==================== agc_controller
agc_controller, cell outlines without signal wires:
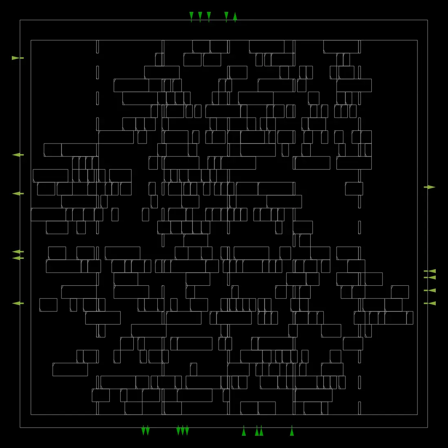
agc_controller, metal layers overlaid:
Scale: 3 px per um. Only two layers are drawn.
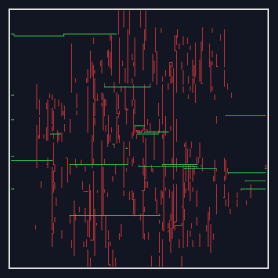
===== config.mk =====
export PLATFORM = sky130hd
export DESIGN_NAME = agc_controller
export DESIGN_NICKNAME = d
export VERILOG_FILES = /design/src/rtl/agc_controller.sv
export SDC_FILE = /design/constraint.sdc
export NUM_CORES = 1
export LEC_CHECK = 0
export ABC_AREA = 1
export CORE_MARGIN = 2
export CORE_UTILIZATION = 30
export CTS_BUF_LIST = sky130_fd_sc_hd__clkbuf_2 sky130_fd_sc_hd__clkbuf_4 sky130_fd_sc_hd__clkbuf_8
export CTS_CLUSTER_SIZE = 12
export DETAILED_ROUTE_END_ITERATION = 16
export PLACE_DENSITY = 0.48
export SLEW_MARGIN = 20
export SYNTH_ARGS = -nofsm -noshare
export SYNTH_HDL_FRONTEND = slang
export SYNTH_SLANG_ARGS = --single-unit

===== constraint.sdc =====
create_clock -name clk -period 2.7 [get_ports clk]
set_input_delay 0.27 -clock clk [delete_from_list [all_inputs] [get_ports clk]]
set_output_delay 0.27 -clock clk [all_outputs]
set_load 0.01 [all_outputs]

===== src/rtl/agc_controller.sv =====
// AM receive-chain AGC: tracks windowed envelope peak and steps the IF filter gain,
// with a once-per-window fast attack on envelope saturation.
module agc_controller #(
    parameter int unsigned WINDOW_LOG2  = 12,
    parameter logic [7:0]  HI_THRESH    = 8'd200,
    parameter logic [7:0]  LO_THRESH    = 8'd48,
    parameter int unsigned HOLD_WINDOWS = 4
) (
    input  logic       clk,
    input  logic       RST,
    input  logic [7:0] env_in,
    input  logic       agc_en,
    input  logic [1:0] manual_gain,
    output logic [1:0] gain_out,
    output logic [7:0] peak_out,
    output logic       clip,
    output logic       agc_active
);

    localparam int unsigned WIN_W  = WINDOW_LOG2;
    localparam int unsigned HOLD_W = 4;

    localparam logic [0:0] ST_MANUAL = 1'b0;
    localparam logic [0:0] ST_TRACK  = 1'b1;

    logic [0:0]        state_q, state_d;
    logic [1:0]        gain_q, gain_d;
    logic [7:0]        peak_q, peak_d;
    logic              clip_q, clip_d;
    logic              active_q;
    logic [WIN_W-1:0]  win_cnt_q, win_cnt_d;
    logic [7:0]        peak_acc_q, peak_acc_d;
    logic [HOLD_W-1:0] hold_cnt_q, hold_cnt_d;
    logic              lockout_q, lockout_d;

    logic [7:0]        win_max;
    logic [HOLD_W-1:0] hold_inc;
    logic              win_end;
    logic              fast_attack;

    assign win_max     = (env_in > peak_acc_q) ? env_in : peak_acc_q;
    assign hold_inc    = hold_cnt_q + HOLD_W'(1);
    assign win_end     = &win_cnt_q;
    assign fast_attack = (env_in == 8'hFF) && !lockout_q && (gain_q != 2'd0);

    // Next-state and output decode
    always_comb begin
        state_d    = state_q;
        gain_d     = gain_q;
        peak_d     = peak_q;
        clip_d     = 1'b0;
        win_cnt_d  = win_cnt_q;
        peak_acc_d = peak_acc_q;
        hold_cnt_d = hold_cnt_q;
        lockout_d  = lockout_q;

        case (state_q)
            ST_MANUAL: begin
                gain_d     = manual_gain;
                win_cnt_d  = '0;
                peak_acc_d = '0;
                hold_cnt_d = '0;
                lockout_d  = 1'b0;
                if (agc_en) begin
                    state_d = ST_TRACK;
                end
            end
            ST_TRACK: begin
                if (!agc_en) begin
                    state_d    = ST_MANUAL;
                    gain_d     = manual_gain;
                    win_cnt_d  = '0;
                    peak_acc_d = '0;
                    hold_cnt_d = '0;
                    lockout_d  = 1'b0;
                end else if (fast_attack) begin
                    // Fast attack restarts the window and discards any window-end evaluation
                    gain_d     = gain_q - 2'd1;
                    clip_d     = 1'b1;
                    lockout_d  = 1'b1;
                    win_cnt_d  = '0;
                    peak_acc_d = '0;
                    hold_cnt_d = '0;
                end else begin
                    win_cnt_d = win_cnt_q + WIN_W'(1);
                    if (win_end) begin
                        peak_d     = win_max;
                        peak_acc_d = '0;
                        lockout_d  = 1'b0;
                        if (win_max >= HI_THRESH) begin
                            if (gain_q != 2'd0) begin
                                gain_d = gain_q - 2'd1;
                            end
                            hold_cnt_d = '0;
                        end else if (win_max < LO_THRESH) begin
                            if (hold_inc >= HOLD_W'(HOLD_WINDOWS)) begin
                                if (gain_q != 2'd3) begin
                                    gain_d = gain_q + 2'd1;
                                end
                                hold_cnt_d = '0;
                            end else begin
                                hold_cnt_d = hold_inc;
                            end
                        end else begin
                            hold_cnt_d = '0;
                        end
                    end else begin
                        peak_acc_d = win_max;
                    end
                end
            end
            default: begin
                state_d = ST_MANUAL;
            end
        endcase
    end

    always_ff @(posedge clk) begin
        if (RST) begin
            state_q    <= ST_MANUAL;
            gain_q     <= 2'd0;
            peak_q     <= 8'd0;
            clip_q     <= 1'b0;
            active_q   <= 1'b0;
            win_cnt_q  <= '0;
            peak_acc_q <= 8'd0;
            hold_cnt_q <= '0;
            lockout_q  <= 1'b0;
        end else begin
            state_q    <= state_d;
            gain_q     <= gain_d;
            peak_q     <= peak_d;
            clip_q     <= clip_d;
            active_q   <= (state_d == ST_TRACK);
            win_cnt_q  <= win_cnt_d;
            peak_acc_q <= peak_acc_d;
            hold_cnt_q <= hold_cnt_d;
            lockout_q  <= lockout_d;
        end
    end

    assign gain_out   = gain_q;
    assign peak_out   = peak_q;
    assign clip       = clip_q;
    assign agc_active = active_q;

endmodule


==> reports/metrics.cfg <==
[power_and_ir_drop]
comb_cell_power_uw=170
p_int_uw=812
sequentialPowerShare=0.506
p_comb_frac=0.154
power_leader=sequential cells
power.total_mw=1.11
leakagePower_nw=1.07

[drt]
finalWirelength_mm=4.25
vias_per_cell=4.38
top_layer_used=met4
drtAntennaViolNets=0
met2_length_mm=1.64

[place]
pre_cts_ws_ps=133
dp.cells=377
hpwl_mm=3.31

[run]
warning_count=27

[final_layout]
area_growth_pct=21.5
stdcell_count=385
fin_util=0.380
diodes=0
final_cell_mix=nand2_1, inv_1, dfxtp_1, nor2_1, clkdlybuf4s50_1
design_area_mm2=0.00244

[yosys]
synthCells=274
synth.avg_cell_area_um2=7.34
synthesis.nets=299
synth-edff-count=0
synth_cell_type_count=31
adder_share=0.0747
simple_gate_area_frac=0.332
yosysMostFrequentCell=nand2_1
synth-async-reset-ratio=0
yosys_area_mm2=0.00201
synth_seq_share=0.368
syn-cell-area_mm2=0.00201
synth.cellmix.compoundShare=0.0940
logic_family=simple AND/OR/NAND/NOR gates
top_area_frac=0.368
ys_seq_elements=37

[clock_network]
hold_buffers=0
cts_resized=0
htreeDepth=2
clockBufferDepth=2

[timing]
fin_crit_sh=0.836
fmax_mhz=443
slew_headroom=0.665
setup_viol=0

[global_route]
grt_pass1_vias=1524
grt_max_degree=17
grt_pass1_wl_mm=7.27
grt.busiest_layer=met1
grt_use_met2=0.167

[worst_hold_path]
hold_class=reg -> reg
hold_end=hold_cnt_q[3]$_SDFFE_PP0P_
min_path_cells=2

[setup_path]
critPathMaxFanout=15
crit_path_start_kind=input port
required_ps=2880
crit_end=gain_out[1]$_SDFFE_PP0P_

[run_status]
status=complete, no violations

[floorplanning]
die-area_mm2=0.00737
fp_util=0.313

## Picture notes: 'cell outlines without signal wires' of agc_controller
n_taps: 77
core area: 0.00642 mm2

## Picture notes: 'metal layers overlaid' of agc_controller
metal 2: shown in red, wire length 1,640 um. metal 3: shown in green, wire length 222 um.

-- worst max-delay path, cell delays in order --
cell and delay [ps]:
clkdlybuf4s50_1 460, ha_1 340, a21o_1 190, nor2_2 150, nand2_4 110, nand2_4 170, nand2_1 70, nand2_1 130
nand3_2 120, nand2_2 100, nand3_2 100, nand2_1 80, nand2_1 50, nand2_1 50, nor2_1 40
-- area by class of cell --
class / count / area (um2)
clock inverter: 2 / 10.0
tap: 77 / 96.3
clock buffer: 6 / 76.3
timing repair buffer: 30 / 285
fill: 685 / 3980
multi-input combinational: 179 / 1030
inverter: 54 / 203
sequential: 37 / 741

==================== prefix_adder_scheduler
prefix_adder_scheduler, cell outlines without signal wires:
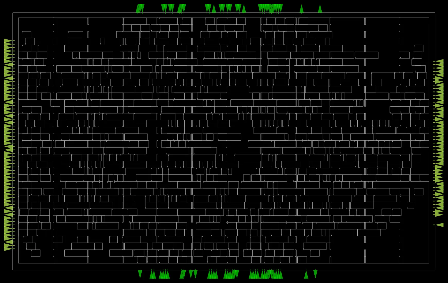
prefix_adder_scheduler, pin map:
Scale: 4 px per um. Pins as bars across the die edge, other pins in grey.
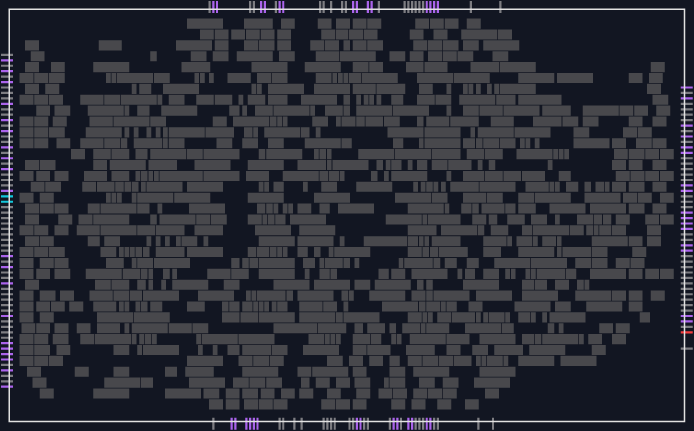
==> src/rtl/prefix_adder_scheduler_pkg.sv <==
// ---------------------------------------------------------------------------
// prefix_adder_scheduler_pkg
//   Shared types for the pipelined prefix-adder service:
//     INPUTSIZE / GROUPSIZE  default operand width and carry group size
//     arb_state_t            lock FSM states of the round-robin arbiter
//     gp_t                   generate/propagate pair
//     gp_combine()           group generate/propagate prefix cell, used for
//                            both halves of the group prefix tree
// ---------------------------------------------------------------------------
`ifndef INPUTSIZE
`define INPUTSIZE 32
`endif
`ifndef GROUPSIZE
`define GROUPSIZE 4
`endif

package prefix_adder_scheduler_pkg;

   typedef enum logic {
      IDLE   = 1'b0,
      LOCKED = 1'b1
   } arb_state_t;

   typedef struct packed {
      logic g;
      logic p;
   } gp_t;

   // Prefix cell: (hi) o (lo). hi is the more significant span.
   function automatic gp_t gp_combine(input gp_t hi, input gp_t lo);
      gp_t r;
      r.g = hi.g | (hi.p & lo.g);
      r.p = hi.p & lo.p;
      return r;
   endfunction

endpackage

==> src/rtl/adder_rr_arbiter.sv <==
// ---------------------------------------------------------------------------
// adder_rr_arbiter
//   Round-robin arbiter with lock for the shared adder.
//   Ports:
//     clk, rst_n   clock, asynchronous active-low reset
//     req_valid    per-requester request
//     req_lock     per-requester "keep the grant after this op"
//     accept_ok    pipeline can take an op this cycle (already reset-gated)
//     grant        one-hot or zero ready vector back to requesters
//     grant_id     index of the granted requester (valid when accept=1)
//     accept       an op is accepted this cycle
// ---------------------------------------------------------------------------
module adder_rr_arbiter
   import prefix_adder_scheduler_pkg::*;
#(
   parameter int NREQ = 2,
   parameter int IDW  = $clog2(NREQ)
) (
   input  logic            clk,
   input  logic            rst_n,
   input  logic [NREQ-1:0] req_valid,
   input  logic [NREQ-1:0] req_lock,
   input  logic            accept_ok,
   output logic [NREQ-1:0] grant,
   output logic [IDW-1:0]  grant_id,
   output logic            accept
);

   arb_state_t     state_reg, state_next;
   logic [IDW-1:0] rr_ptr_reg, rr_ptr_next;
   logic [IDW-1:0] owner_reg, owner_next;
   logic           found;
   int             idx;

   always_ff @(posedge clk or negedge rst_n) begin
      if (!rst_n) begin
         state_reg  <= IDLE;
         rr_ptr_reg <= '0;
         owner_reg  <= '0;
      end else begin
         state_reg  <= state_next;
         rr_ptr_reg <= rr_ptr_next;
         owner_reg  <= owner_next;
      end
   end

   always_comb begin
      state_next  = state_reg;
      rr_ptr_next = rr_ptr_reg;
      owner_next  = owner_reg;
      grant       = '0;
      grant_id    = '0;
      found       = 1'b0;
      idx         = 0;

      case (state_reg)
         IDLE: begin
            // Search starts at rr_ptr and wraps; first valid requester wins.
            for (int i = 0; i < NREQ; i++) begin
               idx = int'(rr_ptr_reg) + i;
               if (idx >= NREQ) idx = idx - NREQ;
               if (!found && req_valid[idx]) begin
                  found    = 1'b1;
                  grant_id = IDW'(idx);
               end
            end
         end
         LOCKED: begin
            grant_id = owner_reg;
            found    = req_valid[owner_reg];
         end
         default: ;
      endcase

      accept = found & accept_ok;

      if (accept) begin
         grant[grant_id] = 1'b1;
         // Both "IDLE accept" and "owner releases" advance past the winner.
         rr_ptr_next = (grant_id == IDW'(NREQ - 1)) ? '0 : grant_id + IDW'(1);
         if (req_lock[grant_id]) begin
            state_next = LOCKED;
            owner_next = grant_id;
         end else begin
            state_next = IDLE;
         end
      end
   end

endmodule

==> src/rtl/prefix_adder_scheduler.sv <==
// ---------------------------------------------------------------------------
// prefix_adder_scheduler
//   Shared two-stage prefix-tree adder, arbitrated round-robin between NREQ
//   requesters, with lockable carry chaining for multi-word add/sub.
//   Ports:
//     clk, rst_n                 clock, asynchronous active-low reset
//     req_valid/req_ready        per-requester handshake (ready one-hot/zero)
//     req_a, req_b               operands, requester k at [k*WIDTH +: WIDTH]
//     req_sub                    a + ~b (+1 unless chained)
//     req_chain                  carry-in from the stored chain carry
//     req_lock                   keep the grant after this op
//     rsp_valid/rsp_ready        result handshake
//     rsp_id, rsp_sum,
//     rsp_cout, rsp_ovf          originating requester, sum, carry, overflow
//   S1 holds operands plus the carry-in-free group prefix; the S1->S2
//   transfer applies the carry-in, ripples inside groups and registers the
//   result, which drives rsp_* directly.
// ---------------------------------------------------------------------------
module prefix_adder_scheduler
   import prefix_adder_scheduler_pkg::*;
#(
   parameter int WIDTH = `INPUTSIZE,
   parameter int GROUP = `GROUPSIZE,
   parameter int NREQ  = 2,
   parameter int IDW   = $clog2(NREQ)
) (
   input  logic                  clk,
   input  logic                  rst_n,
   input  logic [NREQ-1:0]       req_valid,
   output logic [NREQ-1:0]       req_ready,
   input  logic [NREQ*WIDTH-1:0] req_a,
   input  logic [NREQ*WIDTH-1:0] req_b,
   input  logic [NREQ-1:0]       req_sub,
   input  logic [NREQ-1:0]       req_chain,
   input  logic [NREQ-1:0]       req_lock,
   output logic                  rsp_valid,
   input  logic                  rsp_ready,
   output logic [IDW-1:0]        rsp_id,
   output logic [WIDTH-1:0]      rsp_sum,
   output logic                  rsp_cout,
   output logic                  rsp_ovf
);

   localparam int NGRP = WIDTH / GROUP;
   localparam int HALF = NGRP / 2;

   // Ripple a whole group into one generate/propagate pair.
   function automatic gp_t group_gp(input logic [GROUP-1:0] g, input logic [GROUP-1:0] p);
      gp_t acc;
      acc.g = g[0];
      acc.p = p[0];
      for (int j = 1; j < GROUP; j++) begin
         acc = gp_combine('{g: g[j], p: p[j]}, acc);
      end
      return acc;
   endfunction

   // ---------------- flow control and arbitration ----------------
   logic             s1_valid_reg, s2_valid_reg;
   logic             s2_load, s1_adv, accept_ok, accept;
   logic [IDW-1:0]   grant_id;

   assign s2_load   = !s2_valid_reg || rsp_ready;
   assign s1_adv    = s1_valid_reg && s2_load;
   assign accept_ok = (!s1_valid_reg || s1_adv) && rst_n;

   adder_rr_arbiter #(
      .NREQ (NREQ),
      .IDW  (IDW)
   ) u_arb (
      .clk       (clk),
      .rst_n     (rst_n),
      .req_valid (req_valid),
      .req_lock  (req_lock),
      .accept_ok (accept_ok),
      .grant     (req_ready),
      .grant_id  (grant_id),
      .accept    (accept)
   );

   // ---------------- operand prep and group prefix (S1 input) ----------------
   logic [WIDTH-1:0] a_sel, b_eff;
   logic             sub_sel, chain_sel;
   logic [WIDTH-1:0] bit_g, bit_p;
   gp_t              grp_gp   [NGRP];
   gp_t              half_pre [NGRP];
   gp_t              pre_tmp;
   logic [NGRP-1:0]  pre_g, pre_p;

   assign a_sel     = req_a[grant_id*WIDTH +: WIDTH];
   assign sub_sel   = req_sub[grant_id];
   assign chain_sel = req_chain[grant_id];
   assign b_eff     = sub_sel ? ~req_b[grant_id*WIDTH +: WIDTH] : req_b[grant_id*WIDTH +: WIDTH];
   assign bit_g     = a_sel & b_eff;
   assign bit_p     = a_sel ^ b_eff;

   genvar gi;
   generate
      for (gi = 0; gi < NGRP; gi++) begin : g_group
         assign grp_gp[gi] = group_gp(bit_g[gi*GROUP +: GROUP], bit_p[gi*GROUP +: GROUP]);
      end
   endgenerate

   // Each half is scanned independently, then the upper half is combined
   // with the lower half's total to give prefixes G[0..i], P[0..i].
   always_comb begin
      half_pre[0] = grp_gp[0];
      for (int i = 1; i < NGRP; i++) begin
         if (i == HALF) half_pre[i] = grp_gp[i];
         else           half_pre[i] = gp_combine(grp_gp[i], half_pre[i-1]);
      end
      pre_g   = '0;
      pre_p   = '0;
      pre_tmp = '0;
      for (int i = 0; i < NGRP; i++) begin
         if (i < HALF) pre_tmp = half_pre[i];
         else          pre_tmp = gp_combine(half_pre[i], half_pre[HALF-1]);
         pre_g[i] = pre_tmp.g;
         pre_p[i] = pre_tmp.p;
      end
   end

   // ---------------- S1 register ----------------
   logic [IDW-1:0]   s1_id_reg;
   logic [WIDTH-1:0] s1_a_reg, s1_b_reg;
   logic             s1_sub_reg, s1_chain_reg;
   logic [NGRP-1:0]  s1_pg_reg, s1_pp_reg;
   logic             chain_c_reg;

   // ---------------- carry resolve and sum (S2 input) ----------------
   logic [WIDTH-1:0] s1_g, s1_p, s2_sum;
   logic             s2_cin, s2_cout, s2_ovf;
   logic [NGRP:0]    grp_cin;
   logic [WIDTH:0]   carry;

   assign s1_g   = s1_a_reg & s1_b_reg;
   assign s1_p   = s1_a_reg ^ s1_b_reg;
   // chain_c is read here, at transfer time, so it always holds the carry
   // of the op that transferred just before this one.
   assign s2_cin = s1_chain_reg ? chain_c_reg : s1_sub_reg;

   always_comb begin
      grp_cin    = '0;
      grp_cin[0] = s2_cin;
      for (int i = 0; i < NGRP; i++) begin
         grp_cin[i+1] = s1_pg_reg[i] | (s1_pp_reg[i] & s2_cin);
      end
      carry = '0;
      for (int g = 0; g < NGRP; g++) begin
         carry[g*GROUP] = grp_cin[g];
         for (int j = 1; j < GROUP; j++) begin
            carry[g*GROUP+j] = s1_g[g*GROUP+j-1] | (s1_p[g*GROUP+j-1] & carry[g*GROUP+j-1]);
         end
      end
      carry[WIDTH] = grp_cin[NGRP];
   end

   assign s2_sum  = s1_p ^ carry[WIDTH-1:0];
   assign s2_cout = carry[WIDTH];
   assign s2_ovf  = carry[WIDTH] ^ carry[WIDTH-1];

   // ---------------- pipeline registers ----------------
   logic [IDW-1:0]   s2_id_reg;
   logic [WIDTH-1:0] s2_sum_reg;
   logic             s2_cout_reg, s2_ovf_reg;

   always_ff @(posedge clk or negedge rst_n) begin
      if (!rst_n) begin
         s1_valid_reg <= 1'b0;
         s1_id_reg    <= '0;
         s1_a_reg     <= '0;
         s1_b_reg     <= '0;
         s1_sub_reg   <= 1'b0;
         s1_chain_reg <= 1'b0;
         s1_pg_reg    <= '0;
         s1_pp_reg    <= '0;
         chain_c_reg  <= 1'b0;
         s2_valid_reg <= 1'b0;
         s2_id_reg    <= '0;
         s2_sum_reg   <= '0;
         s2_cout_reg  <= 1'b0;
         s2_ovf_reg   <= 1'b0;
      end else begin
         if (s1_adv) begin
            chain_c_reg <= s2_cout;
         end
         if (s2_load) begin
            s2_valid_reg <= s1_valid_reg;
            if (s1_valid_reg) begin
               s2_id_reg   <= s1_id_reg;
               s2_sum_reg  <= s2_sum;
               s2_cout_reg <= s2_cout;
               s2_ovf_reg  <= s2_ovf;
            end
         end
         if (accept) begin
            s1_valid_reg <= 1'b1;
            s1_id_reg    <= grant_id;
            s1_a_reg     <= a_sel;
            s1_b_reg     <= b_eff;
            s1_sub_reg   <= sub_sel;
            s1_chain_reg <= chain_sel;
            s1_pg_reg    <= pre_g;
            s1_pp_reg    <= pre_p;
         end else if (s1_adv) begin
            s1_valid_reg <= 1'b0;
         end
      end
   end

   assign rsp_valid = s2_valid_reg;
   assign rsp_id    = s2_id_reg;
   assign rsp_sum   = s2_sum_reg;
   assign rsp_cout  = s2_cout_reg;
   assign rsp_ovf   = s2_ovf_reg;

endmodule

==> config.mk <==
export PLATFORM = sky130hd
export DESIGN_NAME = prefix_adder_scheduler
export DESIGN_NICKNAME = d
export VERILOG_FILES = /design/src/rtl/prefix_adder_scheduler_pkg.sv /design/src/rtl/adder_rr_arbiter.sv /design/src/rtl/prefix_adder_scheduler.sv
export SDC_FILE = /design/constraint.sdc
export NUM_CORES = 1
export LEC_CHECK = 0
export CORE_ASPECT_RATIO = 0.6
export CORE_MARGIN = 2
export CORE_UTILIZATION = 45
export DETAILED_ROUTE_END_ITERATION = 10
export PLACE_DENSITY = 0.74
export SYNTH_ARGS = -nofsm -noshare
export SYNTH_HDL_FRONTEND = slang
export SYNTH_SLANG_ARGS = --single-unit
==> constraint.sdc <==
create_clock -name clk -period 4.75 [get_ports clk]
set_clock_uncertainty 0.2 [all_clocks]
set_input_delay 0.95 -clock clk [delete_from_list [all_inputs] [get_ports clk]]
set_output_delay 0.95 -clock clk [all_outputs]
set_load 0.02 [all_outputs]
==> reports/metrics.cfg <==
[run_status]
status=complete, no violations

[timing]
setup_viol=0
finalSetupTns_ps=0

[yosys]
synth_seq_share=0.421
synth-xor-area-share=0.0886
synth.avg_cell_area_um2=11.6
synth-async-reset-ratio=1.00
ys_cells=627
syn-cell-area_mm2=0.00730
synth.cellmix.compoundShare=0.0569
synthesis.nets=822
yosysWarnings=0

[power_and_ir_drop]
leakagePower_nw=4.34
switching_share=0.365
sequentialPowerShare=0.309
p_comb_frac=0.460
power_leader=combinational logic

[setup_path]
rr_endpoint=s1_pg_reg[5]$_DFFE_PN0P_
r2r_start=u_arb.state_reg$_DFFE_PN0P_
cp-startpoint=req_valid[1]
cp_slowest_stage_delay_ps=500
crit_end=s1_pg_reg[5]$_DFFE_PN0P_

[place]
hpwl_mm=13.3
placed_area_mm2=0.00928

[drt]
drtAntennaViolNets=0
top_layer_used=met4
drtIter0Drc=261
routed-via-count=5262

[global_route]
grt.busiest_layer=met2
track_usage=0.223
met1_usage=0.303

[floorplanning]
dieHeight_um=103
fp_util=0.455
num_io_pins=177

[final_layout]
layout_top_cell=clkdlybuf4s50_1
design_area_mm2=0.00991

[worst_hold_path]
hold_end=s1_pp_reg[3]$_DFFE_PN0P_
min_path_cells=2

## Picture notes: 'cell outlines without signal wires' of prefix_adder_scheduler
row count: 36
n_taps: 209
fraction of area in registers: 0.311

## Picture notes: 'pin map' of prefix_adder_scheduler
`req_sub`: shown in cyan, pins 2, direction input, edge left. `req_a`: shown in purple, pins 64, direction input, edge 20 left, 16 right, 14 top, 14 bottom. `rsp_ovf`: shown in red, pins 1, direction output, edge right.
All pins by edge: 62 left, 47 right, 36 bottom, 32 top.

[cell type report]
type                            count  area [um2]
Timing Repair Buffer              185        1860
Clock buffer                       21         460
Inverter                            5        18.8
Clock inverter                     11         168
Antenna cell                        1        2.50
Tap cell                          209         262
Multi-Input combinational cell    469        4050
Fill cell                        1260        6130
Sequential cell                   123        3080
[worst reg2reg max path, delay by kind of cell (launching register included)]
kind,cells,cell delay [ps]
AND-OR/OR-AND,4,1080
AND/OR/NAND/NOR,4,810
flip-flops,1,500
multiplexers,1,450
adder cells (fa/ha/maj),1,260
buffers and inverters,1,200
XOR/XNOR,1,190

==================== cur_fetch
--- config.mk ---
export PLATFORM = sky130hd
export DESIGN_NAME = cur_fetch
export DESIGN_NICKNAME = d
export VERILOG_FILES = /design/src/rtl/cur_fetch.sv
export SDC_FILE = /design/constraint.sdc
export NUM_CORES = 1
export LEC_CHECK = 0
export CORE_MARGIN = 2
export CORE_UTILIZATION = 50
export CTS_CLUSTER_DIAMETER = 60
export DETAILED_ROUTE_END_ITERATION = 7
export GPL_ROUTABILITY_DRIVEN = 0
export PLACE_DENSITY = 0.67
export SYNTH_ARGS = -nofsm -noshare
export SYNTH_HDL_FRONTEND = slang
export SYNTH_SLANG_ARGS = --single-unit
--- constraint.sdc ---
create_clock -name clk -period 4.1 [get_ports clk]
set_clock_uncertainty 0.1 [all_clocks]
set_input_delay 0.82 -clock clk [delete_from_list [all_inputs] [get_ports clk]]
set_output_delay 0.82 -clock clk [all_outputs]
set_load 0.01 [all_outputs]
--- src/rtl/cur_fetch.sv ---
// Current-block fetcher: walks a frame in 8x8 block raster order, loads each
// block's 16 words from frame SRAM into a staging file, then streams them to
// the current-block buffer one word per need_cur cycle.
// Optional build macro CUR_FETCH_UNDERRUN_CHK_EN adds underrun_err/underrun_cnt.
module cur_fetch #(
  parameter int unsigned FRAME_W = 64,
  parameter int unsigned FRAME_H = 64,
  parameter int unsigned ADDR_W  = 16,
  localparam int unsigned NumBx  = FRAME_W / 8,
  localparam int unsigned NumBy  = FRAME_H / 8,
  localparam int unsigned BxW    = (NumBx > 1) ? $clog2(NumBx) : 1,
  localparam int unsigned ByW    = (NumBy > 1) ? $clog2(NumBy) : 1
) (
  input  logic              clk,
  input  logic              rst,
  input  logic              start,
  output logic              mem_rd,
  output logic [ADDR_W-1:0] mem_addr,
  input  logic [31:0]       mem_data,
  input  logic              need_cur,
  output logic [31:0]       cur_in,
  output logic              stage_ready,
  output logic [BxW-1:0]    blk_x,
  output logic [ByW-1:0]    blk_y,
  output logic              busy,
`ifdef CUR_FETCH_UNDERRUN_CHK_EN
  output logic              underrun_err,
  output logic [7:0]        underrun_cnt,
`endif
  output logic              frame_done
);

  typedef enum logic [2:0] {StIdle, StLoad, StCapt, StReady, StSend} state_e;

  state_e         state_q, state_d;
  logic [3:0]     ld_idx_q, ld_idx_d;
  logic [3:0]     rd_idx_q, rd_idx_d;
  logic [BxW-1:0] blk_x_q, blk_x_d;
  logic [ByW-1:0] blk_y_q, blk_y_d;
  logic           busy_q, busy_d;
  logic           done_q, done_d;
  logic [31:0]    stage_q [16];

  logic           last_col, last_row, consume, word_last;
  logic [31:0]    row;
  logic [ADDR_W-1:0] addr_w;

  assign last_col  = (blk_x_q == BxW'(NumBx - 1));
  assign last_row  = (blk_y_q == ByW'(NumBy - 1));
  assign consume   = need_cur && ((state_q == StReady) || (state_q == StSend));
  // Word 0 is always taken from READY, so word 15 can only go out in SEND.
  assign word_last = consume && (state_q == StSend) && (rd_idx_q == 4'd15);

  // State register.
  always_ff @(posedge clk or negedge rst) begin
    if (!rst) state_q <= StIdle;
    else      state_q <= state_d;
  end

  // Next-state logic; start outside IDLE is ignored.
  always_comb begin
    state_d = state_q;
    case (state_q)
      StIdle:  if (start) state_d = StLoad;
      StLoad:  if (ld_idx_q == 4'd15) state_d = StCapt;
      StCapt:  state_d = StReady;
      StReady: if (need_cur) state_d = StSend;
      StSend:  if (word_last) state_d = (last_col && last_row) ? StIdle : StLoad;
      default: state_d = StIdle;
    endcase
  end

  // Datapath next state: load/read indices, block walk, busy and done pulse.
  always_comb begin
    ld_idx_d = ld_idx_q;
    rd_idx_d = rd_idx_q;
    blk_x_d  = blk_x_q;
    blk_y_d  = blk_y_q;
    busy_d   = busy_q;
    done_d   = 1'b0;
    if ((state_q == StIdle) && start) begin
      ld_idx_d = '0;
      rd_idx_d = '0;
      blk_x_d  = '0;
      blk_y_d  = '0;
      busy_d   = 1'b1;
    end
    if (state_q == StLoad) ld_idx_d = ld_idx_q + 4'd1;  // wraps to 0 after word 15
    if (consume) rd_idx_d = rd_idx_q + 4'd1;             // wraps to 0 after word 15
    if (word_last) begin
      if (last_col) begin
        blk_x_d = '0;
        blk_y_d = last_row ? '0 : blk_y_q + ByW'(1);
      end else begin
        blk_x_d = blk_x_q + BxW'(1);
      end
      if (last_col && last_row) begin
        busy_d = 1'b0;
        done_d = 1'b1;
      end
    end
  end

  // Datapath registers.
  always_ff @(posedge clk or negedge rst) begin
    if (!rst) begin
      ld_idx_q <= '0;
      rd_idx_q <= '0;
      blk_x_q  <= '0;
      blk_y_q  <= '0;
      busy_q   <= 1'b0;
      done_q   <= 1'b0;
    end else begin
      ld_idx_q <= ld_idx_d;
      rd_idx_q <= rd_idx_d;
      blk_x_q  <= blk_x_d;
      blk_y_q  <= blk_y_d;
      busy_q   <= busy_d;
      done_q   <= done_d;
    end
  end

  // Staging file: read data lags the strobe by one cycle, so word k-1 lands
  // while word k is issued, and word 15 lands in CAPT.
  always_ff @(posedge clk or negedge rst) begin
    if (!rst) begin
      for (int i = 0; i < 16; i++) stage_q[i] <= '0;
    end else if ((state_q == StLoad) && (ld_idx_q != 4'd0)) begin
      stage_q[ld_idx_q - 4'd1] <= mem_data;
    end else if (state_q == StCapt) begin
      stage_q[15] <= mem_data;
    end
  end

  // SRAM word address of row i = ld_idx[3:1], half j = ld_idx[0] of the block.
  always_comb begin
    row    = 32'(blk_y_q) * 32'd8 + 32'(ld_idx_q[3:1]);
    addr_w = ADDR_W'((row * 32'(FRAME_W) + 32'(blk_x_q) * 32'd8) / 32'd4 + 32'(ld_idx_q[0]));
  end

  // Outputs; cur_in is zero whenever no block is staged (underrun included).
  always_comb begin
    mem_rd      = (state_q == StLoad);
    mem_addr    = mem_rd ? addr_w : '0;
    stage_ready = (state_q == StReady) || (state_q == StSend);
    cur_in      = stage_ready ? stage_q[rd_idx_q] : '0;
    blk_x       = blk_x_q;
    blk_y       = blk_y_q;
    busy        = busy_q;
    frame_done  = done_q;
  end

`ifdef CUR_FETCH_UNDERRUN_CHK_EN
  logic       underrun;
  logic       ur_err_q, ur_err_d;
  logic [7:0] ur_cnt_q, ur_cnt_d;

  assign underrun = need_cur && ((state_q == StIdle) || (state_q == StLoad) ||
                                 (state_q == StCapt));

  // Sticky flag and saturating count; an underrun in the same cycle as an
  // accepted start is still recorded.
  always_comb begin
    ur_err_d = ur_err_q;
    ur_cnt_d = ur_cnt_q;
    if ((state_q == StIdle) && start) begin
      ur_err_d = 1'b0;
      ur_cnt_d = '0;
    end
    if (underrun) begin
      ur_err_d = 1'b1;
      if (ur_cnt_d != 8'hff) ur_cnt_d = ur_cnt_d + 8'd1;
    end
  end

  // Underrun status registers.
  always_ff @(posedge clk or negedge rst) begin
    if (!rst) begin
      ur_err_q <= 1'b0;
      ur_cnt_q <= '0;
    end else begin
      ur_err_q <= ur_err_d;
      ur_cnt_q <= ur_cnt_d;
    end
  end

  assign underrun_err = ur_err_q;
  assign underrun_cnt = ur_cnt_q;
`endif

endmodule

==> reports/metrics.cfg <==
[setup_path]
r2r_start=ld_idx_q[0]$_DFFE_PN0P_
critPathTopFamily=simple AND/OR/NAND/NOR gates

[floorplanning]
die-area_mm2=0.0514
fp_util=0.507

[yosys]
top_area_frac=0.535
netlist_top_cells_count=dfrtp_1, mux2_2, mux4_2
area_leaders=dfrtp_1, mux2_2, mux4_2, mux2i_1, o31ai_2
synth-xor-area-share=0.000353
ys_seq_elements=531
yosysWarnings=0
synth_seq_share=0.535
synth_area_leader_cell=dfrtp_1
ff_type=dfrtp_1
synth-edff-count=0

[drt]
wl_per_cell_um=24.2
finalWirelength_mm=58.3

[clock_network]
cts_tree=done
clockBufferDepth=3
cts_resized=8

[global_route]
grt_max_degree=102

[timing]
tightest_slew_ps=1050
rsz0062_at_grt=no
fin_hold_ws_ps=176
hold_viol=0
fin_crit_sh=0.969

[worst_hold_path]
hold_class=in -> async

[final_layout]
inv_count=38
buf_share=0.0589
layout-drive-gt1-share=0.469
seq_cells=531
diodes=0
design_area_mm2=0.0288

[place]
pre_cts_ws_ps=240
hpwl_mm=34.5

[power_and_ir_drop]
pg_seq_mw=9.06
clock_power_mw=5.28
p_clk_frac=0.232
leakagePower_nw=11.8
power.total_mw=22.8

[run_status]
status=complete, no violations

-- metal layers --
layer,routed length [um],GRT usage,part of all wire,up-vias
met5,30,0,0.00051,-
met4,1170,0.0588,0.020,4
met3,2190,0.0374,0.038,80
met2,28600,0.386,0.49,267
met1,26300,0.331,0.45,7663
li1,-,-,-,6196
-- state kept, by name (all words and copies together), names as in the netlist --
name and flops:
busy 1, stage_q 512, blk_y 3, frame_done 1, rd_idx_q 4, state_q 3, ld_idx_q 4, blk_x 3
cur_fetch, cell outlines without signal wires:
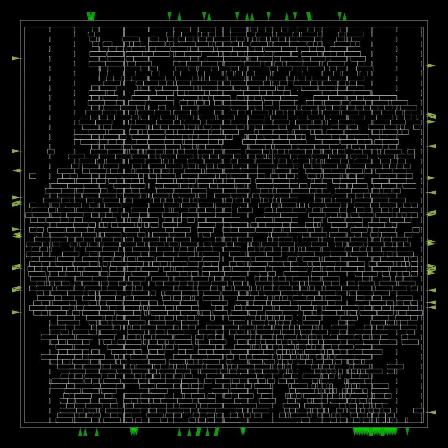
Fillers: 3,759
n_taps: 664
row count: 81
final std cells w/o fill: 2,405
final core utilization: 0.587


==================== taillight_input_cond
**config.mk**
```make
export PLATFORM = sky130hd
export DESIGN_NAME = taillight_input_cond
export DESIGN_NICKNAME = d
export VERILOG_FILES = /design/src/rtl/taillight_input_cond.sv
export SDC_FILE = /design/constraint.sdc
export NUM_CORES = 1
export LEC_CHECK = 0
export CAP_MARGIN = 20
export CORE_ASPECT_RATIO = 1.25
export CORE_MARGIN = 2
export CORE_UTILIZATION = 55
export CTS_CLUSTER_DIAMETER = 100
export DETAILED_ROUTE_END_ITERATION = 7
export PLACE_DENSITY_LB_ADDON = 0.1
export SLEW_MARGIN = 20
export SYNTH_ARGS = -nofsm -noshare
export SYNTH_HDL_FRONTEND = slang
export SYNTH_SLANG_ARGS = --single-unit
```
**constraint.sdc**
```tcl
create_clock -name clk -period 2.5 [get_ports clk]
set_input_delay 0.625 -clock clk [delete_from_list [all_inputs] [get_ports clk]]
set_output_delay 0.625 -clock clk [all_outputs]
set_load 0.005 [all_outputs]
```
**src/rtl/taillight_input_cond.sv**
```systemverilog
// Taillight front end: per-switch synchronizer + debounce lanes and the step/dim clock dividers.
// Optional macro TAILLIGHT_STEP_RESYNC_EN restarts the step divider on any turn/hazard change.

module taillight_db_lane #(
  parameter int SYNC_STAGES     = 2,
  parameter int DEBOUNCE_CYCLES = 500000
) (
  input  logic clk,
  input  logic rst,
  input  logic sw,
  output logic stable
);
  localparam int CW = $clog2(DEBOUNCE_CYCLES + 1);
  localparam logic [CW-1:0] LAST = CW'(DEBOUNCE_CYCLES - 1);

  logic [SYNC_STAGES-1:0] sync;
  logic [CW-1:0]          cnt;
  logic                   synced;

  assign synced = sync[SYNC_STAGES-1];

  always_ff @(posedge clk or negedge rst) begin
    if (!rst) begin
      sync   <= '0;
      cnt    <= '0;
      stable <= 1'b0;
    end else begin
      sync <= {sync[SYNC_STAGES-2:0], sw};
      if (synced == stable) begin
        cnt <= '0;
      end else if (cnt == LAST) begin
        stable <= synced;
        cnt    <= '0;
      end else begin
        cnt <= cnt + CW'(1);
      end
    end
  end
endmodule

module taillight_div #(
  parameter int DIV = 8
) (
  input  logic clk,
  input  logic rst,
  input  logic resync,
  output logic div_clk,
  output logic tick
);
  localparam int W = $clog2(DIV);
  localparam logic [W-1:0] LAST = W'(DIV - 1);

  logic [W-1:0] cnt;

  // Resync has priority over the wrap so a restarted phase never emits a stray tick.
  always_ff @(posedge clk or negedge rst) begin
    if (!rst) begin
      cnt     <= '0;
      div_clk <= 1'b0;
      tick    <= 1'b0;
    end else if (resync) begin
      cnt     <= '0;
      div_clk <= 1'b0;
      tick    <= 1'b0;
    end else if (cnt == LAST) begin
      cnt     <= '0;
      div_clk <= ~div_clk;
      tick    <= 1'b1;
    end else begin
      cnt  <= cnt + W'(1);
      tick <= 1'b0;
    end
  end
endmodule

module taillight_input_cond #(
  parameter int SYNC_STAGES     = 2,
  parameter int DEBOUNCE_CYCLES = 500000,
  parameter int STEP_DIV        = 6250000,
  parameter int DIM_DIV         = 25000
) (
  input  logic clk,
  input  logic rst,
  input  logic sw_left,
  input  logic sw_right,
  input  logic sw_brake,
  input  logic sw_hazard,
  input  logic sw_run,
  output logic left,
  output logic right,
  output logic brake,
  output logic hazard,
  output logic runlight,
  output logic step_clk,
  output logic dim_clk,
  output logic step_tick,
  output logic dim_tick
);
  localparam int NUM_CH = 5;

  logic [NUM_CH-1:0] sw_vec;
  logic [NUM_CH-1:0] db_vec;
  logic              step_resync;

  assign sw_vec = {sw_run, sw_hazard, sw_brake, sw_right, sw_left};

  for (genvar i = 0; i < NUM_CH; i++) begin : g_lane
    taillight_db_lane #(
      .SYNC_STAGES    (SYNC_STAGES),
      .DEBOUNCE_CYCLES(DEBOUNCE_CYCLES)
    ) u_lane (
      .clk   (clk),
      .rst   (rst),
      .sw    (sw_vec[i]),
      .stable(db_vec[i])
    );
  end

  assign left     = db_vec[0];
  assign right    = db_vec[1];
  assign brake    = db_vec[2];
  assign hazard   = db_vec[3];
  assign runlight = db_vec[4];

`ifdef TAILLIGHT_STEP_RESYNC_EN
  logic [2:0] turn_q;

  always_ff @(posedge clk or negedge rst) begin
    if (!rst) turn_q <= '0;
    else      turn_q <= {left, right, hazard};
  end

  assign step_resync = (turn_q != {left, right, hazard});
`else
  assign step_resync = 1'b0;
`endif

  taillight_div #(.DIV(STEP_DIV)) u_step_div (
    .clk    (clk),
    .rst    (rst),
    .resync (step_resync),
    .div_clk(step_clk),
    .tick   (step_tick)
  );

  taillight_div #(.DIV(DIM_DIV)) u_dim_div (
    .clk    (clk),
    .rst    (rst),
    .resync (1'b0),
    .div_clk(dim_clk),
    .tick   (dim_tick)
  );
endmodule

```
taillight_input_cond, wires at chosen ports, followed through buffers:
Scale: 2 px per um.
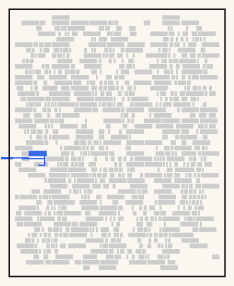
`runlight`: shown in blue, bits 1, direction output, edge left, end cells 1, buffers 1, wire 29.6 um.

==> reports/metrics.cfg <==
[clock_network]
clockBufferDepth=2
cts_resized=0
post-cts-setup-buffer-count=0
cts_root_buffer=clkbuf_16

[run_status]
status=complete, no violations

[global_route]
track_usage=0.210
grt.met3_usage=0.0458
grt_max_degree=51
grt_pass1_vias=5235

[timing]
slew_viol_final=0
min_period_ps=2030
fin_hold_ws_ps=147
rsz0062_at_grt=no
hold_viol=0

[final_layout]
clkCellAreaFrac=0.0762
layout_top_cell=dfrtp_1
inv_count=18
largest_reg_flops=95
design_area_mm2=0.00833
stdcell_count=923
final_cell_mix=dfrtp_1, nor2_1, xnor2_1, nand3_1, nand2_1
area_growth_pct=13.9
fillers=1064

[place]
hpwl_mm=9.43

[yosys]
yosysWarnings=0
ys_seq_elements=152
synthCells=708
ys_cells=708
yosys_area_mm2=0.00731
yosysMostFrequentCell=dfrtp_1
syn-cell-area_mm2=0.00731
top_area_frac=0.520
synth-async-reset-ratio=1.00

[floorplanning]
dieHeight_um=133
coreArea_mm2=0.0131

[setup_path]
slowest_stage=nor4_4
path_depth=5
rr_endpoint=u_dim_div.cnt[8]$_DFF_PN0_
critPathMaxFanout=9
cp-startpoint=u_dim_div.cnt[0]$_DFF_PN0_
cp_slowest_stage_delay_ps=500

[power_and_ir_drop]
comb_cell_power_uw=140
power.total_mw=5.39

[drt]
routed-via-count=5291
first_pass_iters=4

[worst_hold_path]
hold_class=in -> async

taillight_input_cond, cell outlines without signal wires:
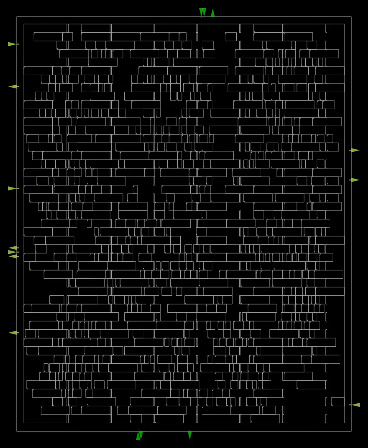
final core utilization: 0.635
row count: 47

-- cell families (layout without fill, tap and decap cells) --
logic type | after synthesis | count (layout) | share of synthesized area
and+or+nand+nor | 361 | 361 | 0.273
xor gates and xnor gates | 103 | 103 | 0.123
adders and majority gates | 7 | 7 | 0.0120
muxes | 7 | 7 | 0.0104
DFF | 152 | 152 | 0.520
AOI/OAI and AO/OA | 46 | 46 | 0.0407
buffers and inverters | 32 | 76 | 0.0200
-- routing by layer --
metal  vias to the layer above  wire length [um]
li1                       2575                 -
met1                      2614              6080
met2                        78              7090
met3                        24               340
met4                         0               235
met5                         -                 0

==================== angle_search
<file path="config.mk">
export PLATFORM = sky130hd
export DESIGN_NAME = angle_search
export DESIGN_NICKNAME = d
export VERILOG_FILES = /design/src/rtl/angle_search.sv
export SDC_FILE = /design/constraint.sdc
export NUM_CORES = 1
export LEC_CHECK = 0
export CAP_MARGIN = 20
export CELL_PAD_IN_SITES_DETAIL_PLACEMENT = 1
export CELL_PAD_IN_SITES_GLOBAL_PLACEMENT = 1
export CORE_MARGIN = 2
export CORE_UTILIZATION = 30
export CTS_CLUSTER_DIAMETER = 50
export DETAILED_ROUTE_END_ITERATION = 6
export PLACE_DENSITY = 0.55
export SLEW_MARGIN = 15
export SYNTH_ARGS = -nofsm -noshare
export SYNTH_HDL_FRONTEND = slang
export SYNTH_SLANG_ARGS = --single-unit
export TNS_END_PERCENT = 1
</file>
<file path="constraint.sdc">
create_clock -name clk -period 5.9 [get_ports clk]
set_input_delay 0.59 -clock clk [delete_from_list [all_inputs] [get_ports clk]]
set_output_delay 0.59 -clock clk [all_outputs]
set_load 0.01 [all_outputs]
</file>
<file path="src/rtl/angle_search.sv">
// angle_search -- inverse sine/cosine: maps a SenLUT-format value back to
// an angle in degrees (0..359).
//
// A binary search over the 0..MAX_ANGLE quarter of an internal SenLUT finds
// the largest angle a with SenLUT(a) <= |value|. That angle is then unfolded
// into the full circle using the sign of value and the op selector.
//
// Ports:
//   clk          rising-edge clock
//   rst_n        asynchronous active-low reset
//   start        request, accepted only when idle
//   op_selector  0 = arcsine, 1 = arccosine
//   value        32-bit two's-complement SenLUT-format input, sampled on start
//   busy         high while a search is in flight
//   done         one-cycle pulse, angle valid
//   angle        result in degrees, held until the next done
//
// Build option: define ANGLE_SEARCH_ROUND_EN to round to the nearest table
// entry instead of flooring (adds one ROUND cycle of latency).

// SenLUT quarter wave: round(sin(deg) * 2^16) for deg 0..90, zero beyond.
module sen_lut (
  input  logic [31:0] deg,
  output logic [31:0] val
);
  localparam logic [31:0] TBL [91] = '{
        0,  1144,  2287,  3430,  4572,  5712,  6850,  7987,  9121, 10252,
    11380, 12505, 13626, 14742, 15855, 16962, 18064, 19161, 20252, 21336,
    22415, 23486, 24550, 25607, 26656, 27697, 28729, 29753, 30767, 31772,
    32768, 33754, 34729, 35693, 36647, 37590, 38521, 39441, 40348, 41243,
    42126, 42995, 43852, 44695, 45525, 46341, 47143, 47930, 48703, 49461,
    50203, 50931, 51643, 52339, 53020, 53684, 54332, 54963, 55578, 56175,
    56756, 57319, 57865, 58393, 58903, 59396, 59870, 60326, 60764, 61183,
    61584, 61966, 62328, 62672, 62997, 63303, 63589, 63856, 64104, 64332,
    64540, 64729, 64898, 65048, 65177, 65287, 65376, 65446, 65496, 65526,
    65536};

  always_comb begin
    val = 32'h0;
    if (deg <= 32'd90) val = TBL[deg[6:0]];
  end
endmodule

module angle_search #(
  parameter int ITERS     = 7,
  parameter int MAX_ANGLE = 90
) (
  input  logic        clk,
  input  logic        rst_n,
  input  logic        start,
  input  logic        op_selector,
  input  logic [31:0] value,
  output logic        busy,
  output logic        done,
  output logic [31:0] angle
);
  localparam int         CW   = (ITERS > 1) ? $clog2(ITERS) : 1;
  localparam logic [7:0] MAXA = 8'(MAX_ANGLE);

  typedef enum logic [1:0] {IDLE, SEARCH, ROUND, RESULT} state_t;
  state_t state, nxt;

  logic          op_q, neg_q;
  logic [31:0]   mag_q, mag_in;
  logic [7:0]    lo, hi, mid;
  logic [8:0]    sum;
  logic [CW-1:0] cnt;
  logic [31:0]   angle_q, result, lut_addr, lut_val;

  // |value| with the most negative code clamped so it stays positive.
  always_comb begin
    mag_in = value;
    if (value[31]) mag_in = (value == 32'h8000_0000) ? 32'h7FFF_FFFF : 32'(-value);
  end

  // Upper midpoint so lo always advances when lo<hi.
  always_comb begin
    sum = {1'b0, lo} + {1'b0, hi} + 9'd1;
    mid = sum[8:1];
  end

  // One LUT serves both the search probe (mid) and the ROUND floor (lo).
  assign lut_addr = {24'h0, (state == SEARCH) ? mid : lo};
  sen_lut u_lut (.deg(lut_addr), .val(lut_val));

`ifdef ANGLE_SEARCH_ROUND_EN
  logic [31:0] lut_up_val;
  logic        round_up;
  sen_lut u_lut_up (.deg({24'h0, lo + 8'd1}), .val(lut_up_val));
  // lo is the floor, so lut_val <= mag < lut_up_val; ties keep the floor.
  assign round_up = (lo < MAXA) && ((mag_q - lut_val) > (lut_up_val - mag_q));
`endif

  // Unfold the quarter-wave angle by sign and op.
  always_comb begin
    if (!op_q) result = neg_q ? ((lo == 8'd0) ? 32'd0 : 32'd360 - {24'h0, lo}) : {24'h0, lo};
    else       result = neg_q ? 32'd90 + {24'h0, lo} : 32'd90 - {24'h0, lo};
  end

  // State register
  always_ff @(posedge clk or negedge rst_n) begin
    if (!rst_n) state <= IDLE;
    else        state <= nxt;
  end

  // Next-state logic
  always_comb begin
    nxt = state;
    case (state)
      IDLE:   if (start) nxt = SEARCH;
      SEARCH: if (cnt == CW'(ITERS - 1)) begin
`ifdef ANGLE_SEARCH_ROUND_EN
                nxt = ROUND;
`else
                nxt = RESULT;
`endif
              end
      ROUND:  nxt = RESULT;
      RESULT: nxt = IDLE;
      default: nxt = IDLE;
    endcase
  end

  // Outputs: done and the fresh result appear in the RESULT cycle itself,
  // then the registered copy holds the angle.
  always_comb begin
    busy  = (state == SEARCH) || (state == ROUND);
    done  = (state == RESULT);
    angle = done ? result : angle_q;
  end

  // Datapath
  always_ff @(posedge clk or negedge rst_n) begin
    if (!rst_n) begin
      op_q    <= 1'b0;
      neg_q   <= 1'b0;
      mag_q   <= 32'h0;
      lo      <= 8'h0;
      hi      <= 8'h0;
      cnt     <= '0;
      angle_q <= 32'h0;
    end else begin
      case (state)
        IDLE: if (start) begin
          op_q  <= op_selector;
          neg_q <= value[31];
          mag_q <= mag_in;
          lo    <= 8'h0;
          hi    <= MAXA;
          cnt   <= '0;
        end
        SEARCH: begin
          cnt <= cnt + 1'b1;
          if (lo < hi) begin
            if (lut_val <= mag_q) lo <= mid;
            else                  hi <= mid - 8'd1;
          end
        end
`ifdef ANGLE_SEARCH_ROUND_EN
        ROUND: if (round_up) lo <= lo + 8'd1;
`endif
        RESULT: angle_q <= result;
        default: ;
      endcase
    end
  end
endmodule

</file>
angle_search, the metal 2 layer:
Scale: 3 px per um.
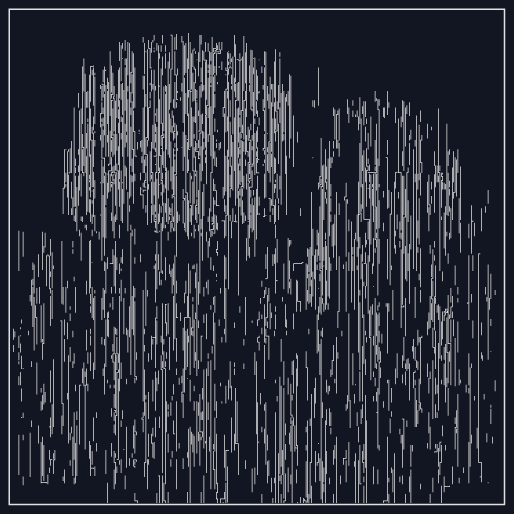
The longest straight run is 69.5 um. 929 nets have wire on it. The wires run mostly vertical. The layer holds 47% of the routed length. The layer carries 13,200 um of wire.

==> reports/metrics.cfg <==
[setup_path]
path_cells=or2_2 -> inv_1 -> fa_1 -> nand2_1 -> a21boi_1 -> buf_12 -> ha_1 -> and2_1 -> o21ai_0 -> o311ai_0 -> buf_4 -> a21boi_0 -> nor4_1 -> ha_1 -> and3_1 -> nand4_1 -> nor2_1 -> o21ai_0 -> nand2_1 -> o311a_1 -> a21bo_2 -> mux2_2
critPathBufInv=3
r2r_cells=22
cp-startpoint=hi[0]$_DFFE_PN0P_
cp.arrival_ps=5750
crit_end=lo[5]$_DFFE_PN0P_

[run_status]
status=complete, no violations

[final_layout]
largest_class=logic gates
seq_cells=87
logic_area_mm2=0.00496
layout-drive-gt1-share=0.100
stdcell_count=1369

[yosys]
yosysMostFrequentCell=nand2_1
syn-cell-area_mm2=0.00774
synth_seq_share=0.281
ys_cells=975

[global_route]
met1_usage=0.292
track_usage=0.215
grt_max_degree=56
grt_use_met2=0.352

[floorplanning]
die-area_mm2=0.0271
tap_cells=330

[drt]
routed-via-count=7624

[clock_network]
cts_root_buffer=clkbuf_16
clockBufferDepth=2
cts_resized=0

[timing]
setup_viol=0
min_period_ps=5520
slew_viol_final=0

[run]
drv_cap=0

[worst_hold_path]
hold_class=in -> async

[place]
pre_cts_ws_ps=349

angle_search, metal layers overlaid:
Scale: 1.5 px per um. Only two layers are drawn.
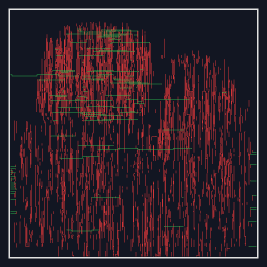
metal 3: shown in green, wire length 1,160 um. metal 2: shown in red, wire length 13,200 um.

-- cells by family after synthesis --
group                      Yosys count  synth area share
DFF                                 87             0.281
muxes                               26            0.0356
and+or+nand+nor                    294             0.180
adders and majority gates           56            0.0915
AOI/OAI and AO/OA                  325             0.286
buffers and inverters              147            0.0789
xor gates and xnor gates            40            0.0462
-- layer usage --
metal  share of wire  wire length, um  vias up
met5               0                0        -
met4           0.020              568        0
met3           0.042             1160       37
met2            0.47            13200      192
met1            0.47            13000     3733
li1                -                -     3662

==================== stage1_dec
[src/rtl/stage_pkg.sv]
// Shared definitions for the stage encoder/decoder pair: datapath defaults,
// key shift-field position and the sequencing FSM state encoding.
package stage_pkg;

    localparam int STAGE_WIDTH  = 16;
    localparam int STAGE_OFFSET = 3;

    // Shift count k lives in key[4:2]; key[1:0] carry no meaning for this stage.
    localparam int KEY_K_MSB = 4;
    localparam int KEY_K_LSB = 2;
    localparam int KEY_K_W   = KEY_K_MSB - KEY_K_LSB + 1;

    typedef enum logic [2:0] {
        ST_IDLE   = 3'd0,
        ST_LOADED = 3'd1,
        ST_SUB    = 3'd2,
        ST_SHIFT  = 3'd3,
        ST_DONE   = 3'd4
    } stage_state_t;

endpackage

[src/rtl/stage1_dec.sv]
// Stage-1 decoder: removes OFFSET, then serially unshifts by k = key[4:2].
// Optional invertibility check (err port) enabled by STAGE1_DEC_ERRCHK_EN.
//
// state     | meaning
// ----------+-----------------------------------------------------------
// ST_IDLE   | after reset, nothing loaded; start ignored
// ST_LOADED | work holds an encoded word, waiting for start
// ST_SUB    | one cycle: work -= OFFSET, latch err
// ST_SHIFT  | shift work right one bit per cycle until cnt reaches 0
// ST_DONE   | result valid on stg1_dec_out; held until ld or rst
module stage1_dec
    import stage_pkg::*;
#(
    parameter int WIDTH  = STAGE_WIDTH,
    parameter int OFFSET = STAGE_OFFSET
) (
    input  logic             clk1,
    input  logic             rst,
    input  logic [4:0]       key_bits,
    input  logic [WIDTH-1:0] input_data,
    input  logic             ld,
    input  logic             start,
    output logic             busy,
    output logic             done,
`ifdef STAGE1_DEC_ERRCHK_EN
    output logic             err,
`endif
    output logic [WIDTH-1:0] stg1_dec_out
);

    localparam logic [WIDTH-1:0] OFFSET_W = WIDTH'(OFFSET);

    stage_state_t       state, state_nxt;
    logic [WIDTH-1:0]   work, work_nxt;
    logic [KEY_K_W-1:0] cnt, cnt_nxt;
    logic [WIDTH-1:0]   out_nxt;
    logic [WIDTH-1:0]   diff;
    logic               key_unused;

    assign diff       = work - OFFSET_W;
    assign key_unused = ^key_bits[KEY_K_LSB-1:0];

`ifdef STAGE1_DEC_ERRCHK_EN
    logic             err_nxt;
    logic [WIDTH-1:0] low_mask;

    // Bits that the unshift discards; any set bit means the word was never a valid encoding.
    assign low_mask = (WIDTH'(1) << cnt) - WIDTH'(1);
`endif

    always_ff @(posedge clk1) begin
        if (rst) begin
            state        <= ST_IDLE;
            work         <= '0;
            cnt          <= '0;
            stg1_dec_out <= '0;
`ifdef STAGE1_DEC_ERRCHK_EN
            err          <= 1'b0;
`endif
        end else begin
            state        <= state_nxt;
            work         <= work_nxt;
            cnt          <= cnt_nxt;
            stg1_dec_out <= out_nxt;
`ifdef STAGE1_DEC_ERRCHK_EN
            err          <= err_nxt;
`endif
        end
    end

    always_comb begin
        state_nxt = state;
        work_nxt  = work;
        cnt_nxt   = cnt;
        out_nxt   = stg1_dec_out;
`ifdef STAGE1_DEC_ERRCHK_EN
        err_nxt   = err;
`endif
        // ld wins over start and aborts any decode in flight.
        if (ld) begin
            work_nxt  = input_data;
            state_nxt = ST_LOADED;
`ifdef STAGE1_DEC_ERRCHK_EN
            err_nxt   = 1'b0;
`endif
        end else begin
            unique case (state)
                ST_LOADED: begin
                    if (start) begin
                        cnt_nxt   = key_bits[KEY_K_MSB:KEY_K_LSB];
                        state_nxt = ST_SUB;
                    end
                end
                ST_SUB: begin
                    work_nxt  = diff;
                    state_nxt = ST_SHIFT;
`ifdef STAGE1_DEC_ERRCHK_EN
                    err_nxt   = |(diff & low_mask);
`endif
                end
                ST_SHIFT: begin
                    if (cnt != '0) begin
                        work_nxt = work >> 1;
                        cnt_nxt  = cnt - 1'b1;
                    end else begin
                        out_nxt   = work;
                        state_nxt = ST_DONE;
                    end
                end
                default: ;
            endcase
        end
    end

    assign busy = (state == ST_SUB) || (state == ST_SHIFT);
    assign done = (state == ST_DONE);

endmodule

[config.mk]
export PLATFORM = sky130hd
export DESIGN_NAME = stage1_dec
export DESIGN_NICKNAME = d
export VERILOG_FILES = /design/src/rtl/stage_pkg.sv /design/src/rtl/stage1_dec.sv
export SDC_FILE = /design/constraint.sdc
export NUM_CORES = 1
export LEC_CHECK = 0
export CAP_MARGIN = 20
export CORE_ASPECT_RATIO = 0.9
export CORE_MARGIN = 5
export CORE_UTILIZATION = 46
export DETAILED_ROUTE_END_ITERATION = 8
export GPL_TIMING_DRIVEN = 0
export HOLD_SLACK_MARGIN = 0.08
export PLACE_DENSITY_LB_ADDON = 0.2
export SYNTH_ARGS = -nofsm -noshare
export SYNTH_HDL_FRONTEND = slang
export SYNTH_SLANG_ARGS = --single-unit
[constraint.sdc]
create_clock -name clk1 -period 1.85 [get_ports clk1]
set_input_delay 0.37 -clock clk1 [delete_from_list [all_inputs] [get_ports clk1]]
set_output_delay 0.37 -clock clk1 [all_outputs]
set_load 0.005 [all_outputs]
stage1_dec, the metal 2 layer:
Scale: 6 px per um.
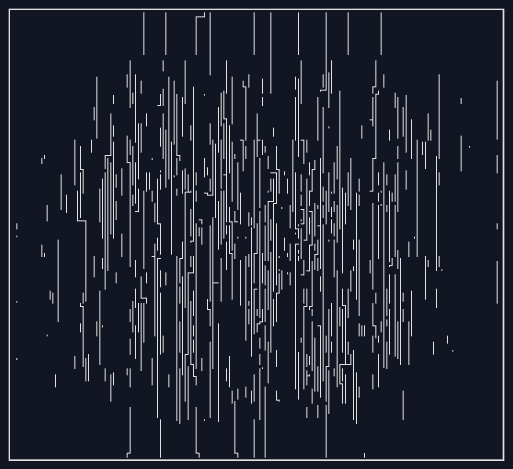
The layer holds 43% of the routed length. The longest straight run is 34.2 um.

==> reports/metrics.cfg <==
[yosys]
area_leaders=dfxtp_1, mux2i_1, nor2_1, a31oi_1, and2_1
yosysWarnings=0
simple_gate_area_frac=0.252
synth.avg_cell_area_um2=8.48
synth_cell_type_count=54
ys_seq_elements=38
ys_cells=254
synth-edff-count=0

[global_route]
track_usage=0.209
grt_pass1_wl_mm=9.82
grt.busiest_layer=met2

[power_and_ir_drop]
power.total_mw=1.83
leakagePower_nw=1.04

[drt]
drcViolationCount=0
routed-via-count=2080

[timing]
finalSetupTns_ps=0
setup_viol=0
hold_viol=0
fin_hold_ws_ps=499

[setup_path]
critPathMaxFanout=8
critPathKind=reg -> reg
cp-startpoint=work[3]$_SDFFE_PP0P_
cp.arrival_ps=1960
r2r_slack_ps=40
crit_path_start_kind=register
cp_slowest_stage_delay_ps=560
slowest_stage=or4_4

[floorplanning]
coreArea_mm2=0.00449
num_io_pins=43
die_w_um=82.1

[final_layout]
signal_buffers=65
comb_cells=188
buf_share=0.200
clkCellAreaFrac=0.0318
seq_cells=38

[run_status]
status=complete, no violations

[place]
placed_area_mm2=0.00263

[clock_network]
cts-buffers-inserted=5

[run]
warning_count=29

## critical path, delay by kind of cell, from the launching register on
kind,cells,cell delay [ps]
DFF,1,300
AOI/OAI and AO/OA,3,640
buffers and inverters,1,160
and+or+nand+nor,1,560
## what timing repair did
action | in CTS | in global routing
buffers inserted | 2 | 5
resized | 16 | 13
hold endpoints to repair | 0 | 0
pin swaps | 1 | 0
setup endpoints to repair | 31 | 15

==================== vend_fsm_change
vend_fsm_change, pin map:
Scale: 4 px per um. Pins as bars across the die edge, other pins in grey.
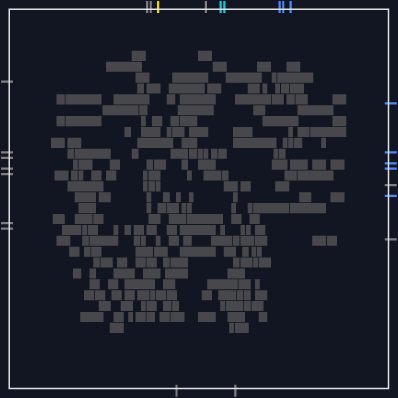
vend_fsm_change, wires at chosen ports, followed through buffers:
Scale: 3 px per um.
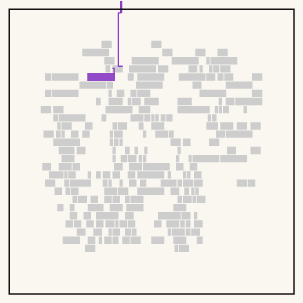
## src/rtl/vend_fsm_change.sv

```systemverilog
// Coin-operated vending controller: accumulates credit from coins, dispenses
// one item at a programmable price, then pays change one coin per handshake.
module vend_fsm_change #(
    parameter int unsigned PRICE      = 3,
    parameter int unsigned MAX_CREDIT = 15,
    parameter int unsigned CREDIT_W   = 4,
    parameter int unsigned CNT_W      = 8
) (
    input  logic                clk,
    input  logic                rst,
    input  logic [1:0]          coin,
    input  logic                cancel,
    input  logic                dispense_ack,
    input  logic                change_ack,
    output logic                dispense,
    output logic                change_valid,
    output logic [1:0]          change_coin,
    output logic                coin_reject,
    output logic                busy,
    output logic [CREDIT_W-1:0] credit,
    output logic [CNT_W-1:0]    sales
);

    // Extra headroom so credit + 5 never wraps before the overflow compare.
    localparam int unsigned SUM_W = CREDIT_W + 3;

    typedef enum logic [1:0] {
        ST_COLLECT  = 2'd0,
        ST_DISPENSE = 2'd1,
        ST_CHANGE   = 2'd2
    } state_t;

    state_t              state;
    state_t              state_nxt;
    logic [CREDIT_W-1:0] change_left;
    logic [CREDIT_W-1:0] change_left_nxt;
    logic [CREDIT_W-1:0] credit_nxt;
    logic [CNT_W-1:0]    sales_nxt;
    logic                reject_nxt;
    logic [SUM_W-1:0]    coin_val;
    logic [SUM_W-1:0]    sum;
    logic                coin_seen;

    // Coin encoding to credit steps, and the widened running sum.
    always_comb begin
        coin_val = '0;
        case (coin)
            2'b01:   coin_val = SUM_W'(1);
            2'b10:   coin_val = SUM_W'(2);
            2'b11:   coin_val = SUM_W'(5);
            default: coin_val = '0;
        endcase
        sum       = SUM_W'(credit) + coin_val;
        coin_seen = (coin != 2'b00);
    end

    // Next-state, credit, change and sales decisions.
    always_comb begin
        state_nxt       = state;
        credit_nxt      = credit;
        change_left_nxt = change_left;
        sales_nxt       = sales;
        reject_nxt      = 1'b0;
        case (state)
            ST_COLLECT: begin
                if (cancel) begin
                    reject_nxt = coin_seen;
                    if (credit != '0) begin
                        change_left_nxt = credit;
                        credit_nxt      = '0;
                        state_nxt       = ST_CHANGE;
                    end
                end else if (coin_seen) begin
                    if (sum > SUM_W'(MAX_CREDIT)) begin
                        reject_nxt = 1'b1;
                    end else if (sum >= SUM_W'(PRICE)) begin
                        credit_nxt      = '0;
                        change_left_nxt = CREDIT_W'(sum - SUM_W'(PRICE));
                        state_nxt       = ST_DISPENSE;
                    end else begin
                        credit_nxt = CREDIT_W'(sum);
                    end
                end
            end
            ST_DISPENSE: begin
                reject_nxt = coin_seen;
                if (dispense_ack) begin
                    sales_nxt = sales + CNT_W'(1);
                    state_nxt = (change_left != '0) ? ST_CHANGE : ST_COLLECT;
                end
            end
            ST_CHANGE: begin
                reject_nxt = coin_seen;
                if (change_ack) begin
                    if (change_left >= CREDIT_W'(2)) begin
                        change_left_nxt = change_left - CREDIT_W'(2);
                    end else begin
                        change_left_nxt = change_left - CREDIT_W'(1);
                    end
                    if (change_left_nxt == '0) begin
                        state_nxt = ST_COLLECT;
                    end
                end
            end
            default: begin
                state_nxt = ST_COLLECT;
            end
        endcase
    end

    // State and registered outputs; actuator outputs track the next state.
    always_ff @(posedge clk or negedge rst) begin
        if (!rst) begin
            state        <= ST_COLLECT;
            credit       <= '0;
            change_left  <= '0;
            sales        <= '0;
            coin_reject  <= 1'b0;
            dispense     <= 1'b0;
            change_valid <= 1'b0;
            change_coin  <= 2'b00;
            busy         <= 1'b0;
        end else begin
            state        <= state_nxt;
            credit       <= credit_nxt;
            change_left  <= change_left_nxt;
            sales        <= sales_nxt;
            coin_reject  <= reject_nxt;
            dispense     <= (state_nxt == ST_DISPENSE);
            change_valid <= (state_nxt == ST_CHANGE);
            busy         <= (state_nxt != ST_COLLECT);
            if (state_nxt == ST_CHANGE) begin
                change_coin <= (change_left_nxt >= CREDIT_W'(2)) ? 2'b10 : 2'b01;
            end else begin
                change_coin <= 2'b00;
            end
        end
    end

endmodule

```

## config.mk

```make
export PLATFORM = sky130hd
export DESIGN_NAME = vend_fsm_change
export DESIGN_NICKNAME = d
export VERILOG_FILES = /design/src/rtl/vend_fsm_change.sv
export SDC_FILE = /design/constraint.sdc
export NUM_CORES = 1
export LEC_CHECK = 0
export CORE_MARGIN = 10
export CORE_UTILIZATION = 30
export CTS_BUF_LIST = sky130_fd_sc_hd__clkbuf_4 sky130_fd_sc_hd__clkbuf_8 sky130_fd_sc_hd__clkbuf_16
export DETAILED_ROUTE_END_ITERATION = 10
export GPL_ROUTABILITY_DRIVEN = 0
export PLACE_DENSITY_LB_ADDON = 0.05
export SYNTH_ARGS = -nofsm -noshare
export SYNTH_HDL_FRONTEND = slang
export SYNTH_SLANG_ARGS = --single-unit
```

## constraint.sdc

```tcl
create_clock -name clk -period 2.9 [get_ports clk]
set_input_delay 0.29 -clock clk [delete_from_list [all_inputs] [get_ports clk]]
set_output_delay 0.29 -clock clk [all_outputs]
set_load 0.01 [all_outputs]
```

==> reports/metrics.cfg <==
[final_layout]
top_register=sales
fin_util=0.418
final_cell_mix=dfrtp_1, buf_4, clkdlybuf4s50_1, nor2_1, nand2_1
stdcell_count=298
area_growth_pct=37.0
layout-drive-gt1-share=0.217

[global_route]
antenna_found_initial=0
grt_max_degree=25
grt-ovfl-total=0
grt.busiest_layer=met2
grt_pass1_vias=1601

[yosys]
synth_cell_type_count=47
mux_share=0.0188
adder_share=0.117
synthesis.nets=200
synth-xor-area-share=0.0527
synth-async-reset-ratio=1.00
area_leaders=dfrtp_1, ha_1, xnor2_1, o21ai_0, nor2_1
yosysWarnings=0
ys_seq_elements=24
simple_gate_area_frac=0.193
top_area_frac=0.361
synth.avg_cell_area_um2=9.33
syn-cell-area_mm2=0.00166

[setup_path]
rr_endpoint=change_coin[1]$_DFF_PN0_
crit_end=change_coin[1]$_DFF_PN0_
path_depth=10
r2r_cells=10
cp.arrival_ps=2970
critPathBufInv=1
crit_path_end_kind=register
cp_slowest_stage_delay_ps=480
slowest_stage=clkdlybuf4s50_1
critPathMaxFanout=3

[clock_network]
cts-buffers-inserted=3
cts_root_buffer=clkbuf_8
cts.sinks=24

[floorplanning]
die_w_um=94.4
dieHeight_um=94.4
num_io_pins=25
rows=27

[drt]
drtIter0Drc=54
vias_per_cell=4.99
met2_length_mm=2.33
drcViolationCount=0
routed-via-count=1488
first_pass_iters=4
wl_met1_mm=1.87
drtAntennaViolNets=0

[run_status]
status=complete, no violations

[timing]
setup_viol=0
tightest_slew_ps=400
fmax_mhz=356
postLayoutSetupSlackWorst_ps=92.3
fin_hold_ws_ps=375
fin_crit_sh=0.968
rsz0062_at_grt=yes

[worst_hold_path]
hold_class=in -> async

[power_and_ir_drop]
pg_seq_uw=537
ir_drop_mv=0.299
comb_cell_power_mw=1.30
p_clk_frac=0.137
switching_share=0.410
sequentialPowerShare=0.253

[run]
drv_cap=0
warning_count=33

[place]
pre_cts_ws_ps=-343
placed_area_mm2=0.00213

## Picture notes: 'pin map' of vend_fsm_change
`change_coin`: shown in cyan, pins 2, direction output, edge top. `coin_reject`: shown in yellow, pins 1, direction output, edge top. `sales`: shown in blue, pins 8, direction output, edge 5 right, 3 top.
All pins by edge: 9 top, 7 left, 7 right, 2 bottom.

## Picture notes: 'wires at chosen ports, followed through buffers' of vend_fsm_change
`coin_reject`: shown in purple, bits 1, direction output, edge top, end cells 1, buffers 1, wire 23.3 um.

## timing repair
| item | CTS | global route |
|---|---|---|
| setup buffers | 2 | 1 |
| pin swaps | 3 | 4 |
| resized | 3 | 13 |
| endpoints found under the setup margin | 2 | 4 |
| hold buffers | 0 | 0 |
## area by class of cell
cell class / count / area (um2)
Timing Repair Buffer: 48 / 419
Tap cell: 72 / 90.1
Clock inverter: 1 / 30.0
Inverter: 13 / 48.8
Fill cell: 550 / 3160
Multi-Input combinational cell: 137 / 1050
Sequential cell: 24 / 601
Clock buffer: 3 / 41.3

==================== if_prefetch
if_prefetch, cell outlines without signal wires:
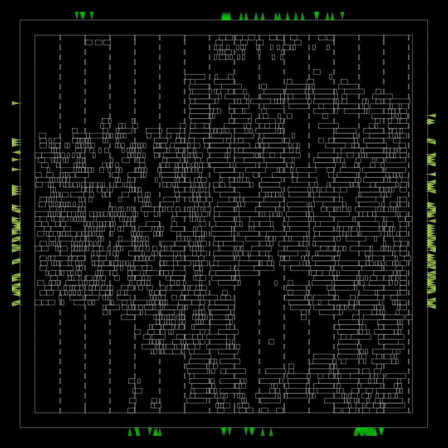
`src/rtl/if_pkg.sv`:
```
// Shared types for the instruction-fetch prefetcher: word PCs, queue entries
// and the NOP that ID sees while the queue is empty.
package if_pkg;

  typedef logic [29:0] word_pc_t;

  typedef struct packed {
    word_pc_t    pcp1;
    logic [31:0] instr;
  } fetch_entry_t;

  localparam logic [31:0] NOP     = 32'h0;
  localparam word_pc_t    PC_ZERO = 30'h0;

  function automatic word_pc_t pc_inc(input word_pc_t pc);
    return pc + 30'd1;
  endfunction

endpackage

```
`src/rtl/fetch_fifo.sv`:
```
// Synchronous fetch queue of {pcp1, instr} entries with a flush that empties it
// in one cycle; push and pop are both ignored while flushing.
module fetch_fifo
  import if_pkg::*;
#(
  parameter int DEPTH = 4
) (
  input  logic                   clk,
  input  logic                   rst,
  input  logic                   flush,
  input  logic                   push,
  input  fetch_entry_t           push_data,
  input  logic                   pop,
  output fetch_entry_t           head,
  output logic [$clog2(DEPTH):0] count
);

  localparam int PW = $clog2(DEPTH);
  localparam logic [PW:0] FULL  = (PW+1)'(DEPTH);
  localparam logic [PW:0] EMPTY = (PW+1)'(0);

  fetch_entry_t  mem_q [DEPTH];
  fetch_entry_t  mem_d [DEPTH];
  logic [PW-1:0] wr_ptr_q, wr_ptr_d;
  logic [PW-1:0] rd_ptr_q, rd_ptr_d;
  logic [PW:0]   count_q, count_d;
  logic          push_ok, pop_ok;

  // next-state for storage, pointers and occupancy
  always_comb begin
    mem_d    = mem_q;
    wr_ptr_d = wr_ptr_q;
    rd_ptr_d = rd_ptr_q;
    count_d  = count_q;
    // guards keep the queue consistent even if a caller breaks the credit rule
    pop_ok   = pop && (count_q != EMPTY);
    push_ok  = push && ((count_q != FULL) || pop_ok);
    if (flush) begin
      wr_ptr_d = PW'(0);
      rd_ptr_d = PW'(0);
      count_d  = EMPTY;
    end else begin
      if (push_ok) begin
        mem_d[wr_ptr_q] = push_data;
        wr_ptr_d        = wr_ptr_q + PW'(1);
      end else begin
        wr_ptr_d = wr_ptr_q;
      end
      if (pop_ok) begin
        rd_ptr_d = rd_ptr_q + PW'(1);
      end else begin
        rd_ptr_d = rd_ptr_q;
      end
      case ({push_ok, pop_ok})
        2'b10:   count_d = count_q + (PW+1)'(1);
        2'b01:   count_d = count_q - (PW+1)'(1);
        default: count_d = count_q;
      endcase
    end
  end

  // control state register
  always_ff @(posedge clk) begin
    if (rst) begin
      wr_ptr_q <= PW'(0);
      rd_ptr_q <= PW'(0);
      count_q  <= EMPTY;
    end else begin
      wr_ptr_q <= wr_ptr_d;
      rd_ptr_q <= rd_ptr_d;
      count_q  <= count_d;
    end
  end

  // storage needs no reset: entries are only visible while counted
  always_ff @(posedge clk) begin
    mem_q <= mem_d;
  end

  assign head  = mem_q[rd_ptr_q];
  assign count = count_q;

endmodule

```
`src/rtl/if_prefetch.sv`:
```
// Instruction prefetcher: issues one IM read per cycle under a credit rule,
// queues responses with their PC+1 and presents the queue head to ID.
module if_prefetch
  import if_pkg::*;
#(
  parameter int       DEPTH    = 4,
  parameter int       IM_AW    = 14,
  parameter word_pc_t RESET_PC = 30'h0
) (
  input  logic             clk,
  input  logic             rst,
  input  logic             redirect_valid,
  input  logic [29:0]      redirect_pc,
  output logic             im_ce,
  output logic [IM_AW-1:0] im_addr,
  input  logic [31:0]      im_rdata,
  output logic             id_valid,
  input  logic             id_ready,
  output logic [31:0]      id_instr,
  output logic [29:0]      id_pcp1
);

  localparam int PW = $clog2(DEPTH);
  localparam logic [PW:0] FULL  = (PW+1)'(DEPTH);
  localparam logic [PW:0] EMPTY = (PW+1)'(0);

  word_pc_t     fetch_pc_q, fetch_pc_d;
  word_pc_t     infl_pc_q, infl_pc_d;
  logic         inflight_q, inflight_d;
  word_pc_t     issue_pc;
  logic         issue, push, pop;
  logic [PW:0]  fifo_count, occupancy;
  fetch_entry_t fifo_head, push_entry;

  fetch_fifo #(.DEPTH(DEPTH)) u_fifo (
    .clk       (clk),
    .rst       (rst),
    .flush     (redirect_valid),
    .push      (push),
    .push_data (push_entry),
    .pop       (pop),
    .head      (fifo_head),
    .count     (fifo_count)
  );

  // issue credit, PC sequencing and head presentation
  always_comb begin
    id_valid   = (fifo_count != EMPTY) && !rst;
    pop        = id_valid && id_ready;
    // an in-flight read already owns a slot, so it counts against the queue
    occupancy  = fifo_count + {{PW{1'b0}}, inflight_q};
    issue      = !rst && (redirect_valid || (occupancy < FULL) ||
                          ((occupancy == FULL) && pop));
    issue_pc   = redirect_valid ? redirect_pc : fetch_pc_q;
    im_ce      = issue;
    im_addr    = issue_pc[IM_AW-1:0];
    push       = inflight_q && !redirect_valid && !rst;
    push_entry = '{pcp1: pc_inc(infl_pc_q), instr: im_rdata};
    inflight_d = issue;
    if (issue) begin
      fetch_pc_d = pc_inc(issue_pc);
      infl_pc_d  = issue_pc;
    end else begin
      fetch_pc_d = fetch_pc_q;
      infl_pc_d  = infl_pc_q;
    end
    if (id_valid) begin
      id_instr = fifo_head.instr;
      id_pcp1  = fifo_head.pcp1;
    end else begin
      id_instr = NOP;
      id_pcp1  = PC_ZERO;
    end
  end

  // fetch PC and in-flight tracking registers
  always_ff @(posedge clk) begin
    if (rst) begin
      fetch_pc_q <= RESET_PC;
      infl_pc_q  <= PC_ZERO;
      inflight_q <= 1'b0;
    end else begin
      fetch_pc_q <= fetch_pc_d;
      infl_pc_q  <= infl_pc_d;
      inflight_q <= inflight_d;
    end
  end

endmodule

```
`config.mk`:
```
export PLATFORM = sky130hd
export DESIGN_NAME = if_prefetch
export DESIGN_NICKNAME = d
export VERILOG_FILES = /design/src/rtl/if_pkg.sv /design/src/rtl/fetch_fifo.sv /design/src/rtl/if_prefetch.sv
export SDC_FILE = /design/constraint.sdc
export NUM_CORES = 1
export LEC_CHECK = 0
export ABC_AREA = 1
export CORE_MARGIN = 8
export CORE_UTILIZATION = 33
export CTS_BUF_LIST = sky130_fd_sc_hd__clkbuf_4
export DETAILED_ROUTE_END_ITERATION = 8
export SETUP_SLACK_MARGIN = 0.05
export SLEW_MARGIN = 10
export SYNTH_ARGS = -nofsm -noshare
export SYNTH_HDL_FRONTEND = slang
export SYNTH_HIERARCHICAL = 1
export SYNTH_SLANG_ARGS = --single-unit
```
`constraint.sdc`:
```
create_clock -name clk -period 11.9 [get_ports clk]
set_input_delay 2.38 -clock clk [delete_from_list [all_inputs] [get_ports clk]]
set_output_delay 2.38 -clock clk [all_outputs]
set_load 0.005 [all_outputs]
```
==> reports/metrics.cfg <==
[global_route]
grt-ovfl-total=0
grt_pass1_vias=10457

[final_layout]
design_area_mm2=0.0174
final_cell_mix=nor2_1, edfxtp_1, nand2_1, inv_1, o21ai_0
largest_class=sequential cells
flop_area_mm2=0.00881
clkCellAreaFrac=0.0584
nets=1747
signal_buffers=156
logic_area_mm2=0.00457
top_regs=u_fifo/mem_q x248, fetch_pc_q x30, infl_pc_q x30
top_register=u_fifo/mem_q

[run_status]
status=complete, no violations

[setup_path]
slowest_stage=clkdlybuf4s50_1
critPathTopFamily=buffers and inverters
r2r_cells=10
cp_slowest_stage_delay_ps=600
crit_end=im_ce
crit_path_end_kind=primary output
r2r_slack_ps=8660

[worst_hold_path]
hold_class=reg -> reg
worstHoldStart=fetch_pc_q[14]$_SDFFE_PP0P_

[clock_network]
clockBufferDepth=3
clk_pin_slew_ps=70
clock_latency_ps=750

[timing]
finalSetupTns_ps=0
postLayoutSetupSlackWorst_ps=4940
min_period_ps=6960
tightest_slew_ps=1070

[yosys]
yosysMostFrequentCell=nor2_1
synth-async-reset-ratio=0
synth_seq_share=0.605
area_leaders=edfxtp_1, dfxtp_1, nor2_1, nand2_1, o21ai_0

[floorplanning]
num_io_pins=144
fp_util=0.332

[place]
pre_cts_ws_ps=4930

[drt]
drtAntennaViolNets=0

[power_and_ir_drop]
ir_drop_mv=0.0526

Notes on 'cell outlines without signal wires' of if_prefetch above:
core area: 0.0438 mm2
final core utilization: 0.396
Fillers: 4,406
row count: 77

-- power by group --
group	switching, mW	internal [mW]
Clock	0.433	0.477
Combinational	0.0905	0.0587
Sequential	0.0119	1.21
-- kinds of logic after synthesis --
logic type      synth area share
simple gates               0.181
xor+xnor                  0.0211
compound gates             0.101
buf+inv                   0.0831
fa+ha+maj                0.00911
flops                      0.605
-- layer usage --
layer  GRT usage  share of wire
met4      0.0486          0.020
met3      0.0364          0.066
met5           0              0
met1       0.187           0.45
met2       0.233           0.46

==================== mem_port_arbiter
--- src/rtl/mem_arb_pkg.sv ---
// ---------------------------------------------------------------------------
// mem_arb_pkg
// Shared definitions for the unified memory-port arbiter: the arbiter state
// encoding, the requester identifiers used for round-robin bookkeeping and a
// small helper that tells whether a state owns the memory port.
// ---------------------------------------------------------------------------
package mem_arb_pkg;

   typedef enum logic [1:0] {
      IDLE      = 2'd0,
      INST_BUSY = 2'd1,
      DATA_BUSY = 2'd2
   } arb_state_e;

   localparam logic REQ_INST = 1'b0;
   localparam logic REQ_DATA = 1'b1;

   // True while a transaction owns the memory port.
   function automatic logic is_busy(input arb_state_e state);
      return (state == INST_BUSY) || (state == DATA_BUSY);
   endfunction

endpackage

--- src/rtl/mem_arb_watchdog.sv ---
// ---------------------------------------------------------------------------
// mem_arb_watchdog
// Counts cycles a granted transaction has waited for the memory to answer.
//   clk, rst  : clock and asynchronous active-low reset
//   clr       : restart the count (asserted on the grant cycle)
//   en        : count this cycle (busy and no memory completion)
//   timeout   : high while the count has reached TIMEOUT_CYCLES-1
// With TIMEOUT_CYCLES = 0 the watchdog is absent and timeout is tied low.
// ---------------------------------------------------------------------------
module mem_arb_watchdog #(
   parameter int TIMEOUT_CYCLES = 255
) (
   input  logic clk,
   input  logic rst,
   input  logic clr,
   input  logic en,
   output logic timeout
);

   generate
      if (TIMEOUT_CYCLES > 0) begin : g_wd
         localparam int CNT_W = $clog2(TIMEOUT_CYCLES + 1);
         localparam logic [CNT_W-1:0] LIMIT = CNT_W'(TIMEOUT_CYCLES - 1);
         localparam logic [CNT_W-1:0] ONE   = CNT_W'(1);

         logic [CNT_W-1:0] count_r;

         // Wait counter: cleared on grant, advanced on each unanswered busy cycle.
         always_ff @(posedge clk or negedge rst) begin
            if (!rst) begin
               count_r <= {CNT_W{1'b0}};
            end else if (clr) begin
               count_r <= {CNT_W{1'b0}};
            end else if (en) begin
               count_r <= count_r + ONE;
            end else begin
               count_r <= count_r;
            end
         end

         // The owner gates this with its busy state, so a stale count in IDLE is harmless.
         assign timeout = (count_r == LIMIT);
      end else begin : g_no_wd
         assign timeout = 1'b0;
      end
   endgenerate

endmodule

--- src/rtl/mem_port_arbiter.sv ---
// ---------------------------------------------------------------------------
// mem_port_arbiter
// Shares one memory port between the instruction-fetch and load/store
// requesters. One transaction at a time, round-robin on ties, outbound
// request fields latched at grant, watchdog abort of unanswered requests.
//   inst_req/inst_addr          -> fetch request; inst_valid/inst_data back
//   data_req/addr/wdata/we/be   -> LSU request; data_valid/data_rdata back
//   mem_req/addr/wdata/we/be    -> latched request to memory
//   mem_valid/mem_rdata         <- memory completion
//   err                         -> pulses with the valid strobe on a timeout
// ---------------------------------------------------------------------------
module mem_port_arbiter
   import mem_arb_pkg::*;
#(
   parameter int DATA_WIDTH      = 32,
   parameter int BYTE_DATA_WIDTH = 4,
   parameter int TIMEOUT_CYCLES  = 255
) (
   input  logic                       clk,
   input  logic                       rst,
   input  logic                       inst_req,
   input  logic [DATA_WIDTH-1:0]      inst_addr,
   output logic                       inst_valid,
   output logic [DATA_WIDTH-1:0]      inst_data,
   input  logic                       data_req,
   input  logic [DATA_WIDTH-1:0]      data_addr,
   input  logic [DATA_WIDTH-1:0]      data_wdata,
   input  logic                       data_we,
   input  logic [BYTE_DATA_WIDTH-1:0] data_be,
   output logic                       data_valid,
   output logic [DATA_WIDTH-1:0]      data_rdata,
   output logic                       mem_req,
   output logic [DATA_WIDTH-1:0]      mem_addr,
   output logic [DATA_WIDTH-1:0]      mem_wdata,
   output logic                       mem_we,
   output logic [BYTE_DATA_WIDTH-1:0] mem_be,
   input  logic                       mem_valid,
   input  logic [DATA_WIDTH-1:0]      mem_rdata,
   output logic                       err
);

   arb_state_e                 state_r;
   arb_state_e                 state_nxt_s;
   logic                       last_grant_r;
   logic                       grant_s;
   logic                       grant_data_s;
   logic                       wd_timeout_s;
   logic                       wd_en_s;
   logic [DATA_WIDTH-1:0]      addr_r;
   logic [DATA_WIDTH-1:0]      wdata_r;
   logic                       we_r;
   logic [BYTE_DATA_WIDTH-1:0] be_r;

   assign wd_en_s = is_busy(state_r) && !mem_valid;

   mem_arb_watchdog #(
      .TIMEOUT_CYCLES (TIMEOUT_CYCLES)
   ) u_watchdog (
      .clk     (clk),
      .rst     (rst),
      .clr     (grant_s),
      .en      (wd_en_s),
      .timeout (wd_timeout_s)
   );

   // Arbitration, completion and abort decisions plus the response muxing.
   always_comb begin
      state_nxt_s  = state_r;
      grant_s      = 1'b0;
      grant_data_s = 1'b0;
      inst_valid   = 1'b0;
      inst_data    = {DATA_WIDTH{1'b0}};
      data_valid   = 1'b0;
      data_rdata   = {DATA_WIDTH{1'b0}};
      err          = 1'b0;
      case (state_r)
         IDLE: begin
            if (inst_req || data_req) begin
               grant_s = 1'b1;
               // On a tie the requester that did not win last time goes first.
               grant_data_s = data_req && (!inst_req || (last_grant_r == REQ_INST));
               state_nxt_s  = grant_data_s ? DATA_BUSY : INST_BUSY;
            end else begin
               state_nxt_s = IDLE;
            end
         end
         INST_BUSY: begin
            // A real completion beats a coinciding timeout.
            if (mem_valid) begin
               inst_valid  = 1'b1;
               inst_data   = mem_rdata;
               state_nxt_s = IDLE;
            end else if (wd_timeout_s) begin
               inst_valid  = 1'b1;
               err         = 1'b1;
               state_nxt_s = IDLE;
            end else begin
               state_nxt_s = INST_BUSY;
            end
         end
         DATA_BUSY: begin
            if (mem_valid) begin
               data_valid  = 1'b1;
               data_rdata  = mem_rdata;
               state_nxt_s = IDLE;
            end else if (wd_timeout_s) begin
               data_valid  = 1'b1;
               err         = 1'b1;
               state_nxt_s = IDLE;
            end else begin
               state_nxt_s = DATA_BUSY;
            end
         end
         default: begin
            state_nxt_s = IDLE;
         end
      endcase
   end

   // State and round-robin history.
   always_ff @(posedge clk or negedge rst) begin
      if (!rst) begin
         state_r      <= IDLE;
         last_grant_r <= REQ_INST;
      end else begin
         state_r <= state_nxt_s;
         if (grant_s) begin
            last_grant_r <= grant_data_s ? REQ_DATA : REQ_INST;
         end else begin
            last_grant_r <= last_grant_r;
         end
      end
   end

   // Outbound request fields, captured only on the grant cycle.
   always_ff @(posedge clk or negedge rst) begin
      if (!rst) begin
         addr_r  <= {DATA_WIDTH{1'b0}};
         wdata_r <= {DATA_WIDTH{1'b0}};
         we_r    <= 1'b0;
         be_r    <= {BYTE_DATA_WIDTH{1'b0}};
      end else if (grant_s && grant_data_s) begin
         addr_r  <= data_addr;
         wdata_r <= data_wdata;
         we_r    <= data_we;
         be_r    <= data_be;
      end else if (grant_s) begin
         addr_r  <= inst_addr;
         wdata_r <= {DATA_WIDTH{1'b0}};
         we_r    <= 1'b0;
         be_r    <= {BYTE_DATA_WIDTH{1'b1}};
      end else begin
         addr_r  <= addr_r;
         wdata_r <= wdata_r;
         we_r    <= we_r;
         be_r    <= be_r;
      end
   end

   // mem_req follows the state register, so an asynchronous reset drops it at once.
   assign mem_req   = is_busy(state_r);
   assign mem_addr  = addr_r;
   assign mem_wdata = wdata_r;
   assign mem_we    = we_r;
   assign mem_be    = be_r;

endmodule
--- config.mk ---
export PLATFORM = sky130hd
export DESIGN_NAME = mem_port_arbiter
export DESIGN_NICKNAME = d
export VERILOG_FILES = /design/src/rtl/mem_arb_pkg.sv /design/src/rtl/mem_arb_watchdog.sv /design/src/rtl/mem_port_arbiter.sv
export SDC_FILE = /design/constraint.sdc
export NUM_CORES = 1
export LEC_CHECK = 0
export ABC_AREA = 1
export CORE_AREA = 2 2 108 110
export CTS_CLUSTER_DIAMETER = 200
export DETAILED_ROUTE_END_ITERATION = 6
export DIE_AREA = 0 0 110 112
export GPL_TIMING_DRIVEN = 0
export PLACE_DENSITY_LB_ADDON = 0.12
export SKIP_LAST_GASP = 1
export SYNTH_ARGS = -nofsm -noshare
export SYNTH_HDL_FRONTEND = slang
export SYNTH_SLANG_ARGS = --single-unit
--- constraint.sdc ---
create_clock -name clk -period 4.1 [get_ports clk]
set_input_delay 0.82 -clock clk [delete_from_list [all_inputs] [get_ports clk]]
set_output_delay 0.82 -clock clk [all_outputs]
set_load 0.05 [all_outputs]
==> reports/metrics.cfg <==
[clock_network]
cts-buffers-inserted=9
post-cts-setup-buffer-count=0
clockBufferDepth=2

[run_status]
status=complete, no violations

[power_and_ir_drop]
power_density_mw_per_mm2=836
ir_drop_mv=0.501
p_int_mw=2.91

[setup_path]
critPathBufInv=5
crit_end=inst_data[15]
slowest_stage=clkdlybuf4s50_1
crit_path_start_kind=input port
r2r_start=state_r[1]$_DFF_PN0_
critPathTopFamily=buffers and inverters
critPathMaxFanout=10

[timing]
fin_crit_sh=0.935
hold_viol=0

[yosys]
area_leaders=dfrtp_1, nor3_1, a22o_1, o21ai_1, nand2_1
adder_share=0.0191
simple_gate_area_frac=0.197
synth-async-reset-ratio=1.00
synth-xor-area-share=0
synth.avg_cell_area_um2=8.51
synth.cellmix.compoundShare=0.180
netlist_top_cells_count=dfrtp_1, nor3_1, nand2_1

[final_layout]
largest_class=buffers
buf_share=0.411
diodes=0
seq-cell-share=0.279
signal_buffers=310
layout_top_cell=clkdlybuf4s50_1

[drt]
finalWirelength_mm=14.1
met2_length_mm=7.20
wl_per_cell_um=15.7
vias_per_cell=4.83

[floorplanning]
fp_util=0.351
die_w_um=110
num_io_pins=275
dieHeight_um=112

[global_route]
grt.busiest_layer=met2
grt.met3_usage=0.0738
grt_max_degree=62
grt_use_met2=0.405
grt-ovfl-total=0
antenna_found_initial=0

[run]
warning_count=30
drv_cap=0

[place]
place_congestion=0.821

==> state kept, by name, summed over array words and instances, names as in the netlist <==
register,flops
mem_we,1
mem_wdata,32
mem_addr,32
u_watchdog.g_wd.count_r,8
last_grant_r,1
mem_be,4
state_r,2
==> metrics by stage <==
stage | TNS [ps] | hold WS, ps | cell area [um2]
2_1_floorplan | 0 | 449 | 3920
3_3_place_gp | -54320 | 466 | 6840
3_5_place_dp | 0 | 467 | 6870
4_1_cts | 0 | 357 | 7180
5_1_grt | 0 | 360 | 7180
6_report | 0 | 361 | 7180
mem_port_arbiter, cell outlines without signal wires:
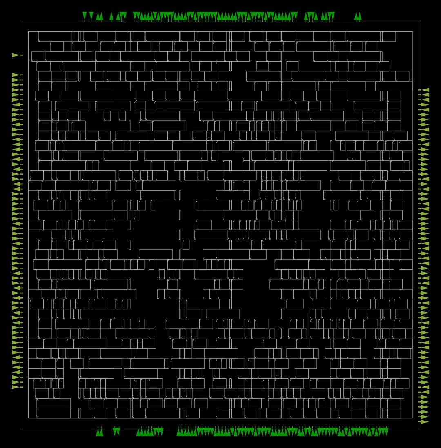
Fillers: 963
final std cells w/o fill: 895
n_taps: 143
row count: 39
core area: 0.0112 mm2

mem_port_arbiter, pin map:
Scale: 4 px per um. Pins as bars across the die edge, other pins in grey.
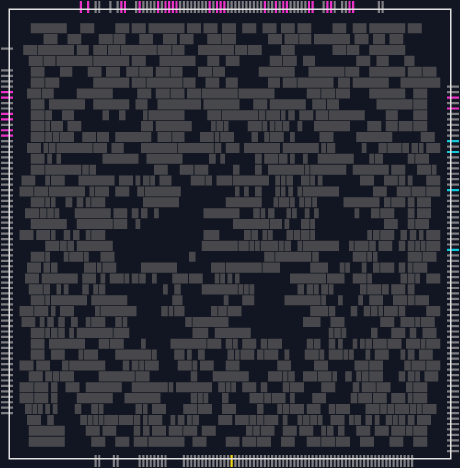
`inst_req`: shown in yellow, pins 1, direction input, edge bottom. `mem_be`: shown in cyan, pins 4, direction output, edge right. `data_wdata`: shown in magenta, pins 32, direction input, edge 24 top, 6 left, 2 right.

mem_port_arbiter, wires at chosen ports, followed through buffers:
Scale: 2 px per um.
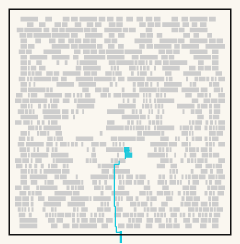
`inst_req`: shown in cyan, bits 1, direction input, edge bottom, end cells 3, buffers 1, wire 49.1 um.


==================== butterfly_stream
===== src/rtl/butterfly_stream.sv =====
// Streaming radix-2 complex butterfly: Y = A + W*B, Z = A - W*B, 4-stage pipeline with valid/ready.
// Define BUTTERFLY_STREAM_SAT_EN to saturate out-of-range results; otherwise they wrap.
module butterfly_stream #(
    parameter int DATA_W = 8,
    parameter int FRAC_W = 7
) (
    input  logic              clk,
    input  logic              nreset,
    input  logic              in_valid,
    output logic              in_ready,
    input  logic [DATA_W-1:0] a_re,
    input  logic [DATA_W-1:0] a_im,
    input  logic [DATA_W-1:0] b_re,
    input  logic [DATA_W-1:0] b_im,
    input  logic [DATA_W-1:0] w_re,
    input  logic [DATA_W-1:0] w_im,
    input  logic              scale,
    output logic              out_valid,
    input  logic              out_ready,
    output logic [DATA_W-1:0] y_re,
    output logic [DATA_W-1:0] y_im,
    output logic [DATA_W-1:0] z_re,
    output logic [DATA_W-1:0] z_im,
    output logic              ovf,
    input  logic              ovf_clr
);

    localparam int PW = 2 * DATA_W;
    localparam int TW = 2 * DATA_W + 1;
    // Sums are kept wide enough that nothing wraps before the range check, whatever FRAC_W is.
    localparam int SW = 2 * DATA_W + 2;

    localparam logic signed [TW-1:0] RND  = TW'(1) <<< (FRAC_W - 1);
    localparam logic signed [SW-1:0] MAXV = (SW'(1) <<< (DATA_W - 1)) - SW'(1);
    localparam logic signed [SW-1:0] MINV = -MAXV - SW'(1);

    logic stall;

    logic                     s1_valid, s1_scale;
    logic signed [DATA_W-1:0] s1_a_re, s1_a_im, s1_b_re, s1_b_im, s1_w_re, s1_w_im;

    logic                     s2_valid, s2_scale;
    logic signed [DATA_W-1:0] s2_a_re, s2_a_im;
    logic signed [PW-1:0]     s2_p_rr, s2_p_ii, s2_p_ri, s2_p_ir;

    logic                     s3_valid, s3_scale;
    logic signed [DATA_W-1:0] s3_a_re, s3_a_im;
    logic signed [TW-1:0]     s3_t_re, s3_t_im;

    logic signed [TW-1:0]     t_re_full, t_im_full;
    logic signed [SW-1:0]     sum_w [4];
    logic signed [SW-1:0]     val   [4];
    logic [DATA_W-1:0]        lim   [4];
    logic [3:0]               oor;
    logic                     ovf_cond;
    logic                     ovf_evt;

    assign stall    = out_valid & ~out_ready;
    assign in_ready = ~stall;

    // S1: operand registers
    always_ff @(posedge clk or negedge nreset) begin
        if (!nreset) begin
            s1_valid <= 1'b0;
            s1_scale <= 1'b0;
            s1_a_re  <= '0;
            s1_a_im  <= '0;
            s1_b_re  <= '0;
            s1_b_im  <= '0;
            s1_w_re  <= '0;
            s1_w_im  <= '0;
        end else if (!stall) begin
            s1_valid <= in_valid;
            if (in_valid) begin
                s1_scale <= scale;
                s1_a_re  <= a_re;
                s1_a_im  <= a_im;
                s1_b_re  <= b_re;
                s1_b_im  <= b_im;
                s1_w_re  <= w_re;
                s1_w_im  <= w_im;
            end
        end
    end

    // S2: four full-precision products
    always_ff @(posedge clk or negedge nreset) begin
        if (!nreset) begin
            s2_valid <= 1'b0;
            s2_scale <= 1'b0;
            s2_a_re  <= '0;
            s2_a_im  <= '0;
            s2_p_rr  <= '0;
            s2_p_ii  <= '0;
            s2_p_ri  <= '0;
            s2_p_ir  <= '0;
        end else if (!stall) begin
            s2_valid <= s1_valid;
            if (s1_valid) begin
                s2_scale <= s1_scale;
                s2_a_re  <= s1_a_re;
                s2_a_im  <= s1_a_im;
                s2_p_rr  <= PW'(s1_w_re) * PW'(s1_b_re);
                s2_p_ii  <= PW'(s1_w_im) * PW'(s1_b_im);
                s2_p_ri  <= PW'(s1_w_re) * PW'(s1_b_im);
                s2_p_ir  <= PW'(s1_w_im) * PW'(s1_b_re);
            end
        end
    end

    always_comb begin
        t_re_full = TW'(s2_p_rr) - TW'(s2_p_ii);
        t_im_full = TW'(s2_p_ri) + TW'(s2_p_ir);
    end

    // S3: T = W*B, rounded half up to the data grid
    always_ff @(posedge clk or negedge nreset) begin
        if (!nreset) begin
            s3_valid <= 1'b0;
            s3_scale <= 1'b0;
            s3_a_re  <= '0;
            s3_a_im  <= '0;
            s3_t_re  <= '0;
            s3_t_im  <= '0;
        end else if (!stall) begin
            s3_valid <= s2_valid;
            if (s2_valid) begin
                s3_scale <= s2_scale;
                s3_a_re  <= s2_a_re;
                s3_a_im  <= s2_a_im;
                s3_t_re  <= (t_re_full + RND) >>> FRAC_W;
                s3_t_im  <= (t_im_full + RND) >>> FRAC_W;
            end
        end
    end

    always_comb begin
        sum_w[0] = SW'(s3_a_re) + SW'(s3_t_re);
        sum_w[1] = SW'(s3_a_im) + SW'(s3_t_im);
        sum_w[2] = SW'(s3_a_re) - SW'(s3_t_re);
        sum_w[3] = SW'(s3_a_im) - SW'(s3_t_im);
        for (int i = 0; i < 4; i++) begin
            val[i] = s3_scale ? (sum_w[i] >>> 1) : sum_w[i];
            oor[i] = (val[i] > MAXV) || (val[i] < MINV);
`ifdef BUTTERFLY_STREAM_SAT_EN
            if (val[i] > MAXV)
                lim[i] = {1'b0, {(DATA_W-1){1'b1}}};
            else if (val[i] < MINV)
                lim[i] = {1'b1, {(DATA_W-1){1'b0}}};
            else
                lim[i] = val[i][DATA_W-1:0];
`else
            lim[i] = val[i][DATA_W-1:0];
`endif
        end
        ovf_cond = |oor;
    end

    // S4: output registers; ovf_evt marks the edge an overflowing result entered S4
    always_ff @(posedge clk or negedge nreset) begin
        if (!nreset) begin
            out_valid <= 1'b0;
            y_re      <= '0;
            y_im      <= '0;
            z_re      <= '0;
            z_im      <= '0;
            ovf_evt   <= 1'b0;
        end else if (!stall) begin
            out_valid <= s3_valid;
            ovf_evt   <= s3_valid & ovf_cond;
            if (s3_valid) begin
                y_re <= lim[0];
                y_im <= lim[1];
                z_re <= lim[2];
                z_im <= lim[3];
            end
        end else begin
            ovf_evt <= 1'b0;
        end
    end

    always_ff @(posedge clk or negedge nreset) begin
        if (!nreset)
            ovf <= 1'b0;
        else if (ovf_evt)
            ovf <= 1'b1;
        else if (ovf_clr)
            ovf <= 1'b0;
    end

endmodule

===== config.mk =====
export PLATFORM = sky130hd
export DESIGN_NAME = butterfly_stream
export DESIGN_NICKNAME = d
export VERILOG_FILES = /design/src/rtl/butterfly_stream.sv
export SDC_FILE = /design/constraint.sdc
export NUM_CORES = 1
export LEC_CHECK = 0
export CAP_MARGIN = 20
export CELL_PAD_IN_SITES_DETAIL_PLACEMENT = 1
export CELL_PAD_IN_SITES_GLOBAL_PLACEMENT = 1
export CORE_AREA = 2 2 201 203
export DETAILED_ROUTE_END_ITERATION = 10
export DIE_AREA = 0 0 203 205
export PLACE_DENSITY_LB_ADDON = 0.1
export SYNTH_ARGS = -nofsm -noshare
export SYNTH_HDL_FRONTEND = slang
export SYNTH_SLANG_ARGS = --single-unit

===== constraint.sdc =====
create_clock -name clk -period 11.8 [get_ports clk]
set_clock_uncertainty 0.15 [all_clocks]
set_input_delay 1.77 -clock clk [delete_from_list [all_inputs] [get_ports clk]]
set_output_delay 1.77 -clock clk [all_outputs]
set_load 0.005 [all_outputs]

butterfly_stream, cell outlines without signal wires:
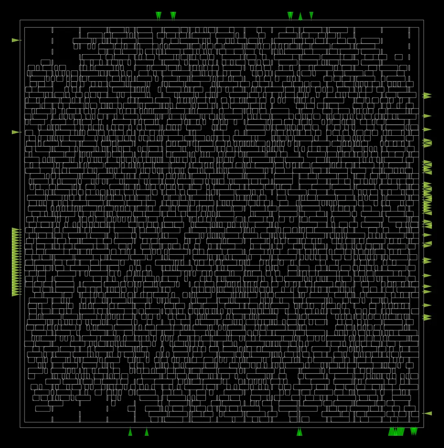
core area: 0.0394 mm2
row count: 73
final std cells w/o fill: 2,733
fraction of area in registers: 0.224

butterfly_stream, metal layers overlaid:
Scale: 1.5 px per um. Only two layers are drawn.
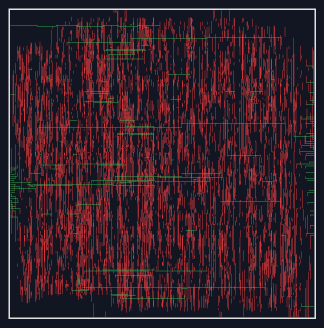
metal 2: shown in red, wire length 25.9 mm. metal 3: shown in green, wire length 1,870 um.

==> reports/metrics.cfg <==
[run_status]
status=complete, no violations

[worst_hold_path]
worstHoldStart=ovf_evt$_DFF_PN0_

[drt]
routed-via-count=14676
vias_per_cell=5.37
wl_met1_mm=20.7
drcViolationCount=0

[setup_path]
r2r_start=s1_w_im[7]$_DFFE_PN0P_
r2r_cells=18
rr_endpoint=s2_p_ii[14]$_DFFE_PN0P_

[clock_network]
clk_pin_slew_ps=60

[yosys]
ff_type=dfrtp_1
syn-cell-area_mm2=0.0207

[run]
drv_cap=0

[floorplanning]
num_io_pins=89
fp_util=0.526

[final_layout]
num-clock-buffers=38
signal_buffers=94
layout_top_cell=inv_1
fin_util=0.581
largest_class=logic gates
flop_area_mm2=0.00513
area_growth_pct=10.5
seq_cells=205

[global_route]
grt_pass1_wl_mm=83.0

[cell families (layout without fill, tap and decap cells)]
| family | Yosys count | count (layout) | share of synthesized area |
|---|---|---|---|
| mux | 124 | 124 | 0.0665 |
| simple gates | 550 | 550 | 0.129 |
| buf+inv | 455 | 516 | 0.0832 |
| xor+xnor | 105 | 105 | 0.0444 |
| fa+ha+maj | 438 | 438 | 0.346 |
| flops | 205 | 205 | 0.248 |
| compound gates | 270 | 270 | 0.0830 |

==================== uart_rx_oversampled
[config.mk]
export PLATFORM = sky130hd
export DESIGN_NAME = uart_rx_oversampled
export DESIGN_NICKNAME = d
export VERILOG_FILES = /design/src/rtl/uart_pkg.sv /design/src/rtl/uart_rx_sync.sv /design/src/rtl/uart_rx_oversampled.sv
export SDC_FILE = /design/constraint.sdc
export NUM_CORES = 1
export LEC_CHECK = 0
export ABC_AREA = 1
export CAP_MARGIN = 20
export CORE_MARGIN = 5
export CORE_UTILIZATION = 40
export DETAILED_ROUTE_END_ITERATION = 6
export SLEW_MARGIN = 0
export SYNTH_ARGS = -nofsm -noshare
export SYNTH_HDL_FRONTEND = slang
export SYNTH_SLANG_ARGS = --single-unit
[constraint.sdc]
create_clock -name clk -period 1.65 [get_ports clk]
set_input_delay 0.33 -clock clk [delete_from_list [all_inputs] [get_ports clk]]
set_output_delay 0.33 -clock clk [all_outputs]
set_load 0.02 [all_outputs]
[src/rtl/uart_pkg.sv]
// rtl/uart_pkg.sv - shared UART frame definitions for the RX and TX sides
package uart_pkg;

    typedef enum logic [2:0] {
        IDLE,
        START,
        DATA,
        PARITY,
        STOP
    } rx_state_t;

    localparam int   DATA_BITS   = 8;
    localparam logic IDLE_LEVEL  = 1'b0;
    localparam logic START_LEVEL = 1'b1;
    localparam logic STOP_LEVEL  = 1'b1;

    function automatic logic odd_par(input logic [DATA_BITS-1:0] b);
        return ~^b;
    endfunction

endpackage

[src/rtl/uart_rx_sync.sv]
// rtl/uart_rx_sync.sv - two-flop synchronizer with delayed copy and rising-edge flag
module uart_rx_sync
    import uart_pkg::*;
(
    input  logic clk,
    input  logic rst_n,
    input  logic i_rx,
    output logic o_s,
    output logic o_rise
);

    logic r_meta;
    logic r_sync;
    logic r_sync_d;

    always_ff @(posedge clk or negedge rst_n) begin
        if (!rst_n) begin
            r_meta   <= IDLE_LEVEL;
            r_sync   <= IDLE_LEVEL;
            r_sync_d <= IDLE_LEVEL;
        end else begin
            r_meta   <= i_rx;
            r_sync   <= r_meta;
            r_sync_d <= r_sync;
        end
    end

    assign o_s    = r_sync;
    assign o_rise = r_sync & ~r_sync_d;

endmodule

[src/rtl/uart_rx_oversampled.sv]
// rtl/uart_rx_oversampled.sv - oversampling UART receiver with majority vote and one-byte holding register
module uart_rx_oversampled
    import uart_pkg::*;
#(
    parameter int CLKS_PER_BIT = 16
) (
    input  logic       clk,
    input  logic       rst_n,
    input  logic       rx_in,
    output logic [7:0] rx_data,
    output logic       rx_valid,
    input  logic       rx_ready,
    output logic       parity_err,
    output logic       frame_err,
    output logic       overrun,
    output logic       busy
);

    localparam int         H       = CLKS_PER_BIT / 2;
    localparam logic [7:0] TC_LAST = 8'(CLKS_PER_BIT - 1);
    localparam logic [7:0] TC_VM1  = 8'(H - 1);
    localparam logic [7:0] TC_V0   = 8'(H);
    localparam logic [7:0] TC_VP1  = 8'(H + 1);

    logic w_s;
    logic w_rise;

    uart_rx_sync u_sync (
        .clk    (clk),
        .rst_n  (rst_n),
        .i_rx   (rx_in),
        .o_s    (w_s),
        .o_rise (w_rise)
    );

    rx_state_t              r_state;
    rx_state_t              w_next;
    logic [7:0]             r_tc;
    logic [2:0]             r_bit_idx;
    logic [DATA_BITS-1:0]   r_shift;
    logic                   r_v0;
    logic                   r_v1;
    logic                   r_par;
    logic                   r_done;
    logic                   r_stop_vote;
    logic [7:0]             r_rx_data;
    logic                   r_rx_valid;
    logic                   r_parity_err;
    logic                   r_frame_err;
    logic                   r_overrun;

    logic w_vote_pt;
    logic w_vote;

    assign w_vote_pt = (r_tc == TC_VP1);
    // Third sample is the live synchronized line at the vote point itself.
    assign w_vote    = (r_v0 & r_v1) | (r_v0 & w_s) | (r_v1 & w_s);

    always_ff @(posedge clk or negedge rst_n) begin
        if (!rst_n) r_state <= IDLE;
        else        r_state <= w_next;
    end

    always_comb begin
        w_next = r_state;
        case (r_state)
            IDLE:    if (w_rise) w_next = START;
            START:   if (w_vote_pt) w_next = (w_vote == START_LEVEL) ? DATA : IDLE;
            DATA:    if (w_vote_pt && (r_bit_idx == 3'(DATA_BITS - 1))) w_next = PARITY;
            PARITY:  if (w_vote_pt) w_next = STOP;
            STOP:    if (w_vote_pt) w_next = IDLE;
            default: w_next = IDLE;
        endcase
    end

    always_ff @(posedge clk or negedge rst_n) begin
        if (!rst_n) begin
            r_tc        <= '0;
            r_bit_idx   <= '0;
            r_shift     <= '0;
            r_v0        <= 1'b0;
            r_v1        <= 1'b0;
            r_par       <= 1'b0;
            r_done      <= 1'b0;
            r_stop_vote <= 1'b0;
        end else begin
            if (r_state == IDLE)      r_tc <= w_rise ? 8'd1 : 8'd0;
            else if (r_tc == TC_LAST) r_tc <= 8'd0;
            else                      r_tc <= r_tc + 8'd1;

            if (r_tc == TC_VM1) r_v0 <= w_s;
            if (r_tc == TC_V0)  r_v1 <= w_s;

            if (w_vote_pt && r_state == START) r_bit_idx <= '0;
            if (w_vote_pt && r_state == DATA) begin
                r_shift   <= {w_vote, r_shift[DATA_BITS-1:1]};
                r_bit_idx <= r_bit_idx + 3'd1;
            end
            if (w_vote_pt && r_state == PARITY) r_par <= w_vote;

            r_done <= w_vote_pt && (r_state == STOP);
            if (w_vote_pt && r_state == STOP) r_stop_vote <= w_vote;
        end
    end

    // A completion overrides a same-cycle transfer; with a full, unread buffer it is dropped.
    always_ff @(posedge clk or negedge rst_n) begin
        if (!rst_n) begin
            r_rx_data    <= '0;
            r_rx_valid   <= 1'b0;
            r_parity_err <= 1'b0;
            r_frame_err  <= 1'b0;
            r_overrun    <= 1'b0;
        end else begin
            r_overrun <= 1'b0;
            if (r_done) begin
                if (!r_rx_valid || rx_ready) begin
                    r_rx_data    <= r_shift;
                    r_parity_err <= (r_par != odd_par(r_shift));
                    r_frame_err  <= (r_stop_vote != STOP_LEVEL);
                    r_rx_valid   <= 1'b1;
                end else begin
                    r_overrun <= 1'b1;
                end
            end else if (r_rx_valid && rx_ready) begin
                r_rx_valid <= 1'b0;
            end
        end
    end

    assign rx_data    = r_rx_data;
    assign rx_valid   = r_rx_valid;
    assign parity_err = r_parity_err;
    assign frame_err  = r_frame_err;
    assign overrun    = r_overrun;
    assign busy       = (r_state != IDLE);

endmodule

uart_rx_oversampled, wires at chosen ports, followed through buffers:
Scale: 3 px per um.
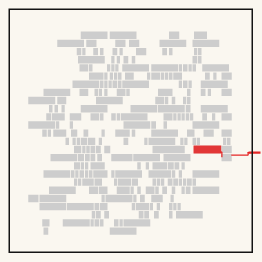
`overrun`: shown in red, bits 1, direction output, edge right, end cells 1, buffers 1, wire 9.30 um.

uart_rx_oversampled, cell outlines without signal wires:
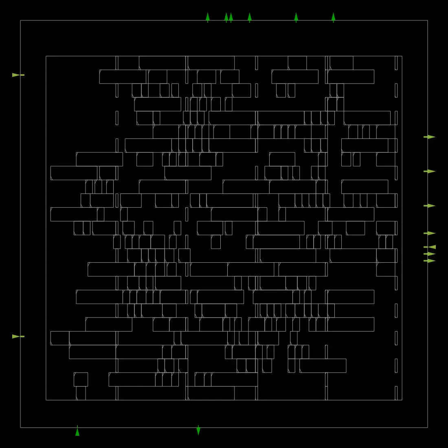
Fillers: 445
row count: 25
final std cells w/o fill: 319
Seq cells: 42
n_taps: 67

==> reports/metrics.cfg <==
[power_and_ir_drop]
ir_drop_mv=0.562
clock_power_uw=817
pg_seq_mw=1.18
p_clk_frac=0.314
power.total_mw=2.60
power_leader=sequential cells
p_int_mw=1.82
power_density_mw_per_mm2=1100

[clock_network]
hold_buffers=0
clock_latency_ps=290
htreeDepth=2
clockBufferDepth=2
clk_pin_slew_ps=80
cts_tree=done
cts_resized=3

[drt]
drcViolationCount=0
drtIter0Drc=87
routed-via-count=1419
wl_met1_mm=1.62
drtAntennaViolNets=0
first_pass_iters=4

[yosys]
synth-async-reset-ratio=1.00
ys_cells=227
top_area_frac=0.529
synth-edff-count=0
ff_type=dfrtp_1
synth.avg_cell_area_um2=8.76
syn-cell-area_mm2=0.00199
synthCells=227
logic_family=simple AND/OR/NAND/NOR gates
yosysWarnings=0
synth.cellmix.compoundShare=0.106

[run]
drv_cap=0

[global_route]
antenna_found_initial=0
grt.busiest_layer=met2
met1_usage=0.151
grt_max_degree=43
grt.met3_usage=0.0448

[final_layout]
flop_area_mm2=0.00105
area_growth_pct=18.5
sh_comb_area=0.337
comb_cells=149
nets=261
diodes=0
inv_count=33
clkCellAreaFrac=0.0478
layout_top_cell=nand2_1
fin_util=0.492

[timing]
tightest_slew_ps=521
setup_viol=0
slew_headroom=0.653
fmax_mhz=631
min_period_ps=1580
rsz0062_at_grt=no

[setup_path]
rr_endpoint=r_tc[0]$_DFF_PN0_
cp-startpoint=frame_err$_DFFE_PN0P_
path_cells=clkdlybuf4s50_1
r2r_slack_ps=200
path_depth=1
crit_path_end_kind=primary output
cp_slowest_stage_delay_ps=610

[floorplanning]
coreArea_mm2=0.00479
num_io_pins=17
fp_util=0.415
die_w_um=80.5

[place]
dp.cells=312
place_congestion=0.783

[run_status]
status=complete, no violations

## Yosys cell counts, types with 2 or more instances
| master | instances |
|---|---|
| nor2_4 | 2 |
| ha_1 | 5 |
| o21ai_2 | 11 |
| nor2_1 | 12 |
| dfrtp_1 | 42 |
| a21oi_1 | 2 |
| clkbuf_1 | 2 |
| nand2_1 | 67 |
| inv_1 | 30 |
| nand3_1 | 13 |
| inv_2 | 3 |
| nor3_1 | 6 |
| nand2_2 | 3 |
| o21ai_0 | 17 |
## state kept, by name (all words and copies together) (netlist names), 3 cells and up
name / count
r_tc: 8
r_state: 3
r_shift: 8
r_bit_idx: 3
rx_data: 8

==================== seg7_card_rx
seg7_card_rx, wires at chosen ports, followed through buffers:
Scale: 4 px per um.
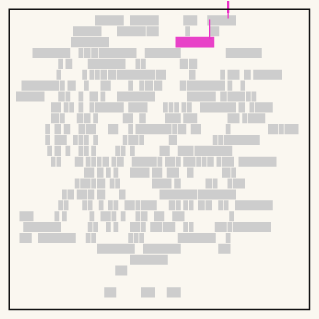
`config.mk`:
```
export PLATFORM = sky130hd
export DESIGN_NAME = seg7_card_rx
export DESIGN_NICKNAME = d
export VERILOG_FILES = /design/src/rtl/card_pkg.sv /design/src/rtl/seg7_glyph_decode.sv /design/src/rtl/seg7_card_rx.sv
export SDC_FILE = /design/constraint.sdc
export NUM_CORES = 1
export LEC_CHECK = 0
export ABC_AREA = 1
export ABC_CLOCK_PERIOD_IN_PS = 1700
export CAP_MARGIN = 20
export CORE_UTILIZATION = 30
export DETAILED_ROUTE_END_ITERATION = 12
export PLACE_DENSITY_LB_ADDON = 0.3
export SETUP_SLACK_MARGIN = 0.4
export SYNTH_ARGS = -nofsm -noshare
export SYNTH_HDL_FRONTEND = slang
export SYNTH_SLANG_ARGS = --single-unit
```
`constraint.sdc`:
```
create_clock -name clk -period 1.7 [get_ports clk]
set_input_delay 0.425 -clock clk [delete_from_list [all_inputs] [get_ports clk]]
set_output_delay 0.425 -clock clk [all_outputs]
set_load 0.1 [all_outputs]
```
`src/rtl/card_pkg.sv`:
```
// Shared card/glyph definitions for the card-to-7-segment encoder and receiver.
// Glyphs are active-low, bit order {g,f,e,d,c,b,a}, same as HEX0.
package card_pkg;

  localparam logic [6:0] HEX_BLANK = 7'b1111111;
  localparam logic [6:0] HEX_A     = 7'b0001000;
  localparam logic [6:0] HEX_2     = 7'b0100100;
  localparam logic [6:0] HEX_3     = 7'b0110000;
  localparam logic [6:0] HEX_4     = 7'b0011001;
  localparam logic [6:0] HEX_5     = 7'b0010010;
  localparam logic [6:0] HEX_6     = 7'b0000010;
  localparam logic [6:0] HEX_7     = 7'b1111000;
  localparam logic [6:0] HEX_8     = 7'b0000000;
  localparam logic [6:0] HEX_9     = 7'b0010000;
  localparam logic [6:0] HEX_10    = 7'b1000000;  // shown as "0"
  localparam logic [6:0] HEX_J     = 7'b1100001;
  localparam logic [6:0] HEX_Q     = 7'b0011000;  // shown as "q"
  localparam logic [6:0] HEX_K     = 7'b0001001;  // shown as "H"

  typedef enum logic [3:0] {
    CARD_NONE = 4'd0,
    CARD_A    = 4'd1,
    CARD_2    = 4'd2,
    CARD_3    = 4'd3,
    CARD_4    = 4'd4,
    CARD_5    = 4'd5,
    CARD_6    = 4'd6,
    CARD_7    = 4'd7,
    CARD_8    = 4'd8,
    CARD_9    = 4'd9,
    CARD_10   = 4'd10,
    CARD_J    = 4'd11,
    CARD_Q    = 4'd12,
    CARD_K    = 4'd13
  } card_t;

  typedef enum logic [1:0] {S_HOLD, S_WAIT, S_EMIT} rx_state_t;

endpackage

```
`src/rtl/seg7_glyph_decode.sv`:
```
// Combinational 7-segment glyph to card code decoder.
module seg7_glyph_decode
  import card_pkg::*;
(
  input  logic [6:0] seg_i,
  output card_t      code_o,
  output logic       legal_o,
  output logic       is_blank_o
);

  // Map each legal glyph to its card; blank and anything else are not cards.
  always_comb begin
    code_o     = CARD_NONE;
    legal_o    = 1'b1;
    is_blank_o = 1'b0;
    case (seg_i)
      HEX_A:     code_o = CARD_A;
      HEX_2:     code_o = CARD_2;
      HEX_3:     code_o = CARD_3;
      HEX_4:     code_o = CARD_4;
      HEX_5:     code_o = CARD_5;
      HEX_6:     code_o = CARD_6;
      HEX_7:     code_o = CARD_7;
      HEX_8:     code_o = CARD_8;
      HEX_9:     code_o = CARD_9;
      HEX_10:    code_o = CARD_10;
      HEX_J:     code_o = CARD_J;
      HEX_Q:     code_o = CARD_Q;
      HEX_K:     code_o = CARD_K;
      HEX_BLANK: begin
        legal_o    = 1'b0;
        is_blank_o = 1'b1;
      end
      default:   legal_o = 1'b0;
    endcase
  end

endmodule

```
`src/rtl/seg7_card_rx.sv`:
```
// Receive side of the card 7-segment display: registers the segment bus, waits
// for the pattern to settle, decodes it and presents each new card once over
// valid/ready. Define SEG7_RX_DROP_ERR_EN to silently drop illegal patterns.
module seg7_card_rx
  import card_pkg::*;
#(
  parameter int unsigned STABLE_CYCLES = 4
) (
  input  logic       clk,
  input  logic       rst,
  input  logic [6:0] seg_in,
  output logic [3:0] card_code,
  output logic       card_err,
  output logic       card_valid,
  input  logic       card_ready,
  output logic       blank
);

  localparam int unsigned CntW = $clog2(STABLE_CYCLES + 1);
  localparam logic [CntW-1:0] CntMax    = CntW'(STABLE_CYCLES);
  localparam logic [CntW-1:0] SettleCnt = CntW'(STABLE_CYCLES - 1);

`ifdef SEG7_RX_DROP_ERR_EN
  localparam bit DropErr = 1'b1;
`else
  localparam bit DropErr = 1'b0;
`endif

  logic [6:0]      seg_q, latch_q;
  logic [CntW-1:0] cnt_q, cnt_d;
  rx_state_t       state_q;
  logic [3:0]      card_code_q;
  logic            card_err_q, card_valid_q, blank_q;

  card_t dec_code;
  logic  dec_legal, dec_blank;
  logic  seg_changed, settled, differs, pending;

  seg7_glyph_decode u_decode (
    .seg_i      (seg_q),
    .code_o     (dec_code),
    .legal_o    (dec_legal),
    .is_blank_o (dec_blank)
  );

  // Change detection, saturating stability count and settle qualification.
  always_comb begin
    seg_changed = (seg_in != seg_q);
    if (seg_changed)          cnt_d = '0;
    else if (cnt_q == CntMax) cnt_d = cnt_q;
    else                      cnt_d = cnt_q + 1'b1;
    // A saturated count also counts as settled so a pattern that settled
    // during a stall is taken straight after the handshake.
    settled = !seg_changed && (cnt_q >= SettleCnt);
    differs = (seg_q != latch_q);
    // HOLD with a new pattern behaves as WAIT so latency is the same from both.
    pending = (state_q == S_WAIT) || ((state_q == S_HOLD) && differs);
  end

  // Input register and stability counter.
  always_ff @(posedge clk or posedge rst) begin
    if (rst) begin
      seg_q <= HEX_BLANK;
      cnt_q <= '0;
    end else begin
      seg_q <= seg_in;
      cnt_q <= cnt_d;
    end
  end

  // Settle/emit FSM with registered outputs and latched pattern.
  always_ff @(posedge clk or posedge rst) begin
    if (rst) begin
      state_q      <= S_HOLD;
      latch_q      <= HEX_BLANK;
      card_code_q  <= '0;
      card_err_q   <= 1'b0;
      card_valid_q <= 1'b0;
      blank_q      <= 1'b1;
    end else begin
      case (state_q)
        S_HOLD, S_WAIT: begin
          if (pending) begin
            if (settled) begin
              latch_q <= seg_q;
              if (!differs) begin
                // Glitch returned to the displayed glyph: nothing new to report.
                state_q <= S_HOLD;
              end else if (dec_blank) begin
                blank_q <= 1'b1;
                state_q <= S_HOLD;
              end else if (!dec_legal && DropErr) begin
                blank_q <= 1'b0;
                state_q <= S_HOLD;
              end else begin
                card_code_q  <= dec_code;
                card_err_q   <= !dec_legal;
                blank_q      <= 1'b0;
                card_valid_q <= 1'b1;
                state_q      <= S_EMIT;
              end
            end else begin
              state_q <= S_WAIT;
            end
          end
        end
        S_EMIT: begin
          if (card_ready) begin
            card_valid_q <= 1'b0;
            state_q      <= differs ? S_WAIT : S_HOLD;
          end
        end
        default: state_q <= S_HOLD;
      endcase
    end
  end

  assign card_code  = card_code_q;
  assign card_err   = DropErr ? 1'b0 : card_err_q;
  assign card_valid = card_valid_q;
  assign blank      = blank_q;

endmodule
```
==> reports/metrics.cfg <==
[run_status]
status=complete, no violations

[power_and_ir_drop]
power_density_mw_per_mm2=546
switchingPower_uw=279
power_leader=sequential cells
leakagePower_nw=0.994
power.total_mw=1.14
p_int_uw=860
p_comb_frac=0.115
sequentialPowerShare=0.570
ir_drop_mv=0.280
p_clk_frac=0.315

[setup_path]
critPathKind=in -> reg
crit_path_end_kind=register
required_ps=1910
critPathMaxFanout=7
r2r_cells=8
cp.arrival_ps=1830

[place]
place_congestion=0.866
pre_cts_ws_ps=-300
dp.cells=299

[floorplanning]
die_w_um=74.7
dieHeight_um=74.7
coreArea_mm2=0.00511
rows=26
die-area_mm2=0.00557

[yosys]
area_leaders=dfstp_2, dfrtp_1, nand2_1, nor2_1, inv_1
yosysMostFrequentCell=nand2_1
synth_area_leader_cell=dfstp_2
netlist_top_cells_count=nand2_1, nor2_1, inv_1
synthCells=211
synth_seq_share=0.423
adder_share=0.0237
ys_seq_elements=26
synth-async-reset-ratio=1.00
simple_gate_area_frac=0.372
syn-cell-area_mm2=0.00158
synth-edff-count=0
logic_family=simple AND/OR/NAND/NOR gates

[worst_hold_path]
hold_class=in -> reg
worstHoldStart=seg_in[4]

[drt]
wl_per_cell_um=11.1
wl_met3_um=69
met2_length_mm=1.64
first_pass_iters=4
wl_met1_mm=1.72
finalWirelength_mm=3.47

[final_layout]
diodes=0
stdcell_count=313
nets=257
flop_area_um2=677
fin_util=0.408

[global_route]
track_usage=0.148
grt.met3_usage=0.0228
grt_max_degree=27
grt.busiest_layer=met2

[timing]
rsz0062_at_grt=yes
fin_hold_ws_ps=417
fin_crit_sh=0.955
fin_skew_ps=3.42
postLayoutSetupSlackWorst_ps=76.1
fmax_mhz=616

[clock_network]
cts_root_buffer=clkbuf_8
htreeDepth=1
hold_buffers=0
cts.sinks=26
cts_resized=7
clk_pin_slew_ps=90
clock_latency_ps=270

[run]
drv_cap=0

About 'wires at chosen ports, followed through buffers' of seg7_card_rx:
`card_valid`: shown in magenta, bits 1, direction output, edge top, end cells 1, buffers 1, wire 7.10 um.

layout make-up:
class,count,share of cell area
clock buffers,4,0.0216
inverters,26,0.0504
multi-input cells,155,0.396
flip-flops and latches,26,0.325
well taps,70,0.0420
repair buffers,32,0.166
state kept, by name (all words and copies together) (netlist names):
name / cells
latch_q: 7
card_err: 1
seg_q: 7
state_q: 2
blank: 1
cnt_q: 3
card_valid: 1
card_code: 4
critical path, cell delays in order:
cell	delay, ps
clkdlybuf4s50_1	520
xnor2_1	130
nand3_1	130
nor2_4	160
nand3_4	150
nor2_8	170
nor2_2	60
nor2_2	70


==> gallery <==
Pin map.
image #1
Scale: 6 px per um. Pins as bars across the die edge, other pins in grey.
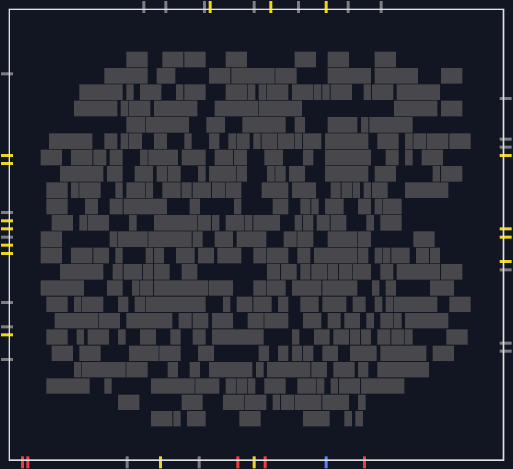
image #2
Scale: 6 px per um. Pins as bars across the die edge, other pins in grey.
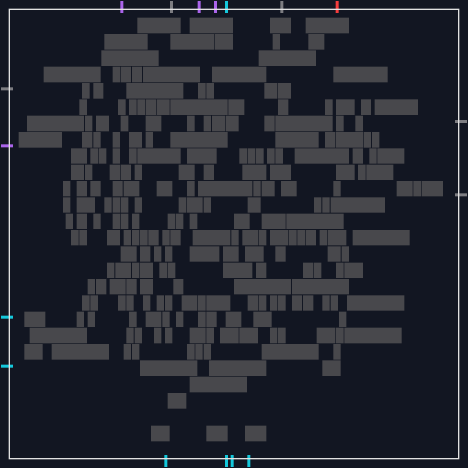
image #3
Scale: 3 px per um. Pins as bars across the die edge, other pins in grey.
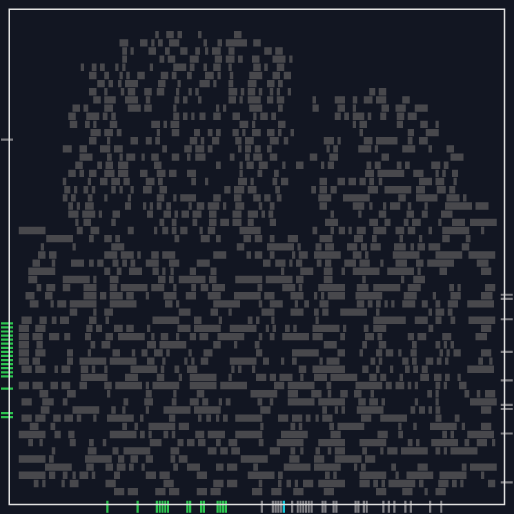
image #4
Scale: 6 px per um. Pins as bars across the die edge, other pins in grey.
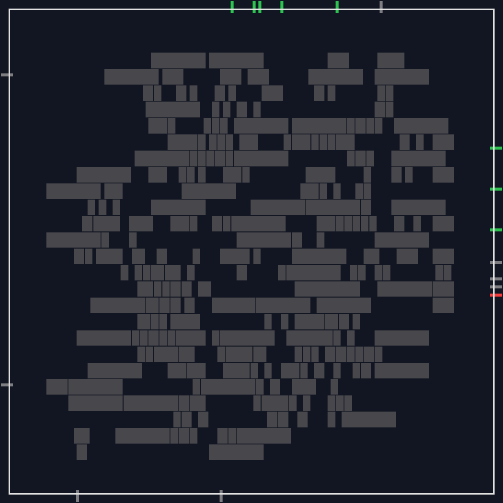
image #5
Scale: 6 px per um. Pins as bars across the die edge, other pins in grey.
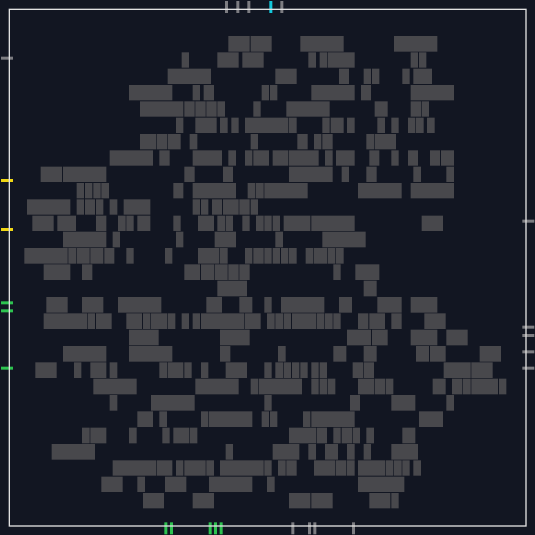
image #6
Scale: 2 px per um. Pins as bars across the die edge, other pins in grey.
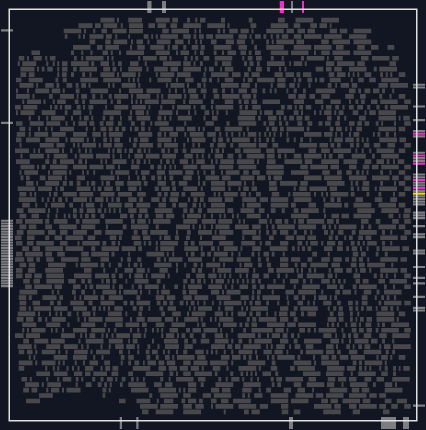
image #1 -> stage1_dec
image #5 -> agc_controller
image #6 -> butterfly_stream
image #2 -> seg7_card_rx
image #4 -> uart_rx_oversampled
image #3 -> angle_search
The one with the most pins is image #6.

Key to image #4:
`overrun`: shown in red, pins 1, direction output, edge right. `rx_data`: shown in green, pins 8, direction output, edge 5 top, 3 right.


## Gallery

Metal layers overlaid.
Plate I
Scale: 2 px per um. Only two layers are drawn.
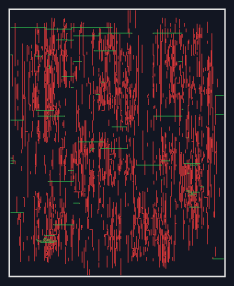
Plate II
Scale: 3 px per um. Only two layers are drawn.
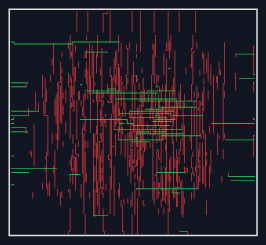
Plate III
Scale: 4 px per um. Only two layers are drawn.
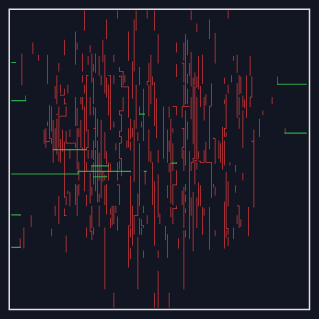
Plate IV
Scale: 2 px per um. Only two layers are drawn.
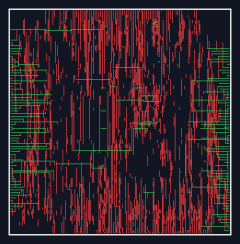
Plate V
Scale: 3 px per um. Only two layers are drawn.
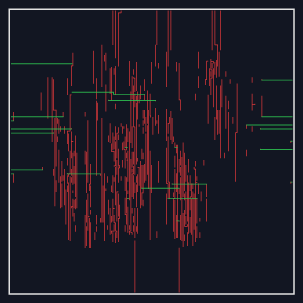
Plate VI
Scale: 1 px per um. Only two layers are drawn.
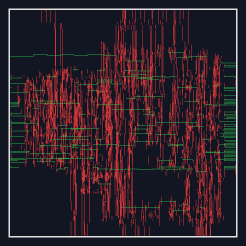
| from | picture |
|---|---|
| stage1_dec | Plate II |
| taillight_input_cond | Plate I |
| seg7_card_rx | Plate III |
| vend_fsm_change | Plate V |
| mem_port_arbiter | Plate IV |
| if_prefetch | Plate VI |
The one with the most wire is Plate VI.
The one with the largest die is Plate VI.

Key to Plate VI:
metal 3: shown in green, wire length 2,470 um. metal 2: shown in red, wire length 17,100 um.

No activity file was given, so power comes from the tool's default toggle rates.
